==================== btn_cond_flat
Figure 1. Sequential cells coloured by netlist name (btn_cond_flat).
Other sequential cells in the stronger grey, the rest of the logic in the fainter grey.
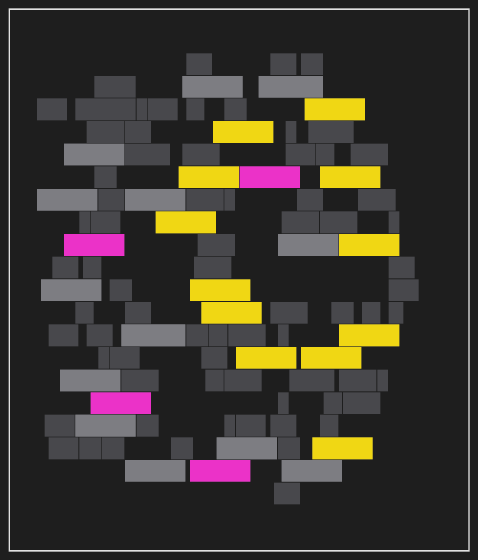

`config.mk`:
```
export PLATFORM = sky130hd
export DESIGN_NAME = btn_cond_flat
export DESIGN_NICKNAME = d
export VERILOG_FILES = /design/src/rtl/btn_cond_pkg.sv /design/src/rtl/btn_cond_if.sv /design/src/rtl/btn_debounce.sv /design/src/rtl/btn_cond.sv /design/src/flat_wrapper.sv
export SDC_FILE = /design/constraint.sdc
export NUM_CORES = 1
export LEC_CHECK = 0
export CELL_PAD_IN_SITES_DETAIL_PLACEMENT = 0
export CELL_PAD_IN_SITES_GLOBAL_PLACEMENT = 1
export CORE_ASPECT_RATIO = 1.2
export CORE_MARGIN = 3
export CORE_UTILIZATION = 38
export CTS_CLUSTER_SIZE = 30
export DETAILED_ROUTE_END_ITERATION = 8
export GPL_ROUTABILITY_DRIVEN = 0
export PLACE_DENSITY = 0.71
export REMOVE_ABC_BUFFERS = 1
export SLEW_MARGIN = 20
export SYNTH_ARGS = -nofsm -noshare
export SYNTH_HDL_FRONTEND = slang
export SYNTH_SLANG_ARGS = --single-unit
```
`constraint.sdc`:
```
create_clock -name clk -period 1.56 [get_ports clk]
set_clock_uncertainty 0.15 [all_clocks]
set_input_delay 0.312 -clock clk [delete_from_list [all_inputs] [get_ports clk]]
set_output_delay 0.312 -clock clk [all_outputs]
set_load 0.01 [all_outputs]
```
`src/rtl/btn_cond_pkg.sv`:
```
// Shared types for the push-button conditioner: channel indices and the
// counter command bundle with its priority arbitration.
package btn_cond_pkg;

  localparam int NUM_BTN = 4;

  typedef enum logic [1:0] {
    BTN_START = 2'd0,
    BTN_STOP  = 2'd1,
    BTN_RST   = 2'd2,
    BTN_DISP  = 2'd3
  } btn_id_e;

  typedef struct packed {
    logic start;
    logic stop;
    logic rst;
  } cnt_cmd_t;

  // Coincident presses resolve rst > stop > start so counter_top never sees two commands at once.
  function automatic cnt_cmd_t arbitrate(input logic press_start,
                                         input logic press_stop,
                                         input logic press_rst);
    cnt_cmd_t cmd;
    cmd.rst   = press_rst;
    cmd.stop  = press_stop & ~press_rst;
    cmd.start = press_start & ~press_stop & ~press_rst;
    return cmd;
  endfunction

endpackage

```
`src/rtl/btn_cond_if.sv`:
```
// Board-button side and counter-command side of btn_cond bundled as one port.
interface btn_cond_if;
  import btn_cond_pkg::*;

  logic               btn_start_i;
  logic               btn_stop_i;
  logic               btn_rst_i;
  logic               btn_disp_i;
  logic               cnt_start;
  logic               cnt_stop;
  logic               cnt_rst;
  logic               disp_tgl;
  logic [NUM_BTN-1:0] btn_db;

  modport master (
    output btn_start_i, btn_stop_i, btn_rst_i, btn_disp_i,
    input  cnt_start, cnt_stop, cnt_rst, disp_tgl, btn_db
  );

  modport slave (
    input  btn_start_i, btn_stop_i, btn_rst_i, btn_disp_i,
    output cnt_start, cnt_stop, cnt_rst, disp_tgl, btn_db
  );

endinterface

```
`src/rtl/btn_debounce.sv`:
```
// One button channel: 2-FF synchroniser, stability counter and a registered
// pulse on each accepted 0->1 transition of the debounced level.
module btn_debounce #(
  parameter int DEB_CYCLES = 4,
  parameter int DEB_W      = $clog2(DEB_CYCLES + 1)
) (
  input  logic clk,
  input  logic rst,
  input  logic raw_i,
  output logic db_o,
  output logic press_o
);

  localparam logic [DEB_W-1:0] CNT_LAST = DEB_W'(DEB_CYCLES - 1);

  logic             sync_p0;
  logic             sync_p1;
  logic             db_p2;
  logic             press_p2;
  logic [DEB_W-1:0] cnt_p2;

  always_ff @(posedge clk) begin
    if (rst) begin
      sync_p0  <= 1'b0;
      sync_p1  <= 1'b0;
      db_p2    <= 1'b0;
      press_p2 <= 1'b0;
      cnt_p2   <= '0;
    end else begin
      // p0/p1: metastability guard for the asynchronous board input
      sync_p0  <= raw_i;
      sync_p1  <= sync_p0;
      // p2: any cycle of agreement restarts qualification from zero
      press_p2 <= 1'b0;
      if (sync_p1 == db_p2) begin
        cnt_p2 <= '0;
      end else if (cnt_p2 == CNT_LAST) begin
        db_p2    <= sync_p1;
        cnt_p2   <= '0;
        press_p2 <= sync_p1;
      end else begin
        cnt_p2 <= cnt_p2 + DEB_W'(1);
      end
    end
  end

  assign db_o    = db_p2;
  assign press_o = press_p2;

endmodule

```
`src/rtl/btn_cond.sv`:
```
// Push-button conditioner feeding counter_top: four debounced channels,
// prioritised one-cycle counter commands and a display toggle level.
module btn_cond
  import btn_cond_pkg::*;
#(
  parameter int DEB_CYCLES = 4,
  parameter bit ACTIVE_LOW = 1'b0
) (
  input logic     clk,
  input logic     rst,
  btn_cond_if.slave bus
);

  localparam int DEB_W = $clog2(DEB_CYCLES + 1);

  logic [NUM_BTN-1:0] raw_p;
  logic [NUM_BTN-1:0] db;
  logic [NUM_BTN-1:0] press;
  logic               disp_q;
  cnt_cmd_t           cmd;

  // Normalise polarity so every channel sees 1 = pressed.
  assign raw_p = {bus.btn_disp_i, bus.btn_rst_i, bus.btn_stop_i, bus.btn_start_i}
               ^ {NUM_BTN{ACTIVE_LOW}};

  for (genvar i = 0; i < NUM_BTN; i++) begin : g_ch
    btn_debounce #(
      .DEB_CYCLES(DEB_CYCLES),
      .DEB_W     (DEB_W)
    ) u_deb (
      .clk    (clk),
      .rst    (rst),
      .raw_i  (raw_p[i]),
      .db_o   (db[i]),
      .press_o(press[i])
    );
  end

  always_comb begin
    cmd = arbitrate(press[BTN_START], press[BTN_STOP], press[BTN_RST]);
  end

  always_ff @(posedge clk) begin
    if (rst) begin
      disp_q <= 1'b0;
    end else if (press[BTN_DISP]) begin
      disp_q <= ~disp_q;
    end
  end

  assign bus.cnt_start = cmd.start;
  assign bus.cnt_stop  = cmd.stop;
  assign bus.cnt_rst   = cmd.rst;
  assign bus.disp_tgl  = disp_q;
  assign bus.btn_db    = db;

endmodule

```
`src/flat_wrapper.sv`:
```
// flat-port wrapper written by rule: the top's interface ports become plain ports
module btn_cond_flat import btn_cond_pkg::*;
#(
  parameter int DEB_CYCLES = 4,
  parameter bit ACTIVE_LOW = 1'b0
)
  (clk, rst, bus_btn_start_i, bus_btn_stop_i, bus_btn_rst_i, bus_btn_disp_i, bus_cnt_start, bus_cnt_stop, bus_cnt_rst, bus_disp_tgl, bus_btn_db);
  btn_cond_if bus_i ();
  input logic clk;
  input logic rst;
  input wire logic [$bits(bus_i.btn_start_i)-1:0] bus_btn_start_i;
  input wire logic [$bits(bus_i.btn_stop_i)-1:0] bus_btn_stop_i;
  input wire logic [$bits(bus_i.btn_rst_i)-1:0] bus_btn_rst_i;
  input wire logic [$bits(bus_i.btn_disp_i)-1:0] bus_btn_disp_i;
  output wire logic [$bits(bus_i.cnt_start)-1:0] bus_cnt_start;
  output wire logic [$bits(bus_i.cnt_stop)-1:0] bus_cnt_stop;
  output wire logic [$bits(bus_i.cnt_rst)-1:0] bus_cnt_rst;
  output wire logic [$bits(bus_i.disp_tgl)-1:0] bus_disp_tgl;
  output wire logic [$bits(bus_i.btn_db)-1:0] bus_btn_db;
  assign bus_i.btn_start_i = bus_btn_start_i;
  assign bus_i.btn_stop_i = bus_btn_stop_i;
  assign bus_i.btn_rst_i = bus_btn_rst_i;
  assign bus_i.btn_disp_i = bus_btn_disp_i;
  assign bus_cnt_start = bus_i.cnt_start;
  assign bus_cnt_stop = bus_i.cnt_stop;
  assign bus_cnt_rst = bus_i.cnt_rst;
  assign bus_disp_tgl = bus_i.disp_tgl;
  assign bus_btn_db = bus_i.btn_db;
  btn_cond #(.DEB_CYCLES(DEB_CYCLES), .ACTIVE_LOW(ACTIVE_LOW)) u_core (.clk(clk), .rst(rst), .bus(bus_i));
endmodule
```
==================== wbu_retire
[config.mk]
export PLATFORM = sky130hd
export DESIGN_NAME = wbu_retire
export DESIGN_NICKNAME = d
export VERILOG_FILES = /design/src/rtl/wbu_retire.sv
export SDC_FILE = /design/constraint.sdc
export NUM_CORES = 1
export LEC_CHECK = 0
export CAP_MARGIN = 0
export CORE_UTILIZATION = 48
export DETAILED_ROUTE_END_ITERATION = 12
export GPL_ROUTABILITY_DRIVEN = 1
export PLACE_DENSITY = 0.8
export SLEW_MARGIN = 0
export SYNTH_ARGS = -nofsm -noshare
export SYNTH_HDL_FRONTEND = slang
export SYNTH_SLANG_ARGS = --single-unit
[constraint.sdc]
create_clock -name clk -period 5.3 [get_ports clk]
set_input_delay 1.06 -clock clk [delete_from_list [all_inputs] [get_ports clk]]
set_output_delay 1.06 -clock clk [all_outputs]
set_load 0.01 [all_outputs]
[src/rtl/wbu_retire.sv]
// Writeback/retire stage: picks the writeback value, buffers it in an in-order FIFO,
// and drains it to the register-file port. Optional forwarding search under WBU_FWD_EN.
module wbu_retire #(
  parameter int XLEN  = 32,
  parameter int DEPTH = 2
) (
  input  logic            clk,
  input  logic            rst_n,
  input  logic            in_valid,
  output logic            in_ready,
  input  logic [XLEN-1:0] in_pc,
  input  logic [XLEN-1:0] in_alu_result,
  input  logic [XLEN-1:0] in_mem_rd_data,
  input  logic [1:0]      in_result_src,
  input  logic            in_reg_write,
  input  logic [4:0]      in_rd,
  output logic            rf_wr_en,
  input  logic            rf_wr_ready,
  output logic [4:0]      rf_wr_addr,
  output logic [XLEN-1:0] rf_wr_data,
  output logic            commit_valid,
  output logic [XLEN-1:0] commit_pc,
  output logic [63:0]     retire_cnt,
  input  logic [4:0]      fwd_rs,
  output logic            fwd_hit,
  output logic [XLEN-1:0] fwd_data
);

  localparam int PTR_W = (DEPTH > 1) ? $clog2(DEPTH) : 1;
  localparam int CNT_W = $clog2(DEPTH + 1);
  localparam logic [CNT_W-1:0] FULL_CNT = CNT_W'(DEPTH);

  // Entry storage: datapath only, never reset; visibility is governed by count_q.
  logic [XLEN-1:0] pc_q   [DEPTH];
  logic [XLEN-1:0] data_q [DEPTH];
  logic            wr_q   [DEPTH];
  logic [4:0]      rd_q   [DEPTH];

  logic [PTR_W-1:0] head_q, head_d;
  logic [PTR_W-1:0] tail_q, tail_d;
  logic [CNT_W-1:0] count_q, count_d;
  logic [63:0]      retire_q, retire_d;

  logic            head_valid;
  logic            full;
  logic            push;
  logic            pop;
  logic [XLEN-1:0] in_data;
  logic            in_wr;

  always_comb begin
    in_data = '0;
    case (in_result_src)
      2'b00:   in_data = in_alu_result;
      2'b01:   in_data = in_mem_rd_data;
      2'b10:   in_data = in_pc + XLEN'(4);
      default: in_data = '0;
    endcase
  end

  assign in_wr      = in_reg_write && (in_rd != 5'd0);
  assign head_valid = (count_q != '0);
  assign full       = (count_q == FULL_CNT);
  assign in_ready   = !full;
  assign push       = in_valid && !full;
  assign pop        = head_valid && (!wr_q[head_q] || rf_wr_ready);

  // Head outputs are masked when empty so stale entry contents never leak out.
  assign rf_wr_en     = head_valid && wr_q[head_q];
  assign rf_wr_addr   = head_valid ? rd_q[head_q]   : 5'd0;
  assign rf_wr_data   = head_valid ? data_q[head_q] : '0;
  assign commit_valid = pop;
  assign commit_pc    = head_valid ? pc_q[head_q]   : '0;
  assign retire_cnt   = retire_q;

  always_comb begin
    head_d   = head_q;
    tail_d   = tail_q;
    count_d  = count_q;
    retire_d = retire_q;
    if (push) tail_d = tail_q + PTR_W'(1);
    if (pop) begin
      head_d   = head_q + PTR_W'(1);
      retire_d = retire_q + 64'd1;
    end
    if (push && !pop)      count_d = count_q + CNT_W'(1);
    else if (!push && pop) count_d = count_q - CNT_W'(1);
  end

  always_ff @(posedge clk) begin
    if (!rst_n) begin
      head_q   <= '0;
      tail_q   <= '0;
      count_q  <= '0;
      retire_q <= '0;
    end else begin
      head_q   <= head_d;
      tail_q   <= tail_d;
      count_q  <= count_d;
      retire_q <= retire_d;
    end
  end

  always_ff @(posedge clk) begin
    if (push) begin
      pc_q[tail_q]   <= in_pc;
      data_q[tail_q] <= in_data;
      wr_q[tail_q]   <= in_wr;
      rd_q[tail_q]   <= in_rd;
    end
  end

`ifdef WBU_FWD_EN
  logic [PTR_W-1:0] fwd_idx;

  // Walk oldest to youngest so the youngest matching entry overrides earlier ones.
  always_comb begin
    fwd_hit  = 1'b0;
    fwd_data = '0;
    fwd_idx  = '0;
    for (int i = 0; i < DEPTH; i++) begin
      fwd_idx = head_q + PTR_W'(i);
      if ((CNT_W'(i) < count_q) && wr_q[fwd_idx] &&
          (rd_q[fwd_idx] == fwd_rs) && (fwd_rs != 5'd0)) begin
        fwd_hit  = 1'b1;
        fwd_data = data_q[fwd_idx];
      end
    end
  end
`else
  logic fwd_rs_unused;

  assign fwd_rs_unused = ^fwd_rs;
  assign fwd_hit       = 1'b0;
  assign fwd_data      = '0;
`endif

endmodule

==================== branch_resolve_queue
$ cat src/rtl/branch_resolve_queue.sv
// In-order queue of predicted conditional branches, resolved oldest-first, driving PHT updates and GHR repair.
// Optional event counters are enabled by defining BRQ_STATS_EN.
module branch_resolve_queue #(
  parameter int DEPTH = 4,
  parameter int IDX_W = 4
) (
  input  logic                       clk,
  input  logic                       rst,
  input  logic                       fetch_valid,
  input  logic [IDX_W-1:0]           fetch_pc_bits,
  input  logic                       fetch_predict,
  output logic                       fetch_ready,
  output logic [IDX_W-1:0]           pred_index,
  input  logic                       resolve_valid,
  input  logic                       resolve_taken,
  output logic                       pht_write,
  output logic [IDX_W-1:0]           pht_index,
  output logic                       pht_last_branch,
  output logic                       mispredict,
  output logic [IDX_W-1:0]           spec_ghr,
  output logic [IDX_W-1:0]           arch_ghr,
  output logic [$clog2(DEPTH):0]     count,
  output logic                       empty,
  output logic [15:0]                stat_branches,
  output logic [15:0]                stat_mispredicts
);

  localparam int PTR_W = $clog2(DEPTH);
  localparam int CNT_W = PTR_W + 1;

  typedef enum logic {S_RUN, S_RECOVER} state_e;

  state_e             state_q, state_d;
  logic [PTR_W-1:0]   head_q, head_d, tail_q, tail_d;
  logic [CNT_W-1:0]   count_q, count_d;
  logic [IDX_W-1:0]   spec_ghr_q, spec_ghr_d, arch_ghr_q, arch_ghr_d;
  logic               pht_write_q, pht_write_d;
  logic [IDX_W-1:0]   pht_index_q, pht_index_d;
  logic               pht_last_q, pht_last_d;
  logic               mispredict_q, mispredict_d;

  logic [IDX_W-1:0]   idx_mem [DEPTH];
  logic               pred_mem [DEPTH];

  logic push, pop, mis, push_eff;
  logic [IDX_W-1:0] head_idx;
  logic             head_pred;

  assign pred_index  = fetch_pc_bits ^ spec_ghr_q;
  assign fetch_ready = (state_q == S_RUN) && (count_q < CNT_W'(DEPTH));
  assign head_idx    = idx_mem[head_q];
  assign head_pred   = pred_mem[head_q];

  assign push     = fetch_valid && fetch_ready;
  assign pop      = (state_q == S_RUN) && resolve_valid && (count_q != '0);
  assign mis      = pop && (resolve_taken != head_pred);
  // A mispredicting pop means this cycle's fetch is on the wrong path, so it is dropped.
  assign push_eff = push && !mis;

  always_comb begin
    state_d      = S_RUN;
    head_d       = head_q;
    tail_d       = tail_q;
    count_d      = count_q;
    spec_ghr_d   = spec_ghr_q;
    arch_ghr_d   = arch_ghr_q;
    pht_write_d  = pop;
    pht_index_d  = pht_index_q;
    pht_last_d   = pht_last_q;
    mispredict_d = mis;

    if (pop) begin
      pht_index_d = head_idx;
      pht_last_d  = resolve_taken;
      arch_ghr_d  = {arch_ghr_q[IDX_W-2:0], resolve_taken};
    end

    if (mis) begin
      head_d     = '0;
      tail_d     = '0;
      count_d    = '0;
      spec_ghr_d = {arch_ghr_q[IDX_W-2:0], resolve_taken};
      state_d    = S_RECOVER;
    end else begin
      if (push_eff) begin
        tail_d     = tail_q + PTR_W'(1);
        spec_ghr_d = {spec_ghr_q[IDX_W-2:0], fetch_predict};
      end
      if (pop) head_d = head_q + PTR_W'(1);
      count_d = count_q + CNT_W'(push_eff) - CNT_W'(pop);
    end
  end

  always_ff @(posedge clk) begin
    if (rst) begin
      state_q      <= S_RUN;
      head_q       <= '0;
      tail_q       <= '0;
      count_q      <= '0;
      spec_ghr_q   <= '0;
      arch_ghr_q   <= '0;
      pht_write_q  <= 1'b0;
      pht_index_q  <= '0;
      pht_last_q   <= 1'b0;
      mispredict_q <= 1'b0;
    end else begin
      state_q      <= state_d;
      head_q       <= head_d;
      tail_q       <= tail_d;
      count_q      <= count_d;
      spec_ghr_q   <= spec_ghr_d;
      arch_ghr_q   <= arch_ghr_d;
      pht_write_q  <= pht_write_d;
      pht_index_q  <= pht_index_d;
      pht_last_q   <= pht_last_d;
      mispredict_q <= mispredict_d;
    end
  end

  // Entry storage needs no reset; validity is tracked entirely by the pointers.
  always_ff @(posedge clk) begin
    if (!rst && push_eff) begin
      idx_mem[tail_q]  <= pred_index;
      pred_mem[tail_q] <= fetch_predict;
    end
  end

  assign pht_write       = pht_write_q;
  assign pht_index       = pht_index_q;
  assign pht_last_branch = pht_last_q;
  assign mispredict      = mispredict_q;
  assign spec_ghr        = spec_ghr_q;
  assign arch_ghr        = arch_ghr_q;
  assign count           = count_q;
  assign empty           = (count_q == '0);

`ifdef BRQ_STATS_EN
  logic [15:0] stat_br_q, stat_mis_q;

  always_ff @(posedge clk) begin
    if (rst) begin
      stat_br_q  <= '0;
      stat_mis_q <= '0;
    end else begin
      if (pop && stat_br_q != 16'hFFFF) stat_br_q <= stat_br_q + 16'd1;
      if (mis && stat_mis_q != 16'hFFFF) stat_mis_q <= stat_mis_q + 16'd1;
    end
  end

  assign stat_branches    = stat_br_q;
  assign stat_mispredicts = stat_mis_q;
`else
  assign stat_branches    = 16'd0;
  assign stat_mispredicts = 16'd0;
`endif

endmodule

$ cat config.mk
export PLATFORM = sky130hd
export DESIGN_NAME = branch_resolve_queue
export DESIGN_NICKNAME = d
export VERILOG_FILES = /design/src/rtl/branch_resolve_queue.sv
export SDC_FILE = /design/constraint.sdc
export NUM_CORES = 1
export LEC_CHECK = 0
export CELL_PAD_IN_SITES_DETAIL_PLACEMENT = 1
export CELL_PAD_IN_SITES_GLOBAL_PLACEMENT = 2
export CORE_MARGIN = 4
export CORE_UTILIZATION = 28
export DETAILED_ROUTE_END_ITERATION = 8
export PLACE_DENSITY_LB_ADDON = 0.08
export REMOVE_ABC_BUFFERS = 1
export SYNTH_ARGS = -nofsm -noshare
export SYNTH_HDL_FRONTEND = slang
export SYNTH_SLANG_ARGS = --single-unit
$ cat constraint.sdc
create_clock -name clk -period 3.3 [get_ports clk]
set_input_delay 0.495 -clock clk [delete_from_list [all_inputs] [get_ports clk]]
set_output_delay 0.495 -clock clk [all_outputs]
set_load 0.01 [all_outputs]
Figure 2. Sequential cells coloured by netlist name (wbu_retire).
Other sequential cells in the stronger grey, the rest of the logic in the fainter grey.
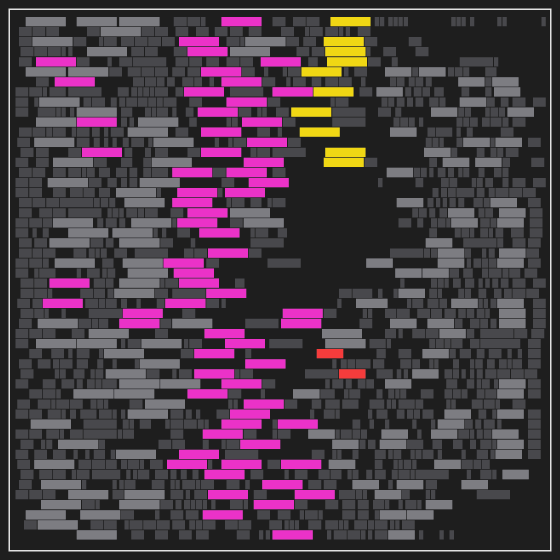
Key: `data_q` = magenta [flops 64]; `rd_q` = yellow [flops 10]; `count_q` = red [flops 2]
Another 133 sequential cells are not coloured.
P_seq: 2.09 mW
flop share of the area: 42.2%

==> job_summary.md, wbu_retire <==
### Flow metrics

| Metric | Value |
|---|---|
| Status | complete, no violations |
| Synth Flop Type | edfxtp_1 |
| Clk sink count | 209 |
| Async S/R FF share, synth | 0% |
| Worst path max stage delay | 0.82 ns |
| Placed Cells | 1395 |
| Sw Ratio | 30.1% |
| Clock transition at the registers of the reported paths | 0.06 ns |
| Non-clock buffers, area share | 18.8% |
| Via/cell ratio | 5.43 |
| Die area | 21300 µm² |
| Flop Count | 209 |
| Fin. Hold Viols | 0 |
| Final instance area | 13200 µm² |
| Clk_buf instances | 30 |
| MI comb area | 4030 µm² |
| Clock-cell share of area | 5.61% |
| Slew Viols, Final | 0 |
| #FFs+latches synth | 209 |
| Die width | 146 µm |
| Synth Seq Share | 56.2% |
| Area fraction in mux cells | 9.41% |
| Routed len/inst | 17.2 µm |
| CTS tree | built |
| PostCTS Resize Cnt | 0 |
| Number of flops mapped to enable cells by yosys | 140 |
| Core area | 20300 µm² |
| Post-Synth Simple-Gate Area | 17.3% |
| Hold crit path type | flop to flop |
| Ratio of cells with drive above 1 in the final layout | 5.41% |
| Tot Pwr | 5.24 mW |
| Uppermost layer routed | met4 |
| Inverters excl. clock | 13 |
| Complex Gates by Area | 6.83% |
| R2R Setup Slk | 2.16 ns |
| Starting DRC count in detailed routing | 461 |
| Comb pwr | 1.59 mW |
| Post-Place Worst Slack | 1.53 ns |
| First-pass GRT wire length | 38.8 mm |
| Crit. End Element | output port |
-- wbu_retire: final timing paths --
path | startpoint | end | cells past startpoint
setup reg to reg | flop | retire_cnt[52] | 5
hold / removal | retire_cnt[63] | retire_cnt[63] | 2
hold reg to reg | retire_cnt[63] | retire_cnt[63] | 2
setup / recovery | count_q[0] | commit_pc[19] | 4
-- wbu_retire: Yosys cell counts, types with 9 or more instances --
cell,n,area (µm²)
a21oi_1,34,170
o22ai_1,11,68.8
xnor2_1,24,210
dfxtp_1,69,1380
nand4_1,29,181
o21ai_0,53,265
mux2i_1,92,921
clkbuf_1,27,101
nor2_1,123,462
edfxtp_1,140,4200
nor4_1,9,56.3
xor2_1,35,307
nand3_1,33,165
inv_1,13,48.8
and3_1,10,62.6
or3_1,32,200
buf_1,10,37.5
nand2_1,62,233
nor3_1,17,85.1
buf_4,33,248
-- wbu_retire: flip-flops by register name, summed over array words and instances, names as in the netlist, named ones only --
signal and cells:
data_q 64, rd_q 10, head_q 1, tail_q 1, count_q 2, wr_q 2
pc_q 64, retire_cnt 64
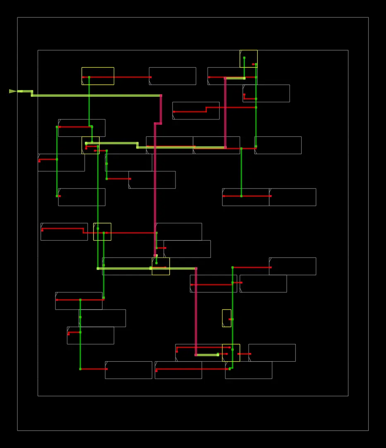
Figure 3: btn_cond_flat, clock wiring as the flow saved it.
Flop Count: 29
CTS Buf Count: 5
clk sink count: 29
insertion delay to the later sink of the worst-skew pair: 0.32 ns

Notes on Figure 1 above:
Key: `u_core.g_ch.u_deb.cnt_p2` = yellow [flops 12]; `u_core.g_ch.u_deb.sync_p1` = magenta [flops 4]
Flop area: 583 µm²
final core occ: 48.2%

==> job_summary.md, btn_cond_flat <==
### Flow metrics

| Metric | Value |
|---|---|
| Status | complete, no violations |
| Path type of the worst setup path | flop to output port |
| Slew Viols, Final | 0 |
| Post-DRT Antenna Nets | 0 |
| Synth Area in XOR/XNOR | 3.97% |
| Largest contributor to cell area by class | sequential cells |
| Post-DP HPWL | 1.03 mm |
| Largest net degree at the start of global routing | 30 |
| Crit. End Element | output port |
| Cell Area, Synth | 1100 µm² |
| Flop share of the area | 45.6% |
| Rows | 20 |
| Starting DRC count in detailed routing | 0 |
| Yosys cell count | 88 |
| Log Warnings | 25 |
| Nature of the critical path startpoint | flop |
| Largest delay contributor family on the critical path | flip-flops |
| Buffer count from post-CTS setup fixing | 0 |
| Synth Seq Share | 52.7% |
| Final instance area | 1280 µm² |
| #FFs+latches synth | 29 |
| Number of logic gates | 48 |
| Chip height | 65 µm |
btn_cond_flat: how the worst min path moves through the flow:
stage                                   startpoint                        endpoint  cells after the start
global placement      u_core.g_ch[1].u_deb.sync_p0    u_core.g_ch[1].u_deb.sync_p1                      1
CTS                 u_core.g_ch[0].u_deb.cnt_p2[0]  u_core.g_ch[0].u_deb.cnt_p2[0]                      1
floorplan                                      rst    u_core.g_ch[2].u_deb.sync_p0                      1
finish              u_core.g_ch[0].u_deb.cnt_p2[0]  u_core.g_ch[0].u_deb.cnt_p2[0]                      1
detailed placement    u_core.g_ch[1].u_deb.sync_p0    u_core.g_ch[1].u_deb.sync_p1                      1
global route        u_core.g_ch[3].u_deb.cnt_p2[0]  u_core.g_ch[3].u_deb.cnt_p2[0]                      1
btn_cond_flat: routing by layer:
| layer | vias to the layer above | global-route usage (%) |
|---|---|---|
| met4 | 0 | 12.8 |
| met5 | - | 0 |
| met1 | 296 | 11.4 |
| met3 | 6 | 4.83 |
| met2 | 15 | 17.5 |
| li1 | 331 | - |
btn_cond_flat: where the power goes:
group | internal, mW | switching (mW) | total, mW
sequential | 0.752 | 0.00618 | 0.758
combinational | 0.0286 | 0.0198 | 0.0484
clock | 0.212 | 0.237 | 0.450
Figure 4. Gate-type map (branch_resolve_queue).
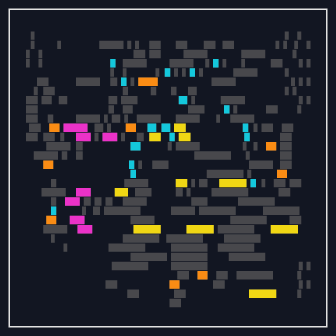
Key: fa/ha/maj cells = magenta [cells 7, most used ha_1, where left middle]; mux cells = yellow [cells 10, most used mux4_2]; xor and xnor cells = orange [cells 9, most used xor2_1]; aoi and oai cells = cyan [cells 17, most used a21oi_1]
non-filler instance count after layout: 312
combinational share of cell area: 31.3%
Commonest Layout Cell: clkdlybuf4s50_1

Figure 5. Placed cells, one colour a class (branch_resolve_queue).
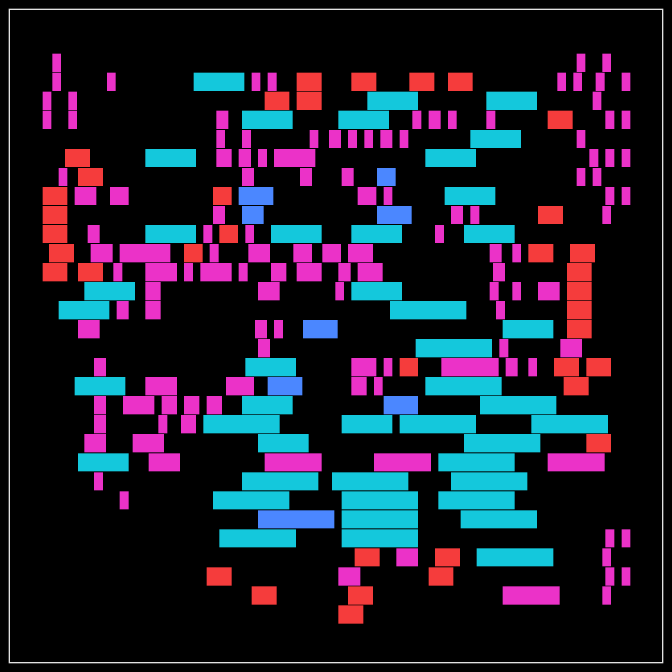
Key: remaining buffers and delay cells = red [cells 37, share of their area 15%]; clock drivers and dummy loads = blue [cells 8, share of their area 4.9%]; sequential cells = cyan [cells 43, share of their area 45%]; combinational and other logic = magenta [cells 128, share of their area 34%]
final instance area: 2460 µm²
final core occ: 35.4%

==> job_summary.md, branch_resolve_queue <==
### Flow metrics

| Metric | Value |
|---|---|
| Status | complete, no violations |
| Path type of the worst setup path | flop to flop |
| Clk sink count | 43 |
| Clock power share | 24.2% |
| Insertion delay to the later sink of the worst-skew pair | 0.29 ns |
| Hold-fix buffers, CTS | 0 |
| Hold crit path type | flop to flop |
| Comb pwr | 0.570 mW |
| Fill count | 783 |
| Worst Hold Depth | 2 |
| YS chip area | 2030 µm² |
| DRC | 0 |
| Die width | 93.2 µm |
| MI comb area | 771 µm² |
| Worst-path cell with the longest stage delay | mux4_2 |
| Nature of the critical path startpoint | flop |
| Ratio of cells with drive above 1 in the final layout | 9.72% |
-- branch_resolve_queue: per-layer routing --
| metal | part of all wire (%) | GRT usage, % | wire [µm] |
|---|---|---|---|
| met5 | 0 | 0 | 0 |
| met4 | 1.1 | 2.93 | 49 |
| met3 | 7.6 | 3.62 | 337 |
| met2 | 46 | 17.2 | 2070 |
| met1 | 45 | 12.9 | 2000 |
-- branch_resolve_queue: how the worst min path moves through the flow --
stage / slack, ns / start / to
floorplan: 0.47 / arch_ghr[3] / arch_ghr[3]
detailed placement: 0.45 / pht_index[0] / pht_index[0]
global route: 0.48 / pht_index[0] / pht_index[0]
global placement: 0.45 / arch_ghr[3] / arch_ghr[3]
finish: 0.46 / pht_index[0] / pht_index[0]
CTS: 0.46 / pht_index[0] / pht_index[0]
-- branch_resolve_queue: per-stage QoR --
step                std cells  hold WS [ns]  area, µm²  power (mW)  utilization, %
floorplan                 171         0.474       1860        1.04               -
global placement          304         0.446       2340        1.31            33.7
detailed placement        304         0.452       2340        1.33            33.7
CTS                       312         0.465       2460        1.75            35.4
global route              312         0.482       2460        1.84            35.4
finish                    312         0.459       2460        1.71            35.4

==================== hex_cmd_parser
Figure 6. Clock wiring as the flow saved it (hex_cmd_parser).
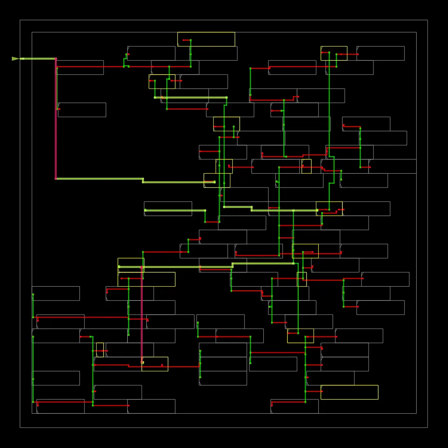

===== config.mk =====
export PLATFORM = sky130hd
export DESIGN_NAME = hex_cmd_parser
export DESIGN_NICKNAME = d
export VERILOG_FILES = /design/src/rtl/hex_cmd_parser.sv
export SDC_FILE = /design/constraint.sdc
export NUM_CORES = 1
export LEC_CHECK = 0
export CORE_MARGIN = 2
export CORE_UTILIZATION = 58
export CTS_CLUSTER_DIAMETER = 100
export DETAILED_ROUTE_END_ITERATION = 10
export HOLD_SLACK_MARGIN = 0.15
export PLACE_DENSITY_LB_ADDON = 0.25
export SETUP_SLACK_MARGIN = 0.3
export SLEW_MARGIN = 20
export SYNTH_ARGS = -nofsm -noshare
export SYNTH_HDL_FRONTEND = slang
export SYNTH_SLANG_ARGS = --single-unit

===== constraint.sdc =====
create_clock -name clk -period 5.79 [get_ports clk]
set_input_delay 1.158 -clock clk [delete_from_list [all_inputs] [get_ports clk]]
set_output_delay 1.158 -clock clk [all_outputs]
set_load 0.01 [all_outputs]

===== src/rtl/hex_cmd_parser.sv =====
`default_nettype none
// ============================================================================
//  Module   : hex_cmd_parser
//  Purpose  : Parses ASCII command lines "<dividend-hex>/<divisor-hex><CR>"
//             from the UART RX stream. Each valid line commits the 16-bit
//             dividend (D_end) and divisor (M) and raises a one-cycle
//             parser_done pulse. A malformed line raises a one-cycle err
//             pulse and is discarded.
//  Option   : `define DIV_ZERO_CHECK_EN to reject a zero divisor with err
//             instead of committing it.
//  Revision : 1.0  initial release
// ============================================================================
module hex_cmd_parser #(
  parameter int MAX_DIGITS = 4
) (
  input  logic        clk,
  input  logic        rst,
  input  logic [7:0]  rx_data,
  input  logic        rx_valid,
  output logic [15:0] D_end,
  output logic [15:0] M,
  output logic        parser_done,
  output logic        err,
  output logic        busy
);

  localparam int c_CW = $clog2(MAX_DIGITS + 1);
  localparam logic [c_CW-1:0] c_MAX = c_CW'(MAX_DIGITS);

  localparam logic [7:0] c_SLASH = 8'h2F;
  localparam logic [7:0] c_CR    = 8'h0D;
  localparam logic [7:0] c_LF    = 8'h0A;
  localparam logic [7:0] c_SP    = 8'h20;

  typedef enum logic [1:0] {
    S_IDLE  = 2'd0,
    S_OPA   = 2'd1,
    S_OPB   = 2'd2,
    S_FLUSH = 2'd3
  } state_t;

  state_t          r_state;
  logic [15:0]     r_acc_a;
  logic [15:0]     r_acc_b;
  logic [c_CW-1:0] r_cnt;
  logic [15:0]     r_d_end;
  logic [15:0]     r_m;
  logic            r_done;
  logic            r_err;

  logic            w_is_hex;
  logic [3:0]      w_nibble;
  logic            w_zero_div;

  // Classify the incoming byte and map hex characters to their nibble value.
  always_comb begin
    w_is_hex = 1'b0;
    w_nibble = 4'h0;
    if (rx_data >= 8'h30 && rx_data <= 8'h39) begin
      w_is_hex = 1'b1;
      w_nibble = rx_data[3:0];
    end else if ((rx_data >= 8'h41 && rx_data <= 8'h46) ||
                 (rx_data >= 8'h61 && rx_data <= 8'h66)) begin
      w_is_hex = 1'b1;
      w_nibble = rx_data[3:0] + 4'd9;
    end
  end

`ifdef DIV_ZERO_CHECK_EN
  assign w_zero_div = (r_acc_b == 16'h0000);
`else
  assign w_zero_div = 1'b0;
`endif

  // Line-parsing FSM: accumulates operands, commits on CR, flags errors.
  always_ff @(posedge clk or posedge rst) begin
    if (rst) begin
      r_state <= S_IDLE;
      r_acc_a <= 16'h0000;
      r_acc_b <= 16'h0000;
      r_cnt   <= '0;
      r_d_end <= 16'h0000;
      r_m     <= 16'h0000;
      r_done  <= 1'b0;
      r_err   <= 1'b0;
    end else begin
      r_done <= 1'b0;
      r_err  <= 1'b0;
      // LF is transparent in every state, so CR/LF line endings both work.
      if (rx_valid && rx_data != c_LF) begin
        case (r_state)
          S_IDLE: begin
            if (w_is_hex) begin
              r_acc_a <= {12'h000, w_nibble};
              r_acc_b <= 16'h0000;
              r_cnt   <= c_CW'(1);
              r_state <= S_OPA;
            end else if (rx_data == c_CR || rx_data == c_SP) begin
              r_state <= S_IDLE;
            end else begin
              r_err   <= 1'b1;
              r_state <= S_FLUSH;
            end
          end
          S_OPA: begin
            if (w_is_hex) begin
              if (r_cnt < c_MAX) begin
                r_acc_a <= {r_acc_a[11:0], w_nibble};
                r_cnt   <= r_cnt + c_CW'(1);
              end else begin
                r_err   <= 1'b1;
                r_state <= S_FLUSH;
              end
            end else if (rx_data == c_SLASH) begin
              r_cnt   <= '0;
              r_state <= S_OPB;
            end else if (rx_data == c_CR) begin
              r_err   <= 1'b1;
              r_state <= S_IDLE;
            end else begin
              r_err   <= 1'b1;
              r_state <= S_FLUSH;
            end
          end
          S_OPB: begin
            if (w_is_hex) begin
              if (r_cnt < c_MAX) begin
                r_acc_b <= {r_acc_b[11:0], w_nibble};
                r_cnt   <= r_cnt + c_CW'(1);
              end else begin
                r_err   <= 1'b1;
                r_state <= S_FLUSH;
              end
            end else if (rx_data == c_CR) begin
              r_state <= S_IDLE;
              if (r_cnt == '0 || w_zero_div) begin
                r_err <= 1'b1;
              end else begin
                r_d_end <= r_acc_a;
                r_m     <= r_acc_b;
                r_done  <= 1'b1;
              end
            end else begin
              r_err   <= 1'b1;
              r_state <= S_FLUSH;
            end
          end
          S_FLUSH: begin
            // Only one err per line; everything up to CR is dropped silently.
            if (rx_data == c_CR) begin
              r_state <= S_IDLE;
            end
          end
          default: r_state <= S_IDLE;
        endcase
      end
    end
  end

  assign D_end       = r_d_end;
  assign M           = r_m;
  assign parser_done = r_done;
  assign err         = r_err;
  assign busy        = (r_state != S_IDLE);

endmodule
`default_nettype wire


==================== i2c_apb_master
[config.mk]
export PLATFORM = sky130hd
export DESIGN_NAME = i2c_apb_master
export DESIGN_NICKNAME = d
export VERILOG_FILES = /design/src/rtl/i2c_apb_master.sv
export SDC_FILE = /design/constraint.sdc
export NUM_CORES = 1
export LEC_CHECK = 0
export CAP_MARGIN = 15
export CORE_MARGIN = 2
export CORE_UTILIZATION = 34
export DETAILED_ROUTE_END_ITERATION = 10
export PLACE_DENSITY = 0.77
export SLEW_MARGIN = 20
export SYNTH_ARGS = -nofsm -noshare
export SYNTH_HDL_FRONTEND = slang
export SYNTH_SLANG_ARGS = --single-unit
[constraint.sdc]
create_clock -name clk -period 2.4 [get_ports clk]
set_clock_uncertainty 0.15 [all_clocks]
set_input_delay 0.48 -clock clk [delete_from_list [all_inputs] [get_ports clk]]
set_output_delay 0.48 -clock clk [all_outputs]
set_load 0.03 [all_outputs]
[src/rtl/i2c_apb_master.sv]
`timescale 1ns/1ps
`default_nettype none
// ============================================================================
// Module      : i2c_apb_master
// Description : Command sequencer that turns a valid/ready command stream
//               (write, read, masked poll) into two-phase APB transfers
//               towards the I2C controller, with a per-transfer ready
//               timeout and one response per command.
//               Optional macro I2C_APB_MASTER_POLL_EN enables op 10 (poll);
//               without it op 10 is rejected like the reserved op 11.
// Revision    : 1.0 - initial release
// ============================================================================
module i2c_apb_master #(
    parameter int TIMEOUT  = 256,
    parameter int POLL_MAX = 1024,
    parameter int POLL_GAP = 4
) (
    input  logic        clk,
    input  logic        rst,
    input  logic        cmd_valid,
    output logic        cmd_ready,
    input  logic [1:0]  cmd_op,
    input  logic [31:0] cmd_addr,
    input  logic [31:0] cmd_data,
    input  logic [31:0] cmd_mask,
    output logic        rsp_valid,
    input  logic        rsp_ready,
    output logic [31:0] rsp_data,
    output logic        rsp_err,
    output logic        apb_sel,
    output logic        apb_en,
    output logic        apb_write,
    output logic [31:0] apb_addr,
    output logic [31:0] apb_wdata,
    input  logic        apb_ready,
    input  logic [31:0] apb_rdata
);

    localparam int WAIT_W = $clog2(TIMEOUT) + 1;
    localparam logic [WAIT_W-1:0] c_wait_last = WAIT_W'(TIMEOUT - 1);

    localparam logic [1:0] c_op_write = 2'b00;
    localparam logic [1:0] c_op_read  = 2'b01;
    localparam logic [1:0] c_op_poll  = 2'b10;

    typedef enum logic [2:0] {
        S_IDLE   = 3'd0,
        S_SETUP  = 3'd1,
        S_ACCESS = 3'd2,
        S_GAP    = 3'd3,
        S_RESP   = 3'd4
    } state_t;

    state_t             r_state;
    logic [1:0]         r_op;
    logic [31:0]        r_data;
    logic [WAIT_W-1:0]  r_wait;

    logic               r_cmd_ready;
    logic               r_rsp_valid;
    logic [31:0]        r_rsp_data;
    logic               r_rsp_err;
    logic               r_sel;
    logic               r_en;
    logic               r_write;
    logic [31:0]        r_addr;
    logic [31:0]        r_wdata;

`ifdef I2C_APB_MASTER_POLL_EN
    localparam int ATT_W = $clog2(POLL_MAX) + 1;
    localparam int GAP_W = $clog2(POLL_GAP) + 1;
    localparam logic [ATT_W-1:0] c_att_last = ATT_W'(POLL_MAX - 1);
    localparam logic [GAP_W-1:0] c_gap_last = GAP_W'((POLL_GAP > 0) ? (POLL_GAP - 1) : 0);

    logic [31:0]        r_mask;
    logic [ATT_W-1:0]   r_att;
    logic [GAP_W-1:0]   r_gap;
    logic               w_match;

    // Poll succeeds when every masked bit of the read data equals the compare value
    assign w_match = (((apb_rdata ^ r_data) & r_mask) == 32'd0);
`else
    logic               w_unused_mask;
    assign w_unused_mask = ^cmd_mask;
`endif

    logic w_op_apb;

    // Decide whether the offered opcode produces APB traffic or an immediate error
    always_comb begin
        w_op_apb = (cmd_op == c_op_write) || (cmd_op == c_op_read);
`ifdef I2C_APB_MASTER_POLL_EN
        if (cmd_op == c_op_poll) begin
            w_op_apb = 1'b1;
        end
`endif
    end

    // Sequencer: state, counters and all registered outputs
    always_ff @(posedge clk) begin
        if (rst) begin
            r_state     <= S_IDLE;
            r_op        <= 2'b00;
            r_data      <= 32'd0;
            r_wait      <= '0;
            r_cmd_ready <= 1'b1;
            r_rsp_valid <= 1'b0;
            r_rsp_data  <= 32'd0;
            r_rsp_err   <= 1'b0;
            r_sel       <= 1'b0;
            r_en        <= 1'b0;
            r_write     <= 1'b0;
            r_addr      <= 32'd0;
            r_wdata     <= 32'd0;
`ifdef I2C_APB_MASTER_POLL_EN
            r_mask      <= 32'd0;
            r_att       <= '0;
            r_gap       <= '0;
`endif
        end else begin
            case (r_state)
                S_IDLE: begin
                    if (cmd_valid && r_cmd_ready) begin
                        r_cmd_ready <= 1'b0;
                        r_op        <= cmd_op;
                        r_addr      <= cmd_addr;
                        r_data      <= cmd_data;
`ifdef I2C_APB_MASTER_POLL_EN
                        r_mask      <= cmd_mask;
                        r_att       <= '0;
`endif
                        if (w_op_apb) begin
                            r_state   <= S_SETUP;
                            r_sel     <= 1'b1;
                            r_en      <= 1'b0;
                            r_write   <= (cmd_op == c_op_write);
                            r_wdata   <= (cmd_op == c_op_write) ? cmd_data : 32'd0;
                        end else begin
                            // Reserved (or disabled) opcode: reject without touching APB
                            r_state     <= S_RESP;
                            r_rsp_valid <= 1'b1;
                            r_rsp_err   <= 1'b1;
                            r_rsp_data  <= 32'd0;
                        end
                    end
                end

                S_SETUP: begin
                    r_en    <= 1'b1;
                    r_wait  <= '0;
                    r_state <= S_ACCESS;
                end

                S_ACCESS: begin
                    if (apb_ready) begin
                        r_sel <= 1'b0;
                        r_en  <= 1'b0;
                        case (r_op)
                            c_op_write: begin
                                r_state     <= S_RESP;
                                r_rsp_valid <= 1'b1;
                                r_rsp_err   <= 1'b0;
                                r_rsp_data  <= 32'd0;
                            end
                            c_op_read: begin
                                r_state     <= S_RESP;
                                r_rsp_valid <= 1'b1;
                                r_rsp_err   <= 1'b0;
                                r_rsp_data  <= apb_rdata;
                            end
`ifdef I2C_APB_MASTER_POLL_EN
                            c_op_poll: begin
                                if (w_match) begin
                                    r_state     <= S_RESP;
                                    r_rsp_valid <= 1'b1;
                                    r_rsp_err   <= 1'b0;
                                    r_rsp_data  <= apb_rdata;
                                end else if (r_att == c_att_last) begin
                                    // Final allowed attempt missed: report last value seen
                                    r_state     <= S_RESP;
                                    r_rsp_valid <= 1'b1;
                                    r_rsp_err   <= 1'b1;
                                    r_rsp_data  <= apb_rdata;
                                end else begin
                                    r_att <= r_att + 1'b1;
                                    if (POLL_GAP == 0) begin
                                        // No idle spacing: back-to-back SETUP, sel stays high
                                        r_state <= S_SETUP;
                                        r_sel   <= 1'b1;
                                        r_en    <= 1'b0;
                                    end else begin
                                        r_state <= S_GAP;
                                        r_gap   <= '0;
                                    end
                                end
                            end
`endif
                            default: begin
                                r_state     <= S_RESP;
                                r_rsp_valid <= 1'b1;
                                r_rsp_err   <= 1'b1;
                                r_rsp_data  <= 32'd0;
                            end
                        endcase
                    end else if (r_wait == c_wait_last) begin
                        // Slave never answered: abandon the transfer and the command
                        r_sel       <= 1'b0;
                        r_en        <= 1'b0;
                        r_state     <= S_RESP;
                        r_rsp_valid <= 1'b1;
                        r_rsp_err   <= 1'b1;
                        r_rsp_data  <= 32'd0;
                    end else begin
                        r_wait <= r_wait + 1'b1;
                    end
                end

`ifdef I2C_APB_MASTER_POLL_EN
                S_GAP: begin
                    if (r_gap == c_gap_last) begin
                        r_state <= S_SETUP;
                        r_sel   <= 1'b1;
                        r_en    <= 1'b0;
                    end else begin
                        r_gap <= r_gap + 1'b1;
                    end
                end
`endif

                S_RESP: begin
                    if (rsp_ready) begin
                        r_rsp_valid <= 1'b0;
                        r_rsp_err   <= 1'b0;
                        r_rsp_data  <= 32'd0;
                        r_cmd_ready <= 1'b1;
                        r_state     <= S_IDLE;
                    end
                end

                default: begin
                    r_state     <= S_IDLE;
                    r_sel       <= 1'b0;
                    r_en        <= 1'b0;
                    r_cmd_ready <= 1'b1;
                end
            endcase
        end
    end

    assign cmd_ready = r_cmd_ready;
    assign rsp_valid = r_rsp_valid;
    assign rsp_data  = r_rsp_data;
    assign rsp_err   = r_rsp_err;
    assign apb_sel   = r_sel;
    assign apb_en    = r_en;
    assign apb_write = r_write;
    assign apb_addr  = r_addr;
    assign apb_wdata = r_wdata;

endmodule
`default_nettype wire
==================== issue_scoreboard_flat
<file path="config.mk">
export PLATFORM = sky130hd
export DESIGN_NAME = issue_scoreboard_flat
export DESIGN_NICKNAME = d
export VERILOG_FILES = /design/src/rtl/issue_scoreboard_if.sv /design/src/rtl/issue_scoreboard.sv /design/src/flat_wrapper.sv
export SDC_FILE = /design/constraint.sdc
export NUM_CORES = 1
export LEC_CHECK = 0
export ABC_AREA = 1
export ABC_CLOCK_PERIOD_IN_PS = 4000
export CORE_MARGIN = 4
export CORE_UTILIZATION = 35
export DETAILED_ROUTE_END_ITERATION = 16
export GPL_TIMING_DRIVEN = 0
export HOLD_SLACK_MARGIN = 0.02
export PLACE_DENSITY = 0.53
export REMOVE_ABC_BUFFERS = 1
export SKIP_CTS_REPAIR_TIMING = 1
export SYNTH_ARGS = -nofsm -noshare
export SYNTH_HDL_FRONTEND = slang
export SYNTH_SLANG_ARGS = --single-unit
</file>
<file path="constraint.sdc">
create_clock -name clock -period 4 [get_ports clock]
set_input_delay 0.8 -clock clock [delete_from_list [all_inputs] [get_ports clock]]
set_output_delay 0.8 -clock clock [all_outputs]
set_load 0.05 [all_outputs]
</file>
<file path="src/rtl/issue_scoreboard_if.sv">
// rtl/issue_scoreboard_if.sv - decode/writeback signal bundle for the issue scoreboard
interface issue_scoreboard_if;
    logic       rs1_en_i;
    logic [4:0] rs1_i;
    logic       rs2_en_i;
    logic [4:0] rs2_i;
    logic       issue_i;
    logic       issue_we_i;
    logic [4:0] issue_rd_i;
    logic       wb_en_i;
    logic [4:0] wb_rd_i;
    logic       flush_i;
    logic       raw_o;
    logic       full_o;
    logic       underflow_o;

    // Pipeline side: drives decode/issue/writeback, observes hazard status
    modport master (
        output rs1_en_i, rs1_i, rs2_en_i, rs2_i,
        output issue_i, issue_we_i, issue_rd_i,
        output wb_en_i, wb_rd_i, flush_i,
        input  raw_o, full_o, underflow_o
    );

    // Scoreboard side
    modport slave (
        input  rs1_en_i, rs1_i, rs2_en_i, rs2_i,
        input  issue_i, issue_we_i, issue_rd_i,
        input  wb_en_i, wb_rd_i, flush_i,
        output raw_o, full_o, underflow_o
    );
endinterface

</file>
<file path="src/rtl/issue_scoreboard.sv">
// rtl/issue_scoreboard.sv - GPR pending-write scoreboard with RAW/full detection; optional SCOREBOARD_BYPASS_EN
module issue_scoreboard #(
    parameter int DEPTH = 4
) (
    input  logic                 clock,
    input  logic                 reset,
    issue_scoreboard_if.slave    sb
);
    localparam int OW = $clog2(DEPTH + 1);
    localparam logic [OW-1:0] DEPTH_CNT = OW'(DEPTH);

    logic [1:0]    pend_q [32];
    logic [1:0]    pend_d [32];
    logic [OW-1:0] outstanding_q;
    logic [OW-1:0] outstanding_d;
    logic          underflow_q;
    logic          underflow_d;

    logic          retire;
    logic          wb_orphan;
    logic          issue_acc;
    logic          out_full;
    logic          reg_full;
    logic          rs1_haz;
    logic          rs2_haz;

    // Classify writeback and compute the combinational full/raw status from registered counters
    always_comb begin
        retire    = sb.wb_en_i && (sb.wb_rd_i != 5'd0) && (pend_q[sb.wb_rd_i] != 2'd0);
        wb_orphan = sb.wb_en_i && (sb.wb_rd_i != 5'd0) && (pend_q[sb.wb_rd_i] == 2'd0);

        // A retire in the same cycle frees one outstanding slot, or one count on the same register
        out_full  = (outstanding_q == DEPTH_CNT) && !retire;
        reg_full  = (sb.issue_rd_i != 5'd0) && (pend_q[sb.issue_rd_i] == 2'd3)
                    && !(retire && (sb.wb_rd_i == sb.issue_rd_i));
        issue_acc = sb.issue_i && sb.issue_we_i && (sb.issue_rd_i != 5'd0) && !(out_full || reg_full);

        rs1_haz   = sb.rs1_en_i && (sb.rs1_i != 5'd0) && (pend_q[sb.rs1_i] != 2'd0);
        rs2_haz   = sb.rs2_en_i && (sb.rs2_i != 5'd0) && (pend_q[sb.rs2_i] != 2'd0);
`ifdef SCOREBOARD_BYPASS_EN
        // The last pending write to a source is landing now, so it can be forwarded
        if (retire && (sb.wb_rd_i == sb.rs1_i) && (pend_q[sb.rs1_i] == 2'd1)) begin
            rs1_haz = 1'b0;
        end
        if (retire && (sb.wb_rd_i == sb.rs2_i) && (pend_q[sb.rs2_i] == 2'd1)) begin
            rs2_haz = 1'b0;
        end
`endif
    end

    assign sb.full_o      = out_full || reg_full;
    assign sb.raw_o       = rs1_haz || rs2_haz;
    assign sb.underflow_o = underflow_q;

    // Next-state for per-register counters, outstanding count and sticky underflow
    always_comb begin
        pend_d = pend_q;
        if (issue_acc) begin
            pend_d[sb.issue_rd_i] = pend_d[sb.issue_rd_i] + 2'd1;
        end
        if (retire) begin
            pend_d[sb.wb_rd_i] = pend_d[sb.wb_rd_i] - 2'd1;
        end

        outstanding_d = outstanding_q;
        case ({issue_acc, retire})
            2'b10:   outstanding_d = outstanding_q + OW'(1);
            2'b01:   outstanding_d = outstanding_q - OW'(1);
            default: outstanding_d = outstanding_q;
        endcase

        // Flush discards all in-flight tracking but keeps the error flag
        if (sb.flush_i) begin
            for (int i = 0; i < 32; i++) begin
                pend_d[i] = 2'd0;
            end
            outstanding_d = '0;
        end
        pend_d[0] = 2'd0;

        underflow_d = underflow_q || wb_orphan;
    end

    // State registers with synchronous reset taking priority over everything
    always_ff @(posedge clock) begin
        if (reset) begin
            for (int i = 0; i < 32; i++) begin
                pend_q[i] <= 2'd0;
            end
            outstanding_q <= '0;
            underflow_q   <= 1'b0;
        end else begin
            for (int i = 0; i < 32; i++) begin
                pend_q[i] <= pend_d[i];
            end
            outstanding_q <= outstanding_d;
            underflow_q   <= underflow_d;
        end
    end
endmodule

</file>
<file path="src/flat_wrapper.sv">
// flat-port wrapper written by rule: the top's interface ports become plain ports
module issue_scoreboard_flat 
#(
    parameter int DEPTH = 4
)
  (clock, reset, sb_rs1_en_i, sb_rs1_i, sb_rs2_en_i, sb_rs2_i, sb_issue_i, sb_issue_we_i, sb_issue_rd_i, sb_wb_en_i, sb_wb_rd_i, sb_flush_i, sb_raw_o, sb_full_o, sb_underflow_o);
  issue_scoreboard_if sb_i ();
  input  logic clock;
  input  logic reset;
  input wire logic [$bits(sb_i.rs1_en_i)-1:0] sb_rs1_en_i;
  input wire logic [$bits(sb_i.rs1_i)-1:0] sb_rs1_i;
  input wire logic [$bits(sb_i.rs2_en_i)-1:0] sb_rs2_en_i;
  input wire logic [$bits(sb_i.rs2_i)-1:0] sb_rs2_i;
  input wire logic [$bits(sb_i.issue_i)-1:0] sb_issue_i;
  input wire logic [$bits(sb_i.issue_we_i)-1:0] sb_issue_we_i;
  input wire logic [$bits(sb_i.issue_rd_i)-1:0] sb_issue_rd_i;
  input wire logic [$bits(sb_i.wb_en_i)-1:0] sb_wb_en_i;
  input wire logic [$bits(sb_i.wb_rd_i)-1:0] sb_wb_rd_i;
  input wire logic [$bits(sb_i.flush_i)-1:0] sb_flush_i;
  output wire logic [$bits(sb_i.raw_o)-1:0] sb_raw_o;
  output wire logic [$bits(sb_i.full_o)-1:0] sb_full_o;
  output wire logic [$bits(sb_i.underflow_o)-1:0] sb_underflow_o;
  assign sb_i.rs1_en_i = sb_rs1_en_i;
  assign sb_i.rs1_i = sb_rs1_i;
  assign sb_i.rs2_en_i = sb_rs2_en_i;
  assign sb_i.rs2_i = sb_rs2_i;
  assign sb_i.issue_i = sb_issue_i;
  assign sb_i.issue_we_i = sb_issue_we_i;
  assign sb_i.issue_rd_i = sb_issue_rd_i;
  assign sb_i.wb_en_i = sb_wb_en_i;
  assign sb_i.wb_rd_i = sb_wb_rd_i;
  assign sb_i.flush_i = sb_flush_i;
  assign sb_raw_o = sb_i.raw_o;
  assign sb_full_o = sb_i.full_o;
  assign sb_underflow_o = sb_i.underflow_o;
  issue_scoreboard #(.DEPTH(DEPTH)) u_core (.clock(clock), .reset(reset), .sb(sb_i));
endmodule
</file>
==================== controle_exibicao_sequencia
[config.mk]
export PLATFORM = sky130hd
export DESIGN_NAME = controle_exibicao_sequencia
export DESIGN_NICKNAME = d
export VERILOG_FILES = /design/src/rtl/exibicao_pkg.sv /design/src/rtl/temporizador_exibicao.sv /design/src/rtl/controle_exibicao_sequencia.sv
export SDC_FILE = /design/constraint.sdc
export NUM_CORES = 1
export LEC_CHECK = 0
export CAP_MARGIN = 20
export CORE_MARGIN = 4
export CORE_UTILIZATION = 48
export DETAILED_ROUTE_END_ITERATION = 6
export GPL_TIMING_DRIVEN = 0
export HOLD_SLACK_MARGIN = 0.05
export PLACE_DENSITY = 0.82
export SETUP_SLACK_MARGIN = 0.3
export SYNTH_ARGS = -nofsm -noshare
export SYNTH_HDL_FRONTEND = slang
export SYNTH_SLANG_ARGS = --single-unit
[constraint.sdc]
create_clock -name clock -period 1.99 [get_ports clock]
set_clock_uncertainty 0.1 [all_clocks]
set_input_delay 0.4975 -clock clock [delete_from_list [all_inputs] [get_ports clock]]
set_output_delay 0.4975 -clock clock [all_outputs]
set_load 0.02 [all_outputs]
[src/rtl/exibicao_pkg.sv]
// Shared definitions for the sequence replay controller: state encodings
// (also driven out on db_estado) and the timer width helper.
package exibicao_pkg;

    localparam logic [3:0] EST_OCIOSO  = 4'd0;
    localparam logic [3:0] EST_PREPARA = 4'd1;
    localparam logic [3:0] EST_ACESO   = 4'd2;
    localparam logic [3:0] EST_APAGADO = 4'd3;
    localparam logic [3:0] EST_PROXIMO = 4'd4;
    localparam logic [3:0] EST_FIM     = 4'd5;

    typedef enum logic [3:0] {
        OCIOSO  = EST_OCIOSO,
        PREPARA = EST_PREPARA,
        ACESO   = EST_ACESO,
        APAGADO = EST_APAGADO,
        PROXIMO = EST_PROXIMO,
        FIM     = EST_FIM
    } estado_t;

    // Wide enough to hold the longest phase length without wrapping.
    function automatic int largura_timer(input int t_aceso, input int t_apagado);
        int maior;
        maior = (t_aceso > t_apagado) ? t_aceso : t_apagado;
        return $clog2(maior + 1);
    endfunction

endpackage

[src/rtl/temporizador_exibicao.sv]
// Phase timer for the replay controller: up-counter with synchronous clear,
// count enable and a terminal-count flag against a caller-selected value.
module temporizador_exibicao #(
    parameter int LARGURA = 10
) (
    input  logic               clock,
    input  logic               reset,
    input  logic               limpar,
    input  logic               habilitar,
    input  logic [LARGURA-1:0] terminal,
    output logic               fim_contagem
);

    logic [LARGURA-1:0] contagem;

    // Clear has priority over counting so every phase starts from zero.
    always_ff @(posedge clock or posedge reset) begin
        if (reset)
            contagem <= '0;
        else if (limpar)
            contagem <= '0;
        else if (habilitar)
            contagem <= contagem + 1'b1;
    end

    assign fim_contagem = (contagem == terminal);

endmodule

[src/rtl/controle_exibicao_sequencia.sv]
// Replays the stored sequence on the LEDs before each player round, walking
// the datapath address counter from 0 up to the round limit.
// Optional build macro EXIBICAO_PAUSA_EN adds a pausar input that freezes
// the lit/dark phases while high.
//
// state   | meaning
// OCIOSO  | idle, waiting for iniciar
// PREPARA | clear address counter
// ACESO   | show current entry for T_ACESO cycles
// APAGADO | dark gap for T_APAGADO cycles, then test the limit
// PROXIMO | advance address counter
// FIM     | one-cycle pronto pulse
module controle_exibicao_sequencia
    import exibicao_pkg::*;
#(
    parameter int T_ACESO   = 1000,
    parameter int T_APAGADO = 250,
    parameter int DADO_W    = 4
) (
    input  logic              clock,
    input  logic              reset,
    input  logic              iniciar,
    input  logic              cancelar,
`ifdef EXIBICAO_PAUSA_EN
    input  logic              pausar,
`endif
    input  logic              enderecoIgualLimite,
    input  logic [DADO_W-1:0] dado,
    output logic              zeraE,
    output logic              contaE,
    output logic [DADO_W-1:0] leds,
    output logic              exibindo,
    output logic              pronto,
    output logic [3:0]        db_estado
);

    localparam int TW = largura_timer(T_ACESO, T_APAGADO);

    estado_t        estado, proximo;
    logic           pausa;
    logic           contando;
    logic           fim_fase;
    logic [TW-1:0]  terminal;

`ifdef EXIBICAO_PAUSA_EN
    assign pausa = pausar;
`else
    assign pausa = 1'b0;
`endif

    assign contando = (estado == ACESO) || (estado == APAGADO);
    assign terminal = (estado == APAGADO) ? TW'(T_APAGADO - 1) : TW'(T_ACESO - 1);

    // Timer restarts on every state change and stays at zero outside the timed phases.
    temporizador_exibicao #(.LARGURA(TW)) u_timer (
        .clock        (clock),
        .reset        (reset),
        .limpar       (cancelar || (proximo != estado) || !contando),
        .habilitar    (contando && !pausa),
        .terminal     (terminal),
        .fim_contagem (fim_fase)
    );

    // State register.
    always_ff @(posedge clock or posedge reset) begin
        if (reset)
            estado <= OCIOSO;
        else
            estado <= proximo;
    end

    // Next-state logic; cancelar overrides everything, unused codes fall back to idle.
    always_comb begin
        proximo = estado;
        case (estado)
            OCIOSO:  if (iniciar) proximo = PREPARA;
            PREPARA: proximo = ACESO;
            ACESO:   if (fim_fase && !pausa) proximo = APAGADO;
            APAGADO: if (fim_fase && !pausa) proximo = enderecoIgualLimite ? FIM : PROXIMO;
            PROXIMO: proximo = ACESO;
            FIM:     proximo = OCIOSO;
            default: proximo = OCIOSO;
        endcase
        if (cancelar)
            proximo = OCIOSO;
    end

    // Moore output decode from the registered state.
    always_comb begin
        zeraE    = 1'b0;
        contaE   = 1'b0;
        leds     = '0;
        exibindo = 1'b0;
        pronto   = 1'b0;
        case (estado)
            PREPARA: begin zeraE = 1'b1;  exibindo = 1'b1; end
            ACESO:   begin leds = dado;   exibindo = 1'b1; end
            APAGADO: exibindo = 1'b1;
            PROXIMO: begin contaE = 1'b1; exibindo = 1'b1; end
            FIM:     pronto = 1'b1;
            default: ;
        endcase
    end

    assign db_estado = estado;

endmodule

Figure 7. Sequential cells coloured by netlist name (i2c_apb_master).
Other sequential cells in the stronger grey, the rest of the logic in the fainter grey.
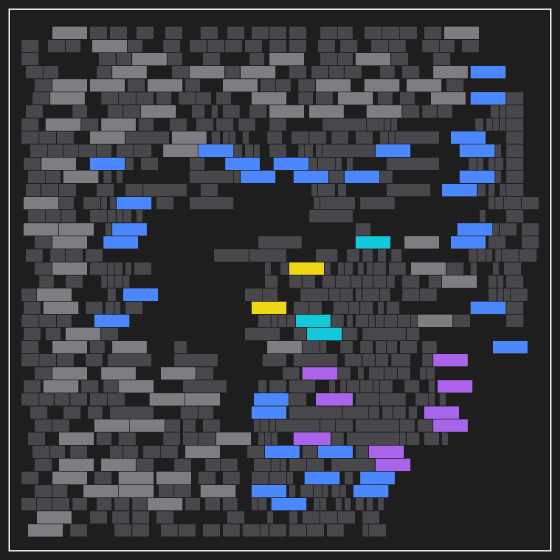
Key: `r_state` = cyan [flops 3]; `r_op` = yellow [flops 2]; `apb_addr` = blue [flops 32, where widely spread]; `r_wait` = purple [flops 9]
P_seq: 2.04 mW
flop share of the area: 33.2%
Flop area: 2320 µm²

Figure 8. Placed cells, one colour a class (i2c_apb_master).
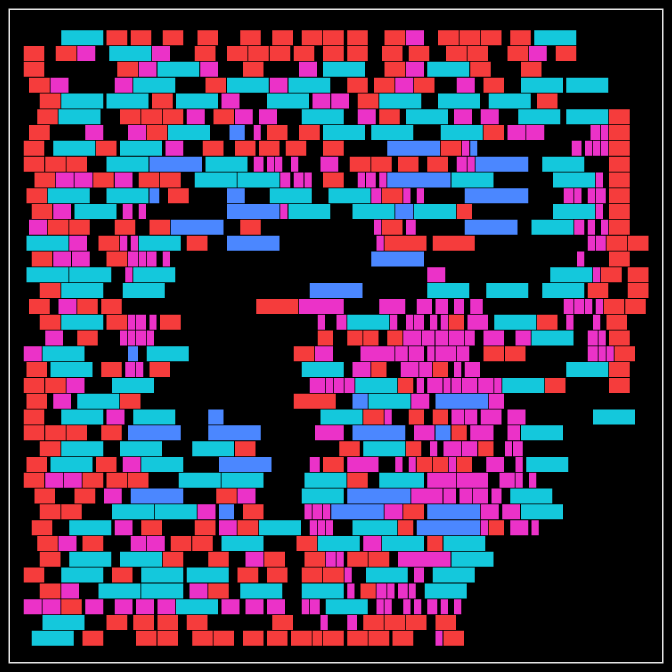
Key: combinational and other logic = magenta [cells 247, share of their area 24%]; clock drivers and dummy loads = blue [cells 31, share of their area 9.0%]; sequential cells = cyan [cells 116, share of their area 34%]; remaining buffers and delay cells = red [cells 229, share of their area 33%]
final core occ: 61.3%
final instance area: 7000 µm²
core area: 11400 µm²

==> job_summary.md, i2c_apb_master <==
### Flow metrics

| Metric | Value |
|---|---|
| Clock network power | 2.59 mW |
| Largest cells by area | dfxtp_1 58%, a22o_1 14%, nand2_1 6.5% |
| PnR worst setup slack | 0.00498 ns |
| Leading area contributor after synthesis | dfxtp_1 |
| Area fraction in mux cells | 0.283% |
| Buffer count from post-CTS setup fixing | 0 |
| Clock transition at the registers of the reported paths | 0.05 ns |
| Clk sink count | 116 |
| Endpoints failing setup | 0 |
| Avg Cell Area, Syn | 10.2 µm² |
| Switching power | 1.27 mW |
| Wire length on met2 | 5.93 mm |
| Sw Ratio | 23.7% |
| Hold-critical path endpoint | apb_addr[30] |
| Internal power | 4.10 mW |
| Insertion delay to the later sink of the worst-skew pair | 0.39 ns |
| CP required | 2.58 ns |
| Yosys cell count | 392 |
| Fin. Hold Viols | 0 |
| R2R Setup Slk | 0.005 ns |
| Status | complete, no violations |
| Leakage power | 2.62 nW |
| CTS Buf Count | 17 |
| YS chip area | 3980 µm² |
| Tot Pwr | 5.37 mW |
| Adder-cell share of the synthesized area | 0.629% |
| FMAX | 418 MHz |
| Max-slew headroom | 60.5% |
| Fp util | 34.9% |
| Nature of the critical path startpoint | flop |
| Placed Cells | 733 |
| Largest net degree at the start of global routing | 35 |
| Detailed Route WL | 11.8 mm |
| Worst Reg-to-Reg Cells | 8 |
| Async S/R FF share, synth | 0% |
| Worst r2r src | r_wait[1] |
| Worst Hold Depth | 2 |
## i2c_apb_master: worst max-delay path, cell delays in order (launching register included)
cell and delay (ns):
dfxtp_2 0.33, ha_4 0.16, nand3_2 0.06, nor2_1 0.05, ha_2 0.18, or4b_4 0.55
a21o_1 0.22, or4_4 0.51, a21oi_2 0.12
## i2c_apb_master: layout by cell type, fill, tap and decap left out, types with 3 or more instances in the layout
cell type,Yosys,routed
a21oi_1,39,36
xnor2_1,5,5
or2_2,3,3
dfxtp_1,116,114
nor2_1,13,13
clkbuf_16,0,17
nand2b_1,4,4
inv_1,5,5
a21oi_2,0,3
buf_4,0,21
buf_12,0,4
a211oi_1,3,3
nand2_1,69,69
clkdlybuf4s50_1,0,203
clkinvlp_4,0,5
a22o_1,65,65
bufinv_16,0,4
## i2c_apb_master: cell type report
cell class | count | area (µm²)
clock buffer | 18 | 429
multi-input combinational | 242 | 1590
timing repair buffer | 229 | 2270
inverter | 5 | 18.8
tap | 143 | 179
fill | 934 | 4420
sequential | 116 | 2320
clock inverter | 13 | 185
## i2c_apb_master: flip-flops by register name (all words and copies together) (netlist names), 2 cells and up
signal,cells
apb_addr,32
apb_wdata,32
rsp_data,32
r_wait,9
r_state,3
r_op,2
Figure 9. Clock network drawn from the DEF (issue_scoreboard_flat).
The bar under the picture is 50 µm long.
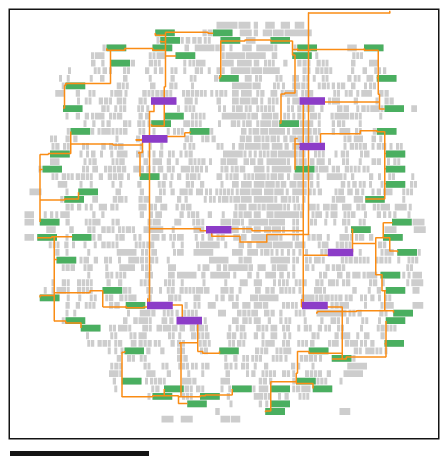
Key: clock wires = orange [length 1360 µm]; clock drivers = purple [count 9]; flip-flops = green [count 66]
There are 10 routed clock nets.
clock power share: 38.1%
clock network power: 0.854 mW
Setup Skew: 0.00889 ns

==> job_summary.md, issue_scoreboard_flat <==
### Flow metrics

| Metric | Value |
|---|---|
| Worst Reg-to-Reg Cells | 28 |
| CP required | 4.30 ns |
| MaxCap Viol Count | 0 |
| Largest delay contributor family on the critical path | simple AND/OR/NAND/NOR gates |
| Post-DRT Antenna Nets | 0 |
| Yosys cell count | 1451 |
| Adder-cell share of the synthesized area | 0.606% |
| Status | complete, but fails checks |
| Internal power | 1.39 mW |
| PnR worst setup slack | -0.494 ns |
| Fp util | 35.5% |
| Area fraction in mux cells | 0.539% |
| Endpoints failing setup | 64 |
| Log Warnings | 26 |
| Failing checks | negative setup slack |
| Max-slew headroom | 27.7% |
| GRT Util Overall | 26.3% |
| Area growth, synth to finish | 29.4% |
| Most frequent cell after synthesis | nand2_1 |
[issue_scoreboard_flat: through the flow]
step | setup WS [ns] | total power [mW] | cell area (µm²) | instances | util, %
floorplan | -1.54 | 0.951 | 7090 | 1379 | -
CTS | -5.22 | 2.01 | 8100 | 1703 | 38.7
finish | -0.494 | 2.24 | 9610 | 1776 | 45.9
global route | -0.613 | 2.29 | 9610 | 1776 | 45.9
detailed placement | -5.56 | 1.16 | 7800 | 1687 | 37.2
global placement | -5.62 | 1.15 | 7730 | 1684 | 36.9
[issue_scoreboard_flat: worst register-to-register path, delay by kind of cell, from the launching register on]
kind | cells | cell delay [ns]
buffers and inverters | 5 | 0.74
DFF | 1 | 0.33
AOI/OAI and AO/OA | 4 | 0.51
adders and majority gates | 1 | 0.15
and+or+nand+nor | 18 | 2.28
[issue_scoreboard_flat: layout make-up]
type                    instances  area, µm²  area share, %
flip-flops and latches         66       1320           13.7
repair buffers                 86        907           9.44
clock inverters                 5       52.6          0.547
multi-input cells            1117       5900           61.3
inverters                     216        838           8.72
clock buffers                  11        253           2.63
well taps                     275        344           3.58
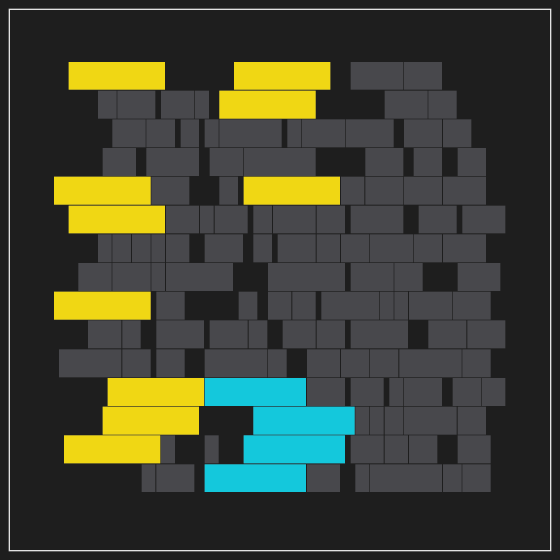
Figure 10: controle_exibicao_sequencia, sequential cells coloured by netlist name.
Other cells in grey.
Key: `db_estado` = cyan [flops 4, where bottom middle]; `u_timer.contagem` = yellow [flops 10]
Flop area: 355 µm²
flop share of the area: 25.9%

==> job_summary.md, controle_exibicao_sequencia <==
### Flow metrics

| Metric | Value |
|---|---|
| Final min period | 2.03 ns |
| Diodes inserted | 0 |
| Combinational share of cell area | 40.8% |
| Status | complete, but fails checks |
| Failing checks | negative setup slack |
| Nonclk buf count | 38 |
| GRT Util Overall | 19.2% |
| Post-DP HPWL | 1.45 mm |
| PnR worst setup slack | -0.0373 ns |
| Detailed Route WL | 2.49 mm |
| Complex Gates by Area | 9.26% |
| # Taps | 25 |
| Chip height | 51.1 µm |
| Final period util | 102% |
| Yosys cell count | 91 |
| CTS tree | built |
| Post-synthesis cell type count | 34 |
| Slew Viols, Final | 0 |
| Hold crit path type | flop to flop |
| Uppermost layer routed | met4 |
| H-tree depth | 1 |
| Routed len/inst | 16.3 µm |
| Worst r2r src | db_estado[2] |
| P_seq | 0.293 mW |
| Post-Synth Simple-Gate Area | 33.0% |
| Die area | 2610 µm² |
| Worst Hold Depth | 1 |
| FMAX | 493 MHz |
| Adder-cell share of the synthesized area | 1.40% |
| Pre-Repair DR Iteration Count | 4 |
| Tot Pwr | 0.554 mW |
| Endpoints failing setup | 4 |
| Switching power | 0.125 mW |
| MI comb area | 559 µm² |
| Maximum VDD drop | 0.292 mV |
| Largest contributor to cell area by class | combinational gates |
| Global route total overflow | 0 |
controle_exibicao_sequencia: repair_timing:
item                                    4_1_cts  5_1_grt
endpoints found under the setup margin       12       16
buffers inserted                              8        5
resized                                      51       25
pin swaps                                     4        6
hold endpoints to repair                      0        0
controle_exibicao_sequencia: worst max-delay path, cell delays in order (launching register included):
cell	delay, ns
dfrtp_2	0.43
buf_8	0.13
nor3b_4	0.26
and3_2	0.21
buf_4	0.13
controle_exibicao_sequencia: layout by cell type (no fill, tap or decap), drive strengths merged, types with 6 or more instances in the layout:
cell	Yosys	routed
nor3	16	16
clkdlybuf4s50	0	8
nor2	6	6
xnor2	6	6
buf	2	24
dfrtp	14	14
clkbuf	3	7
controle_exibicao_sequencia: cell usage after synthesis, drive strengths merged:
master / n
ha: 1
and3b: 1
nor2b: 1
a311oi: 1
o21ai: 1
a211o: 1
o31a: 1
a21boi: 1
and3: 4
a21oi: 1
nand3: 5
inv: 5
xor2: 3
nand4b: 1
o311a: 1
nor3: 16
o2111ai: 1
nand2: 5
a211oi: 1
buf: 2
conb: 1
nand4: 5
dfrtp: 14
nor3b: 2
nor2: 6
clkbuf: 3
xnor2: 6
nand2b: 1
Figure 11. Sequential cells coloured by netlist name (hex_cmd_parser).
Other sequential cells in the stronger grey, the rest of the logic in the fainter grey.
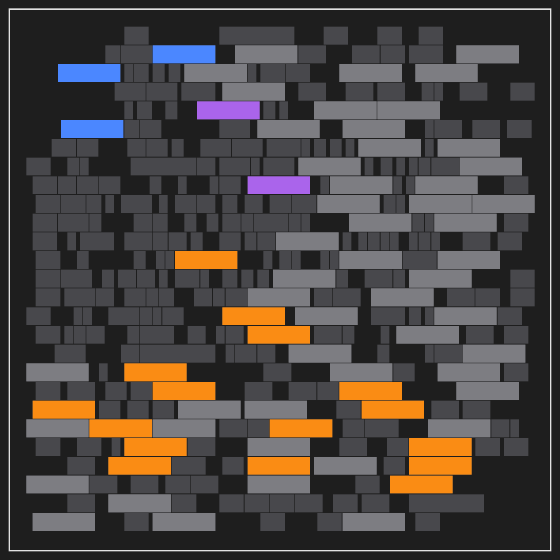
Key: `r_cnt` = blue [flops 3]; `r_acc_b` = orange [flops 16]; `r_state` = purple [flops 2]
Flop area: 1780 µm²
P_seq: 0.557 mW

Figure 12. Placed cells, one colour a class (hex_cmd_parser).
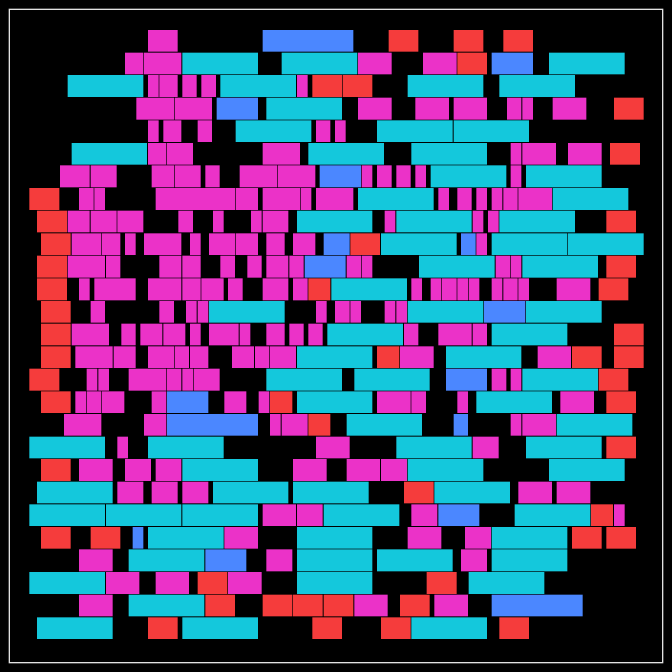
Key: combinational and other logic = magenta [cells 189, share of their area 36%]; remaining buffers and delay cells = red [cells 50, share of their area 13%]; clock drivers and dummy loads = blue [cells 16, share of their area 6.1%]; sequential cells = cyan [cells 71, share of their area 46%]
final instance area: 3980 µm²
flop share of the area: 44.7%

## Picture notes: Figure 6
clk sink count: 71
insertion delay to the later sink of the worst-skew pair: 0.34 ns
clock network power: 0.463 mW

==> job_summary.md, hex_cmd_parser <==
### Flow metrics

| Metric | Value |
|---|---|
| YS chip area | 3220 µm² |
| CTS Buf Count | 9 |
| Avg Cell Area, Syn | 11.8 µm² |
| Global routing met3 resource utilization | 6.44% |
| Pin slew with the least headroom to its limit | 0.844 ns |
| Area growth, synth to finish | 23.5% |
| DRC | 0 |
| Fin. Hold Viols | 0 |
| Number of flops mapped to enable cells by yosys | 0 |
| Synth logic family | AND-OR/OR-AND gates |
| Status | complete, no violations |
| Pre-Repair DR Iteration Count | 4 |
| Worst-path cell with the longest stage delay | nand4_1 |
| Die width | 78.5 µm |
| Complex Gates by Area | 14.0% |
| Largest net degree at the start of global routing | 72 |
| Inverters excl. clock | 11 |
| Via/cell ratio | 5.70 |
| Synth Flop Type | dfrtp_1 |
| Non-clock buffers, area share | 12.3% |
| Clock transition at the registers of the reported paths | 0.07 ns |
| Syn. warnings | 0 |
| MaxCap Viol Count | 0 |
| Adder-cell share of the synthesized area | 4.27% |
| GPL Wtd Cong | 0.872 |
| Hold-fix buffers, CTS | 0 |
| RSZ-0062 raised after global routing | no |
| Vias | 2269 |
| Worst Path Buf+Inv | 3 |
| Fin Setup TNS | 0 ns |
| Synth Area in XOR/XNOR | 0.544% |
| Tot Pwr | 1.26 mW |
| Async S/R FF share, synth | 100% |
| CP Max Fanout | 18 |
| Core area | 5440 µm² |
| First-pass GRT wire length | 10.6 mm |
| Final core occ | 73.1% |
| Final min period | 3.74 ns |
| Fill count | 389 |
| Routed len/inst | 15.2 µm |
| Non-filler instance count after layout | 398 |
| Switching power | 0.352 mW |
| Min Hold Slack | 0.481 ns |
## hex_cmd_parser: cells in the mapped netlist (2+ instances only)
library cell,n,share of area (%)
a21oi_1,7,1.1
a22o_1,13,3.5
a22oi_1,3,0.70
buf_2,5,0.78
clkbuf_1,9,1.0
dfrtp_1,71,55
ha_1,11,4.3
inv_1,11,1.3
mux2_2,32,11
nand2_1,36,4.2
nand2b_1,2,0.39
nand3_1,2,0.31
nand4_1,3,0.58
nor2_1,3,0.35
nor3_1,5,0.78
o2111ai_1,2,0.54
o211ai_1,4,0.93
o21a_1,2,0.47
o21ai_0,22,3.4
o31ai_1,3,0.70
or2_2,2,0.39
or3b_2,2,0.54
## hex_cmd_parser: final timing paths
kind	depth (start not counted)	startpoint	slack, ns	end
worst max-delay path	8	rx_data[0]	2.05	D_end[3]
worst min-delay path	2	r_acc_a[12]	0.48	r_acc_a[12]
worst max register to register	5	r_state[0]	3.23	D_end[3]
worst min register to register	2	r_acc_a[12]	0.48	r_acc_a[12]
max in group asynchronous	3	rst	3.85	r_acc_a[7]
min in group asynchronous	3	rst	1.41	M[12]

==> gallery <==
Gate-type map.
(a)
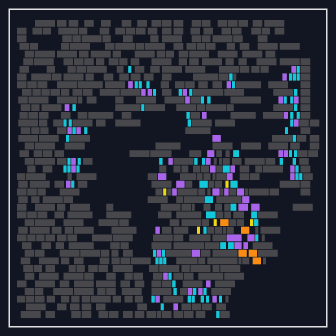
(b)
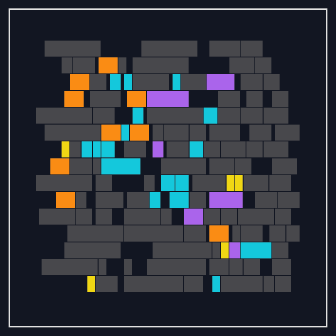
(c)
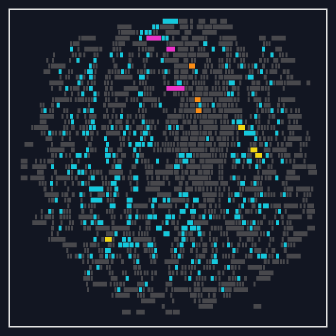
(d)
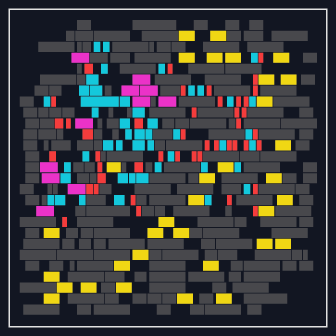
issue_scoreboard_flat -> (c)
controle_exibicao_sequencia -> (b)
hex_cmd_parser -> (d)
i2c_apb_master -> (a)

Key to (b):
Key: nand cells = cyan [cells 17]; xor and xnor cells = orange [cells 9, most used xnor2_1]; inv cells = yellow [cells 5, most used inv_1]; aoi and oai cells = purple [cells 6]



==> notes/layouts.md <==
Pictures saved along the way, in no particular order.

Placed cells, one colour a class.
image #1
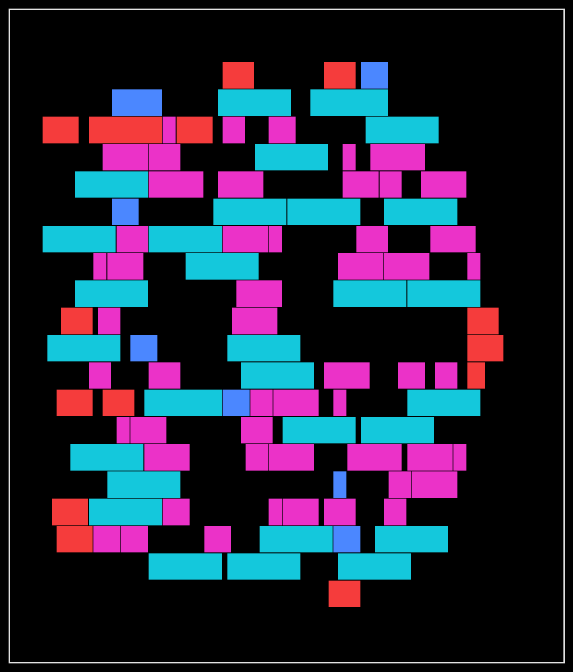
image #2
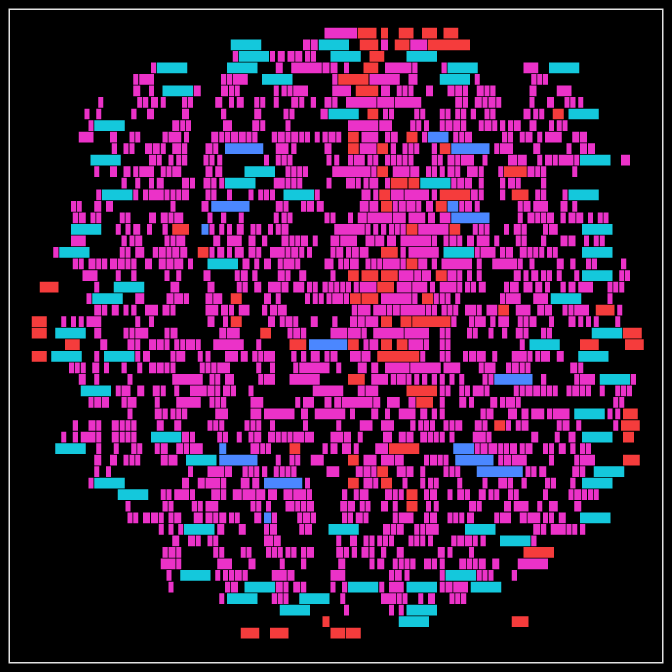
image #3
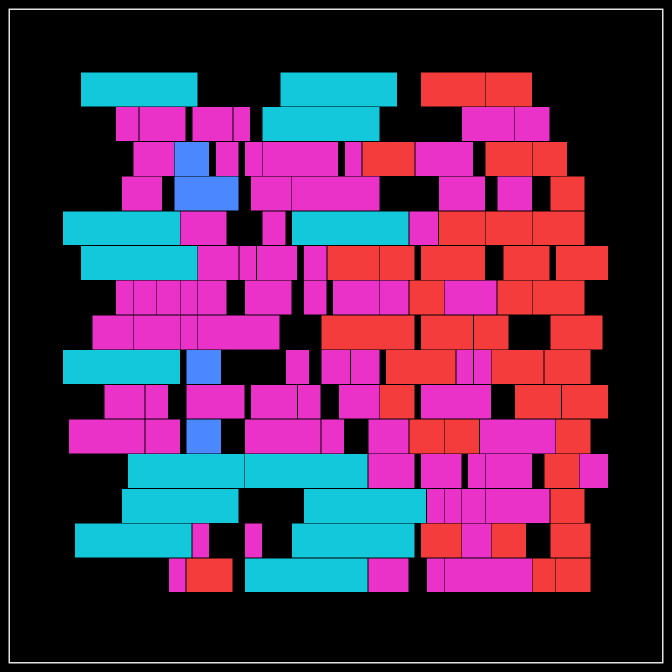
image #4
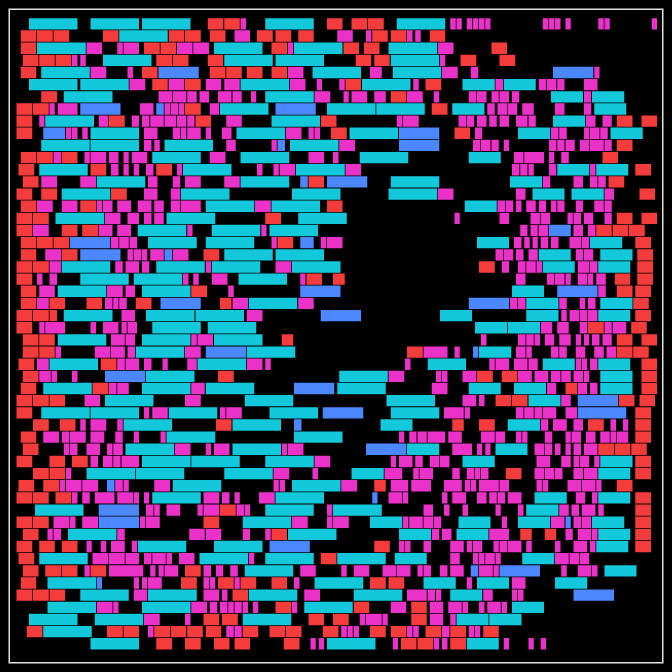
| picture | from |
|---|---|
| image #1 | btn_cond_flat |
| image #3 | controle_exibicao_sequencia |
| image #4 | wbu_retire |
| image #2 | issue_scoreboard_flat |
Of these, most sequential cells: image #4

Key to image #4:
Key: clock drivers and dummy loads = blue [cells 40, share of their area 5.8%]; combinational and other logic = magenta [cells 665, share of their area 32%]; sequential cells = cyan [cells 209, share of their area 43%]; remaining buffers and delay cells = red [cells 251, share of their area 19%]


==> layout pictures side by side <==
Clock wiring as the flow saved it.
Plate I
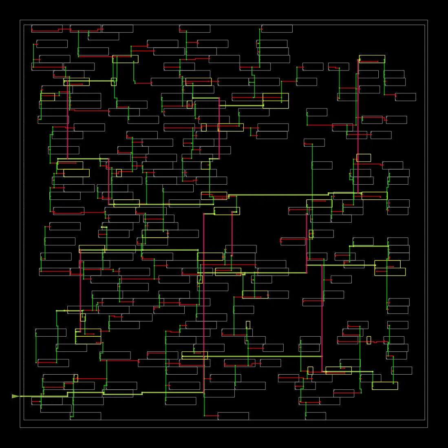
Plate II
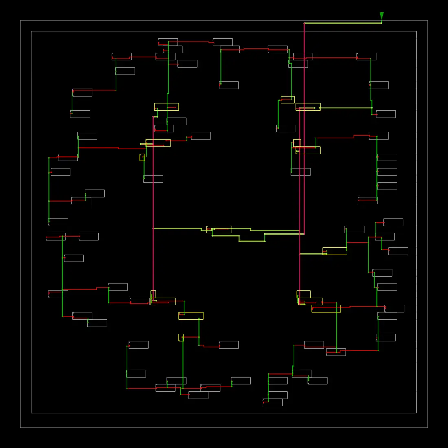
Plate III
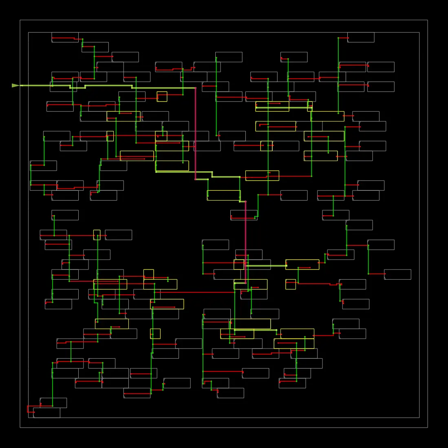
Plate IV
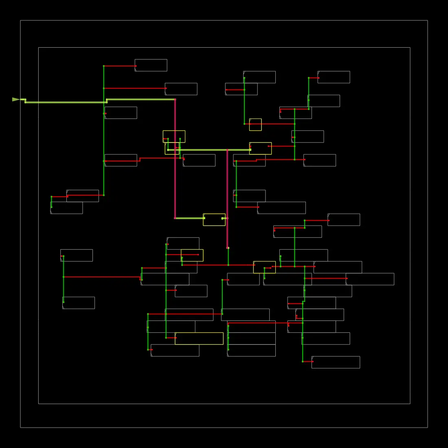
Plate II: issue_scoreboard_flat
Plate III: i2c_apb_master
Plate I: wbu_retire
Plate IV: branch_resolve_queue

Power figures rest on the tool's default switching activity, not on a simulated workload.
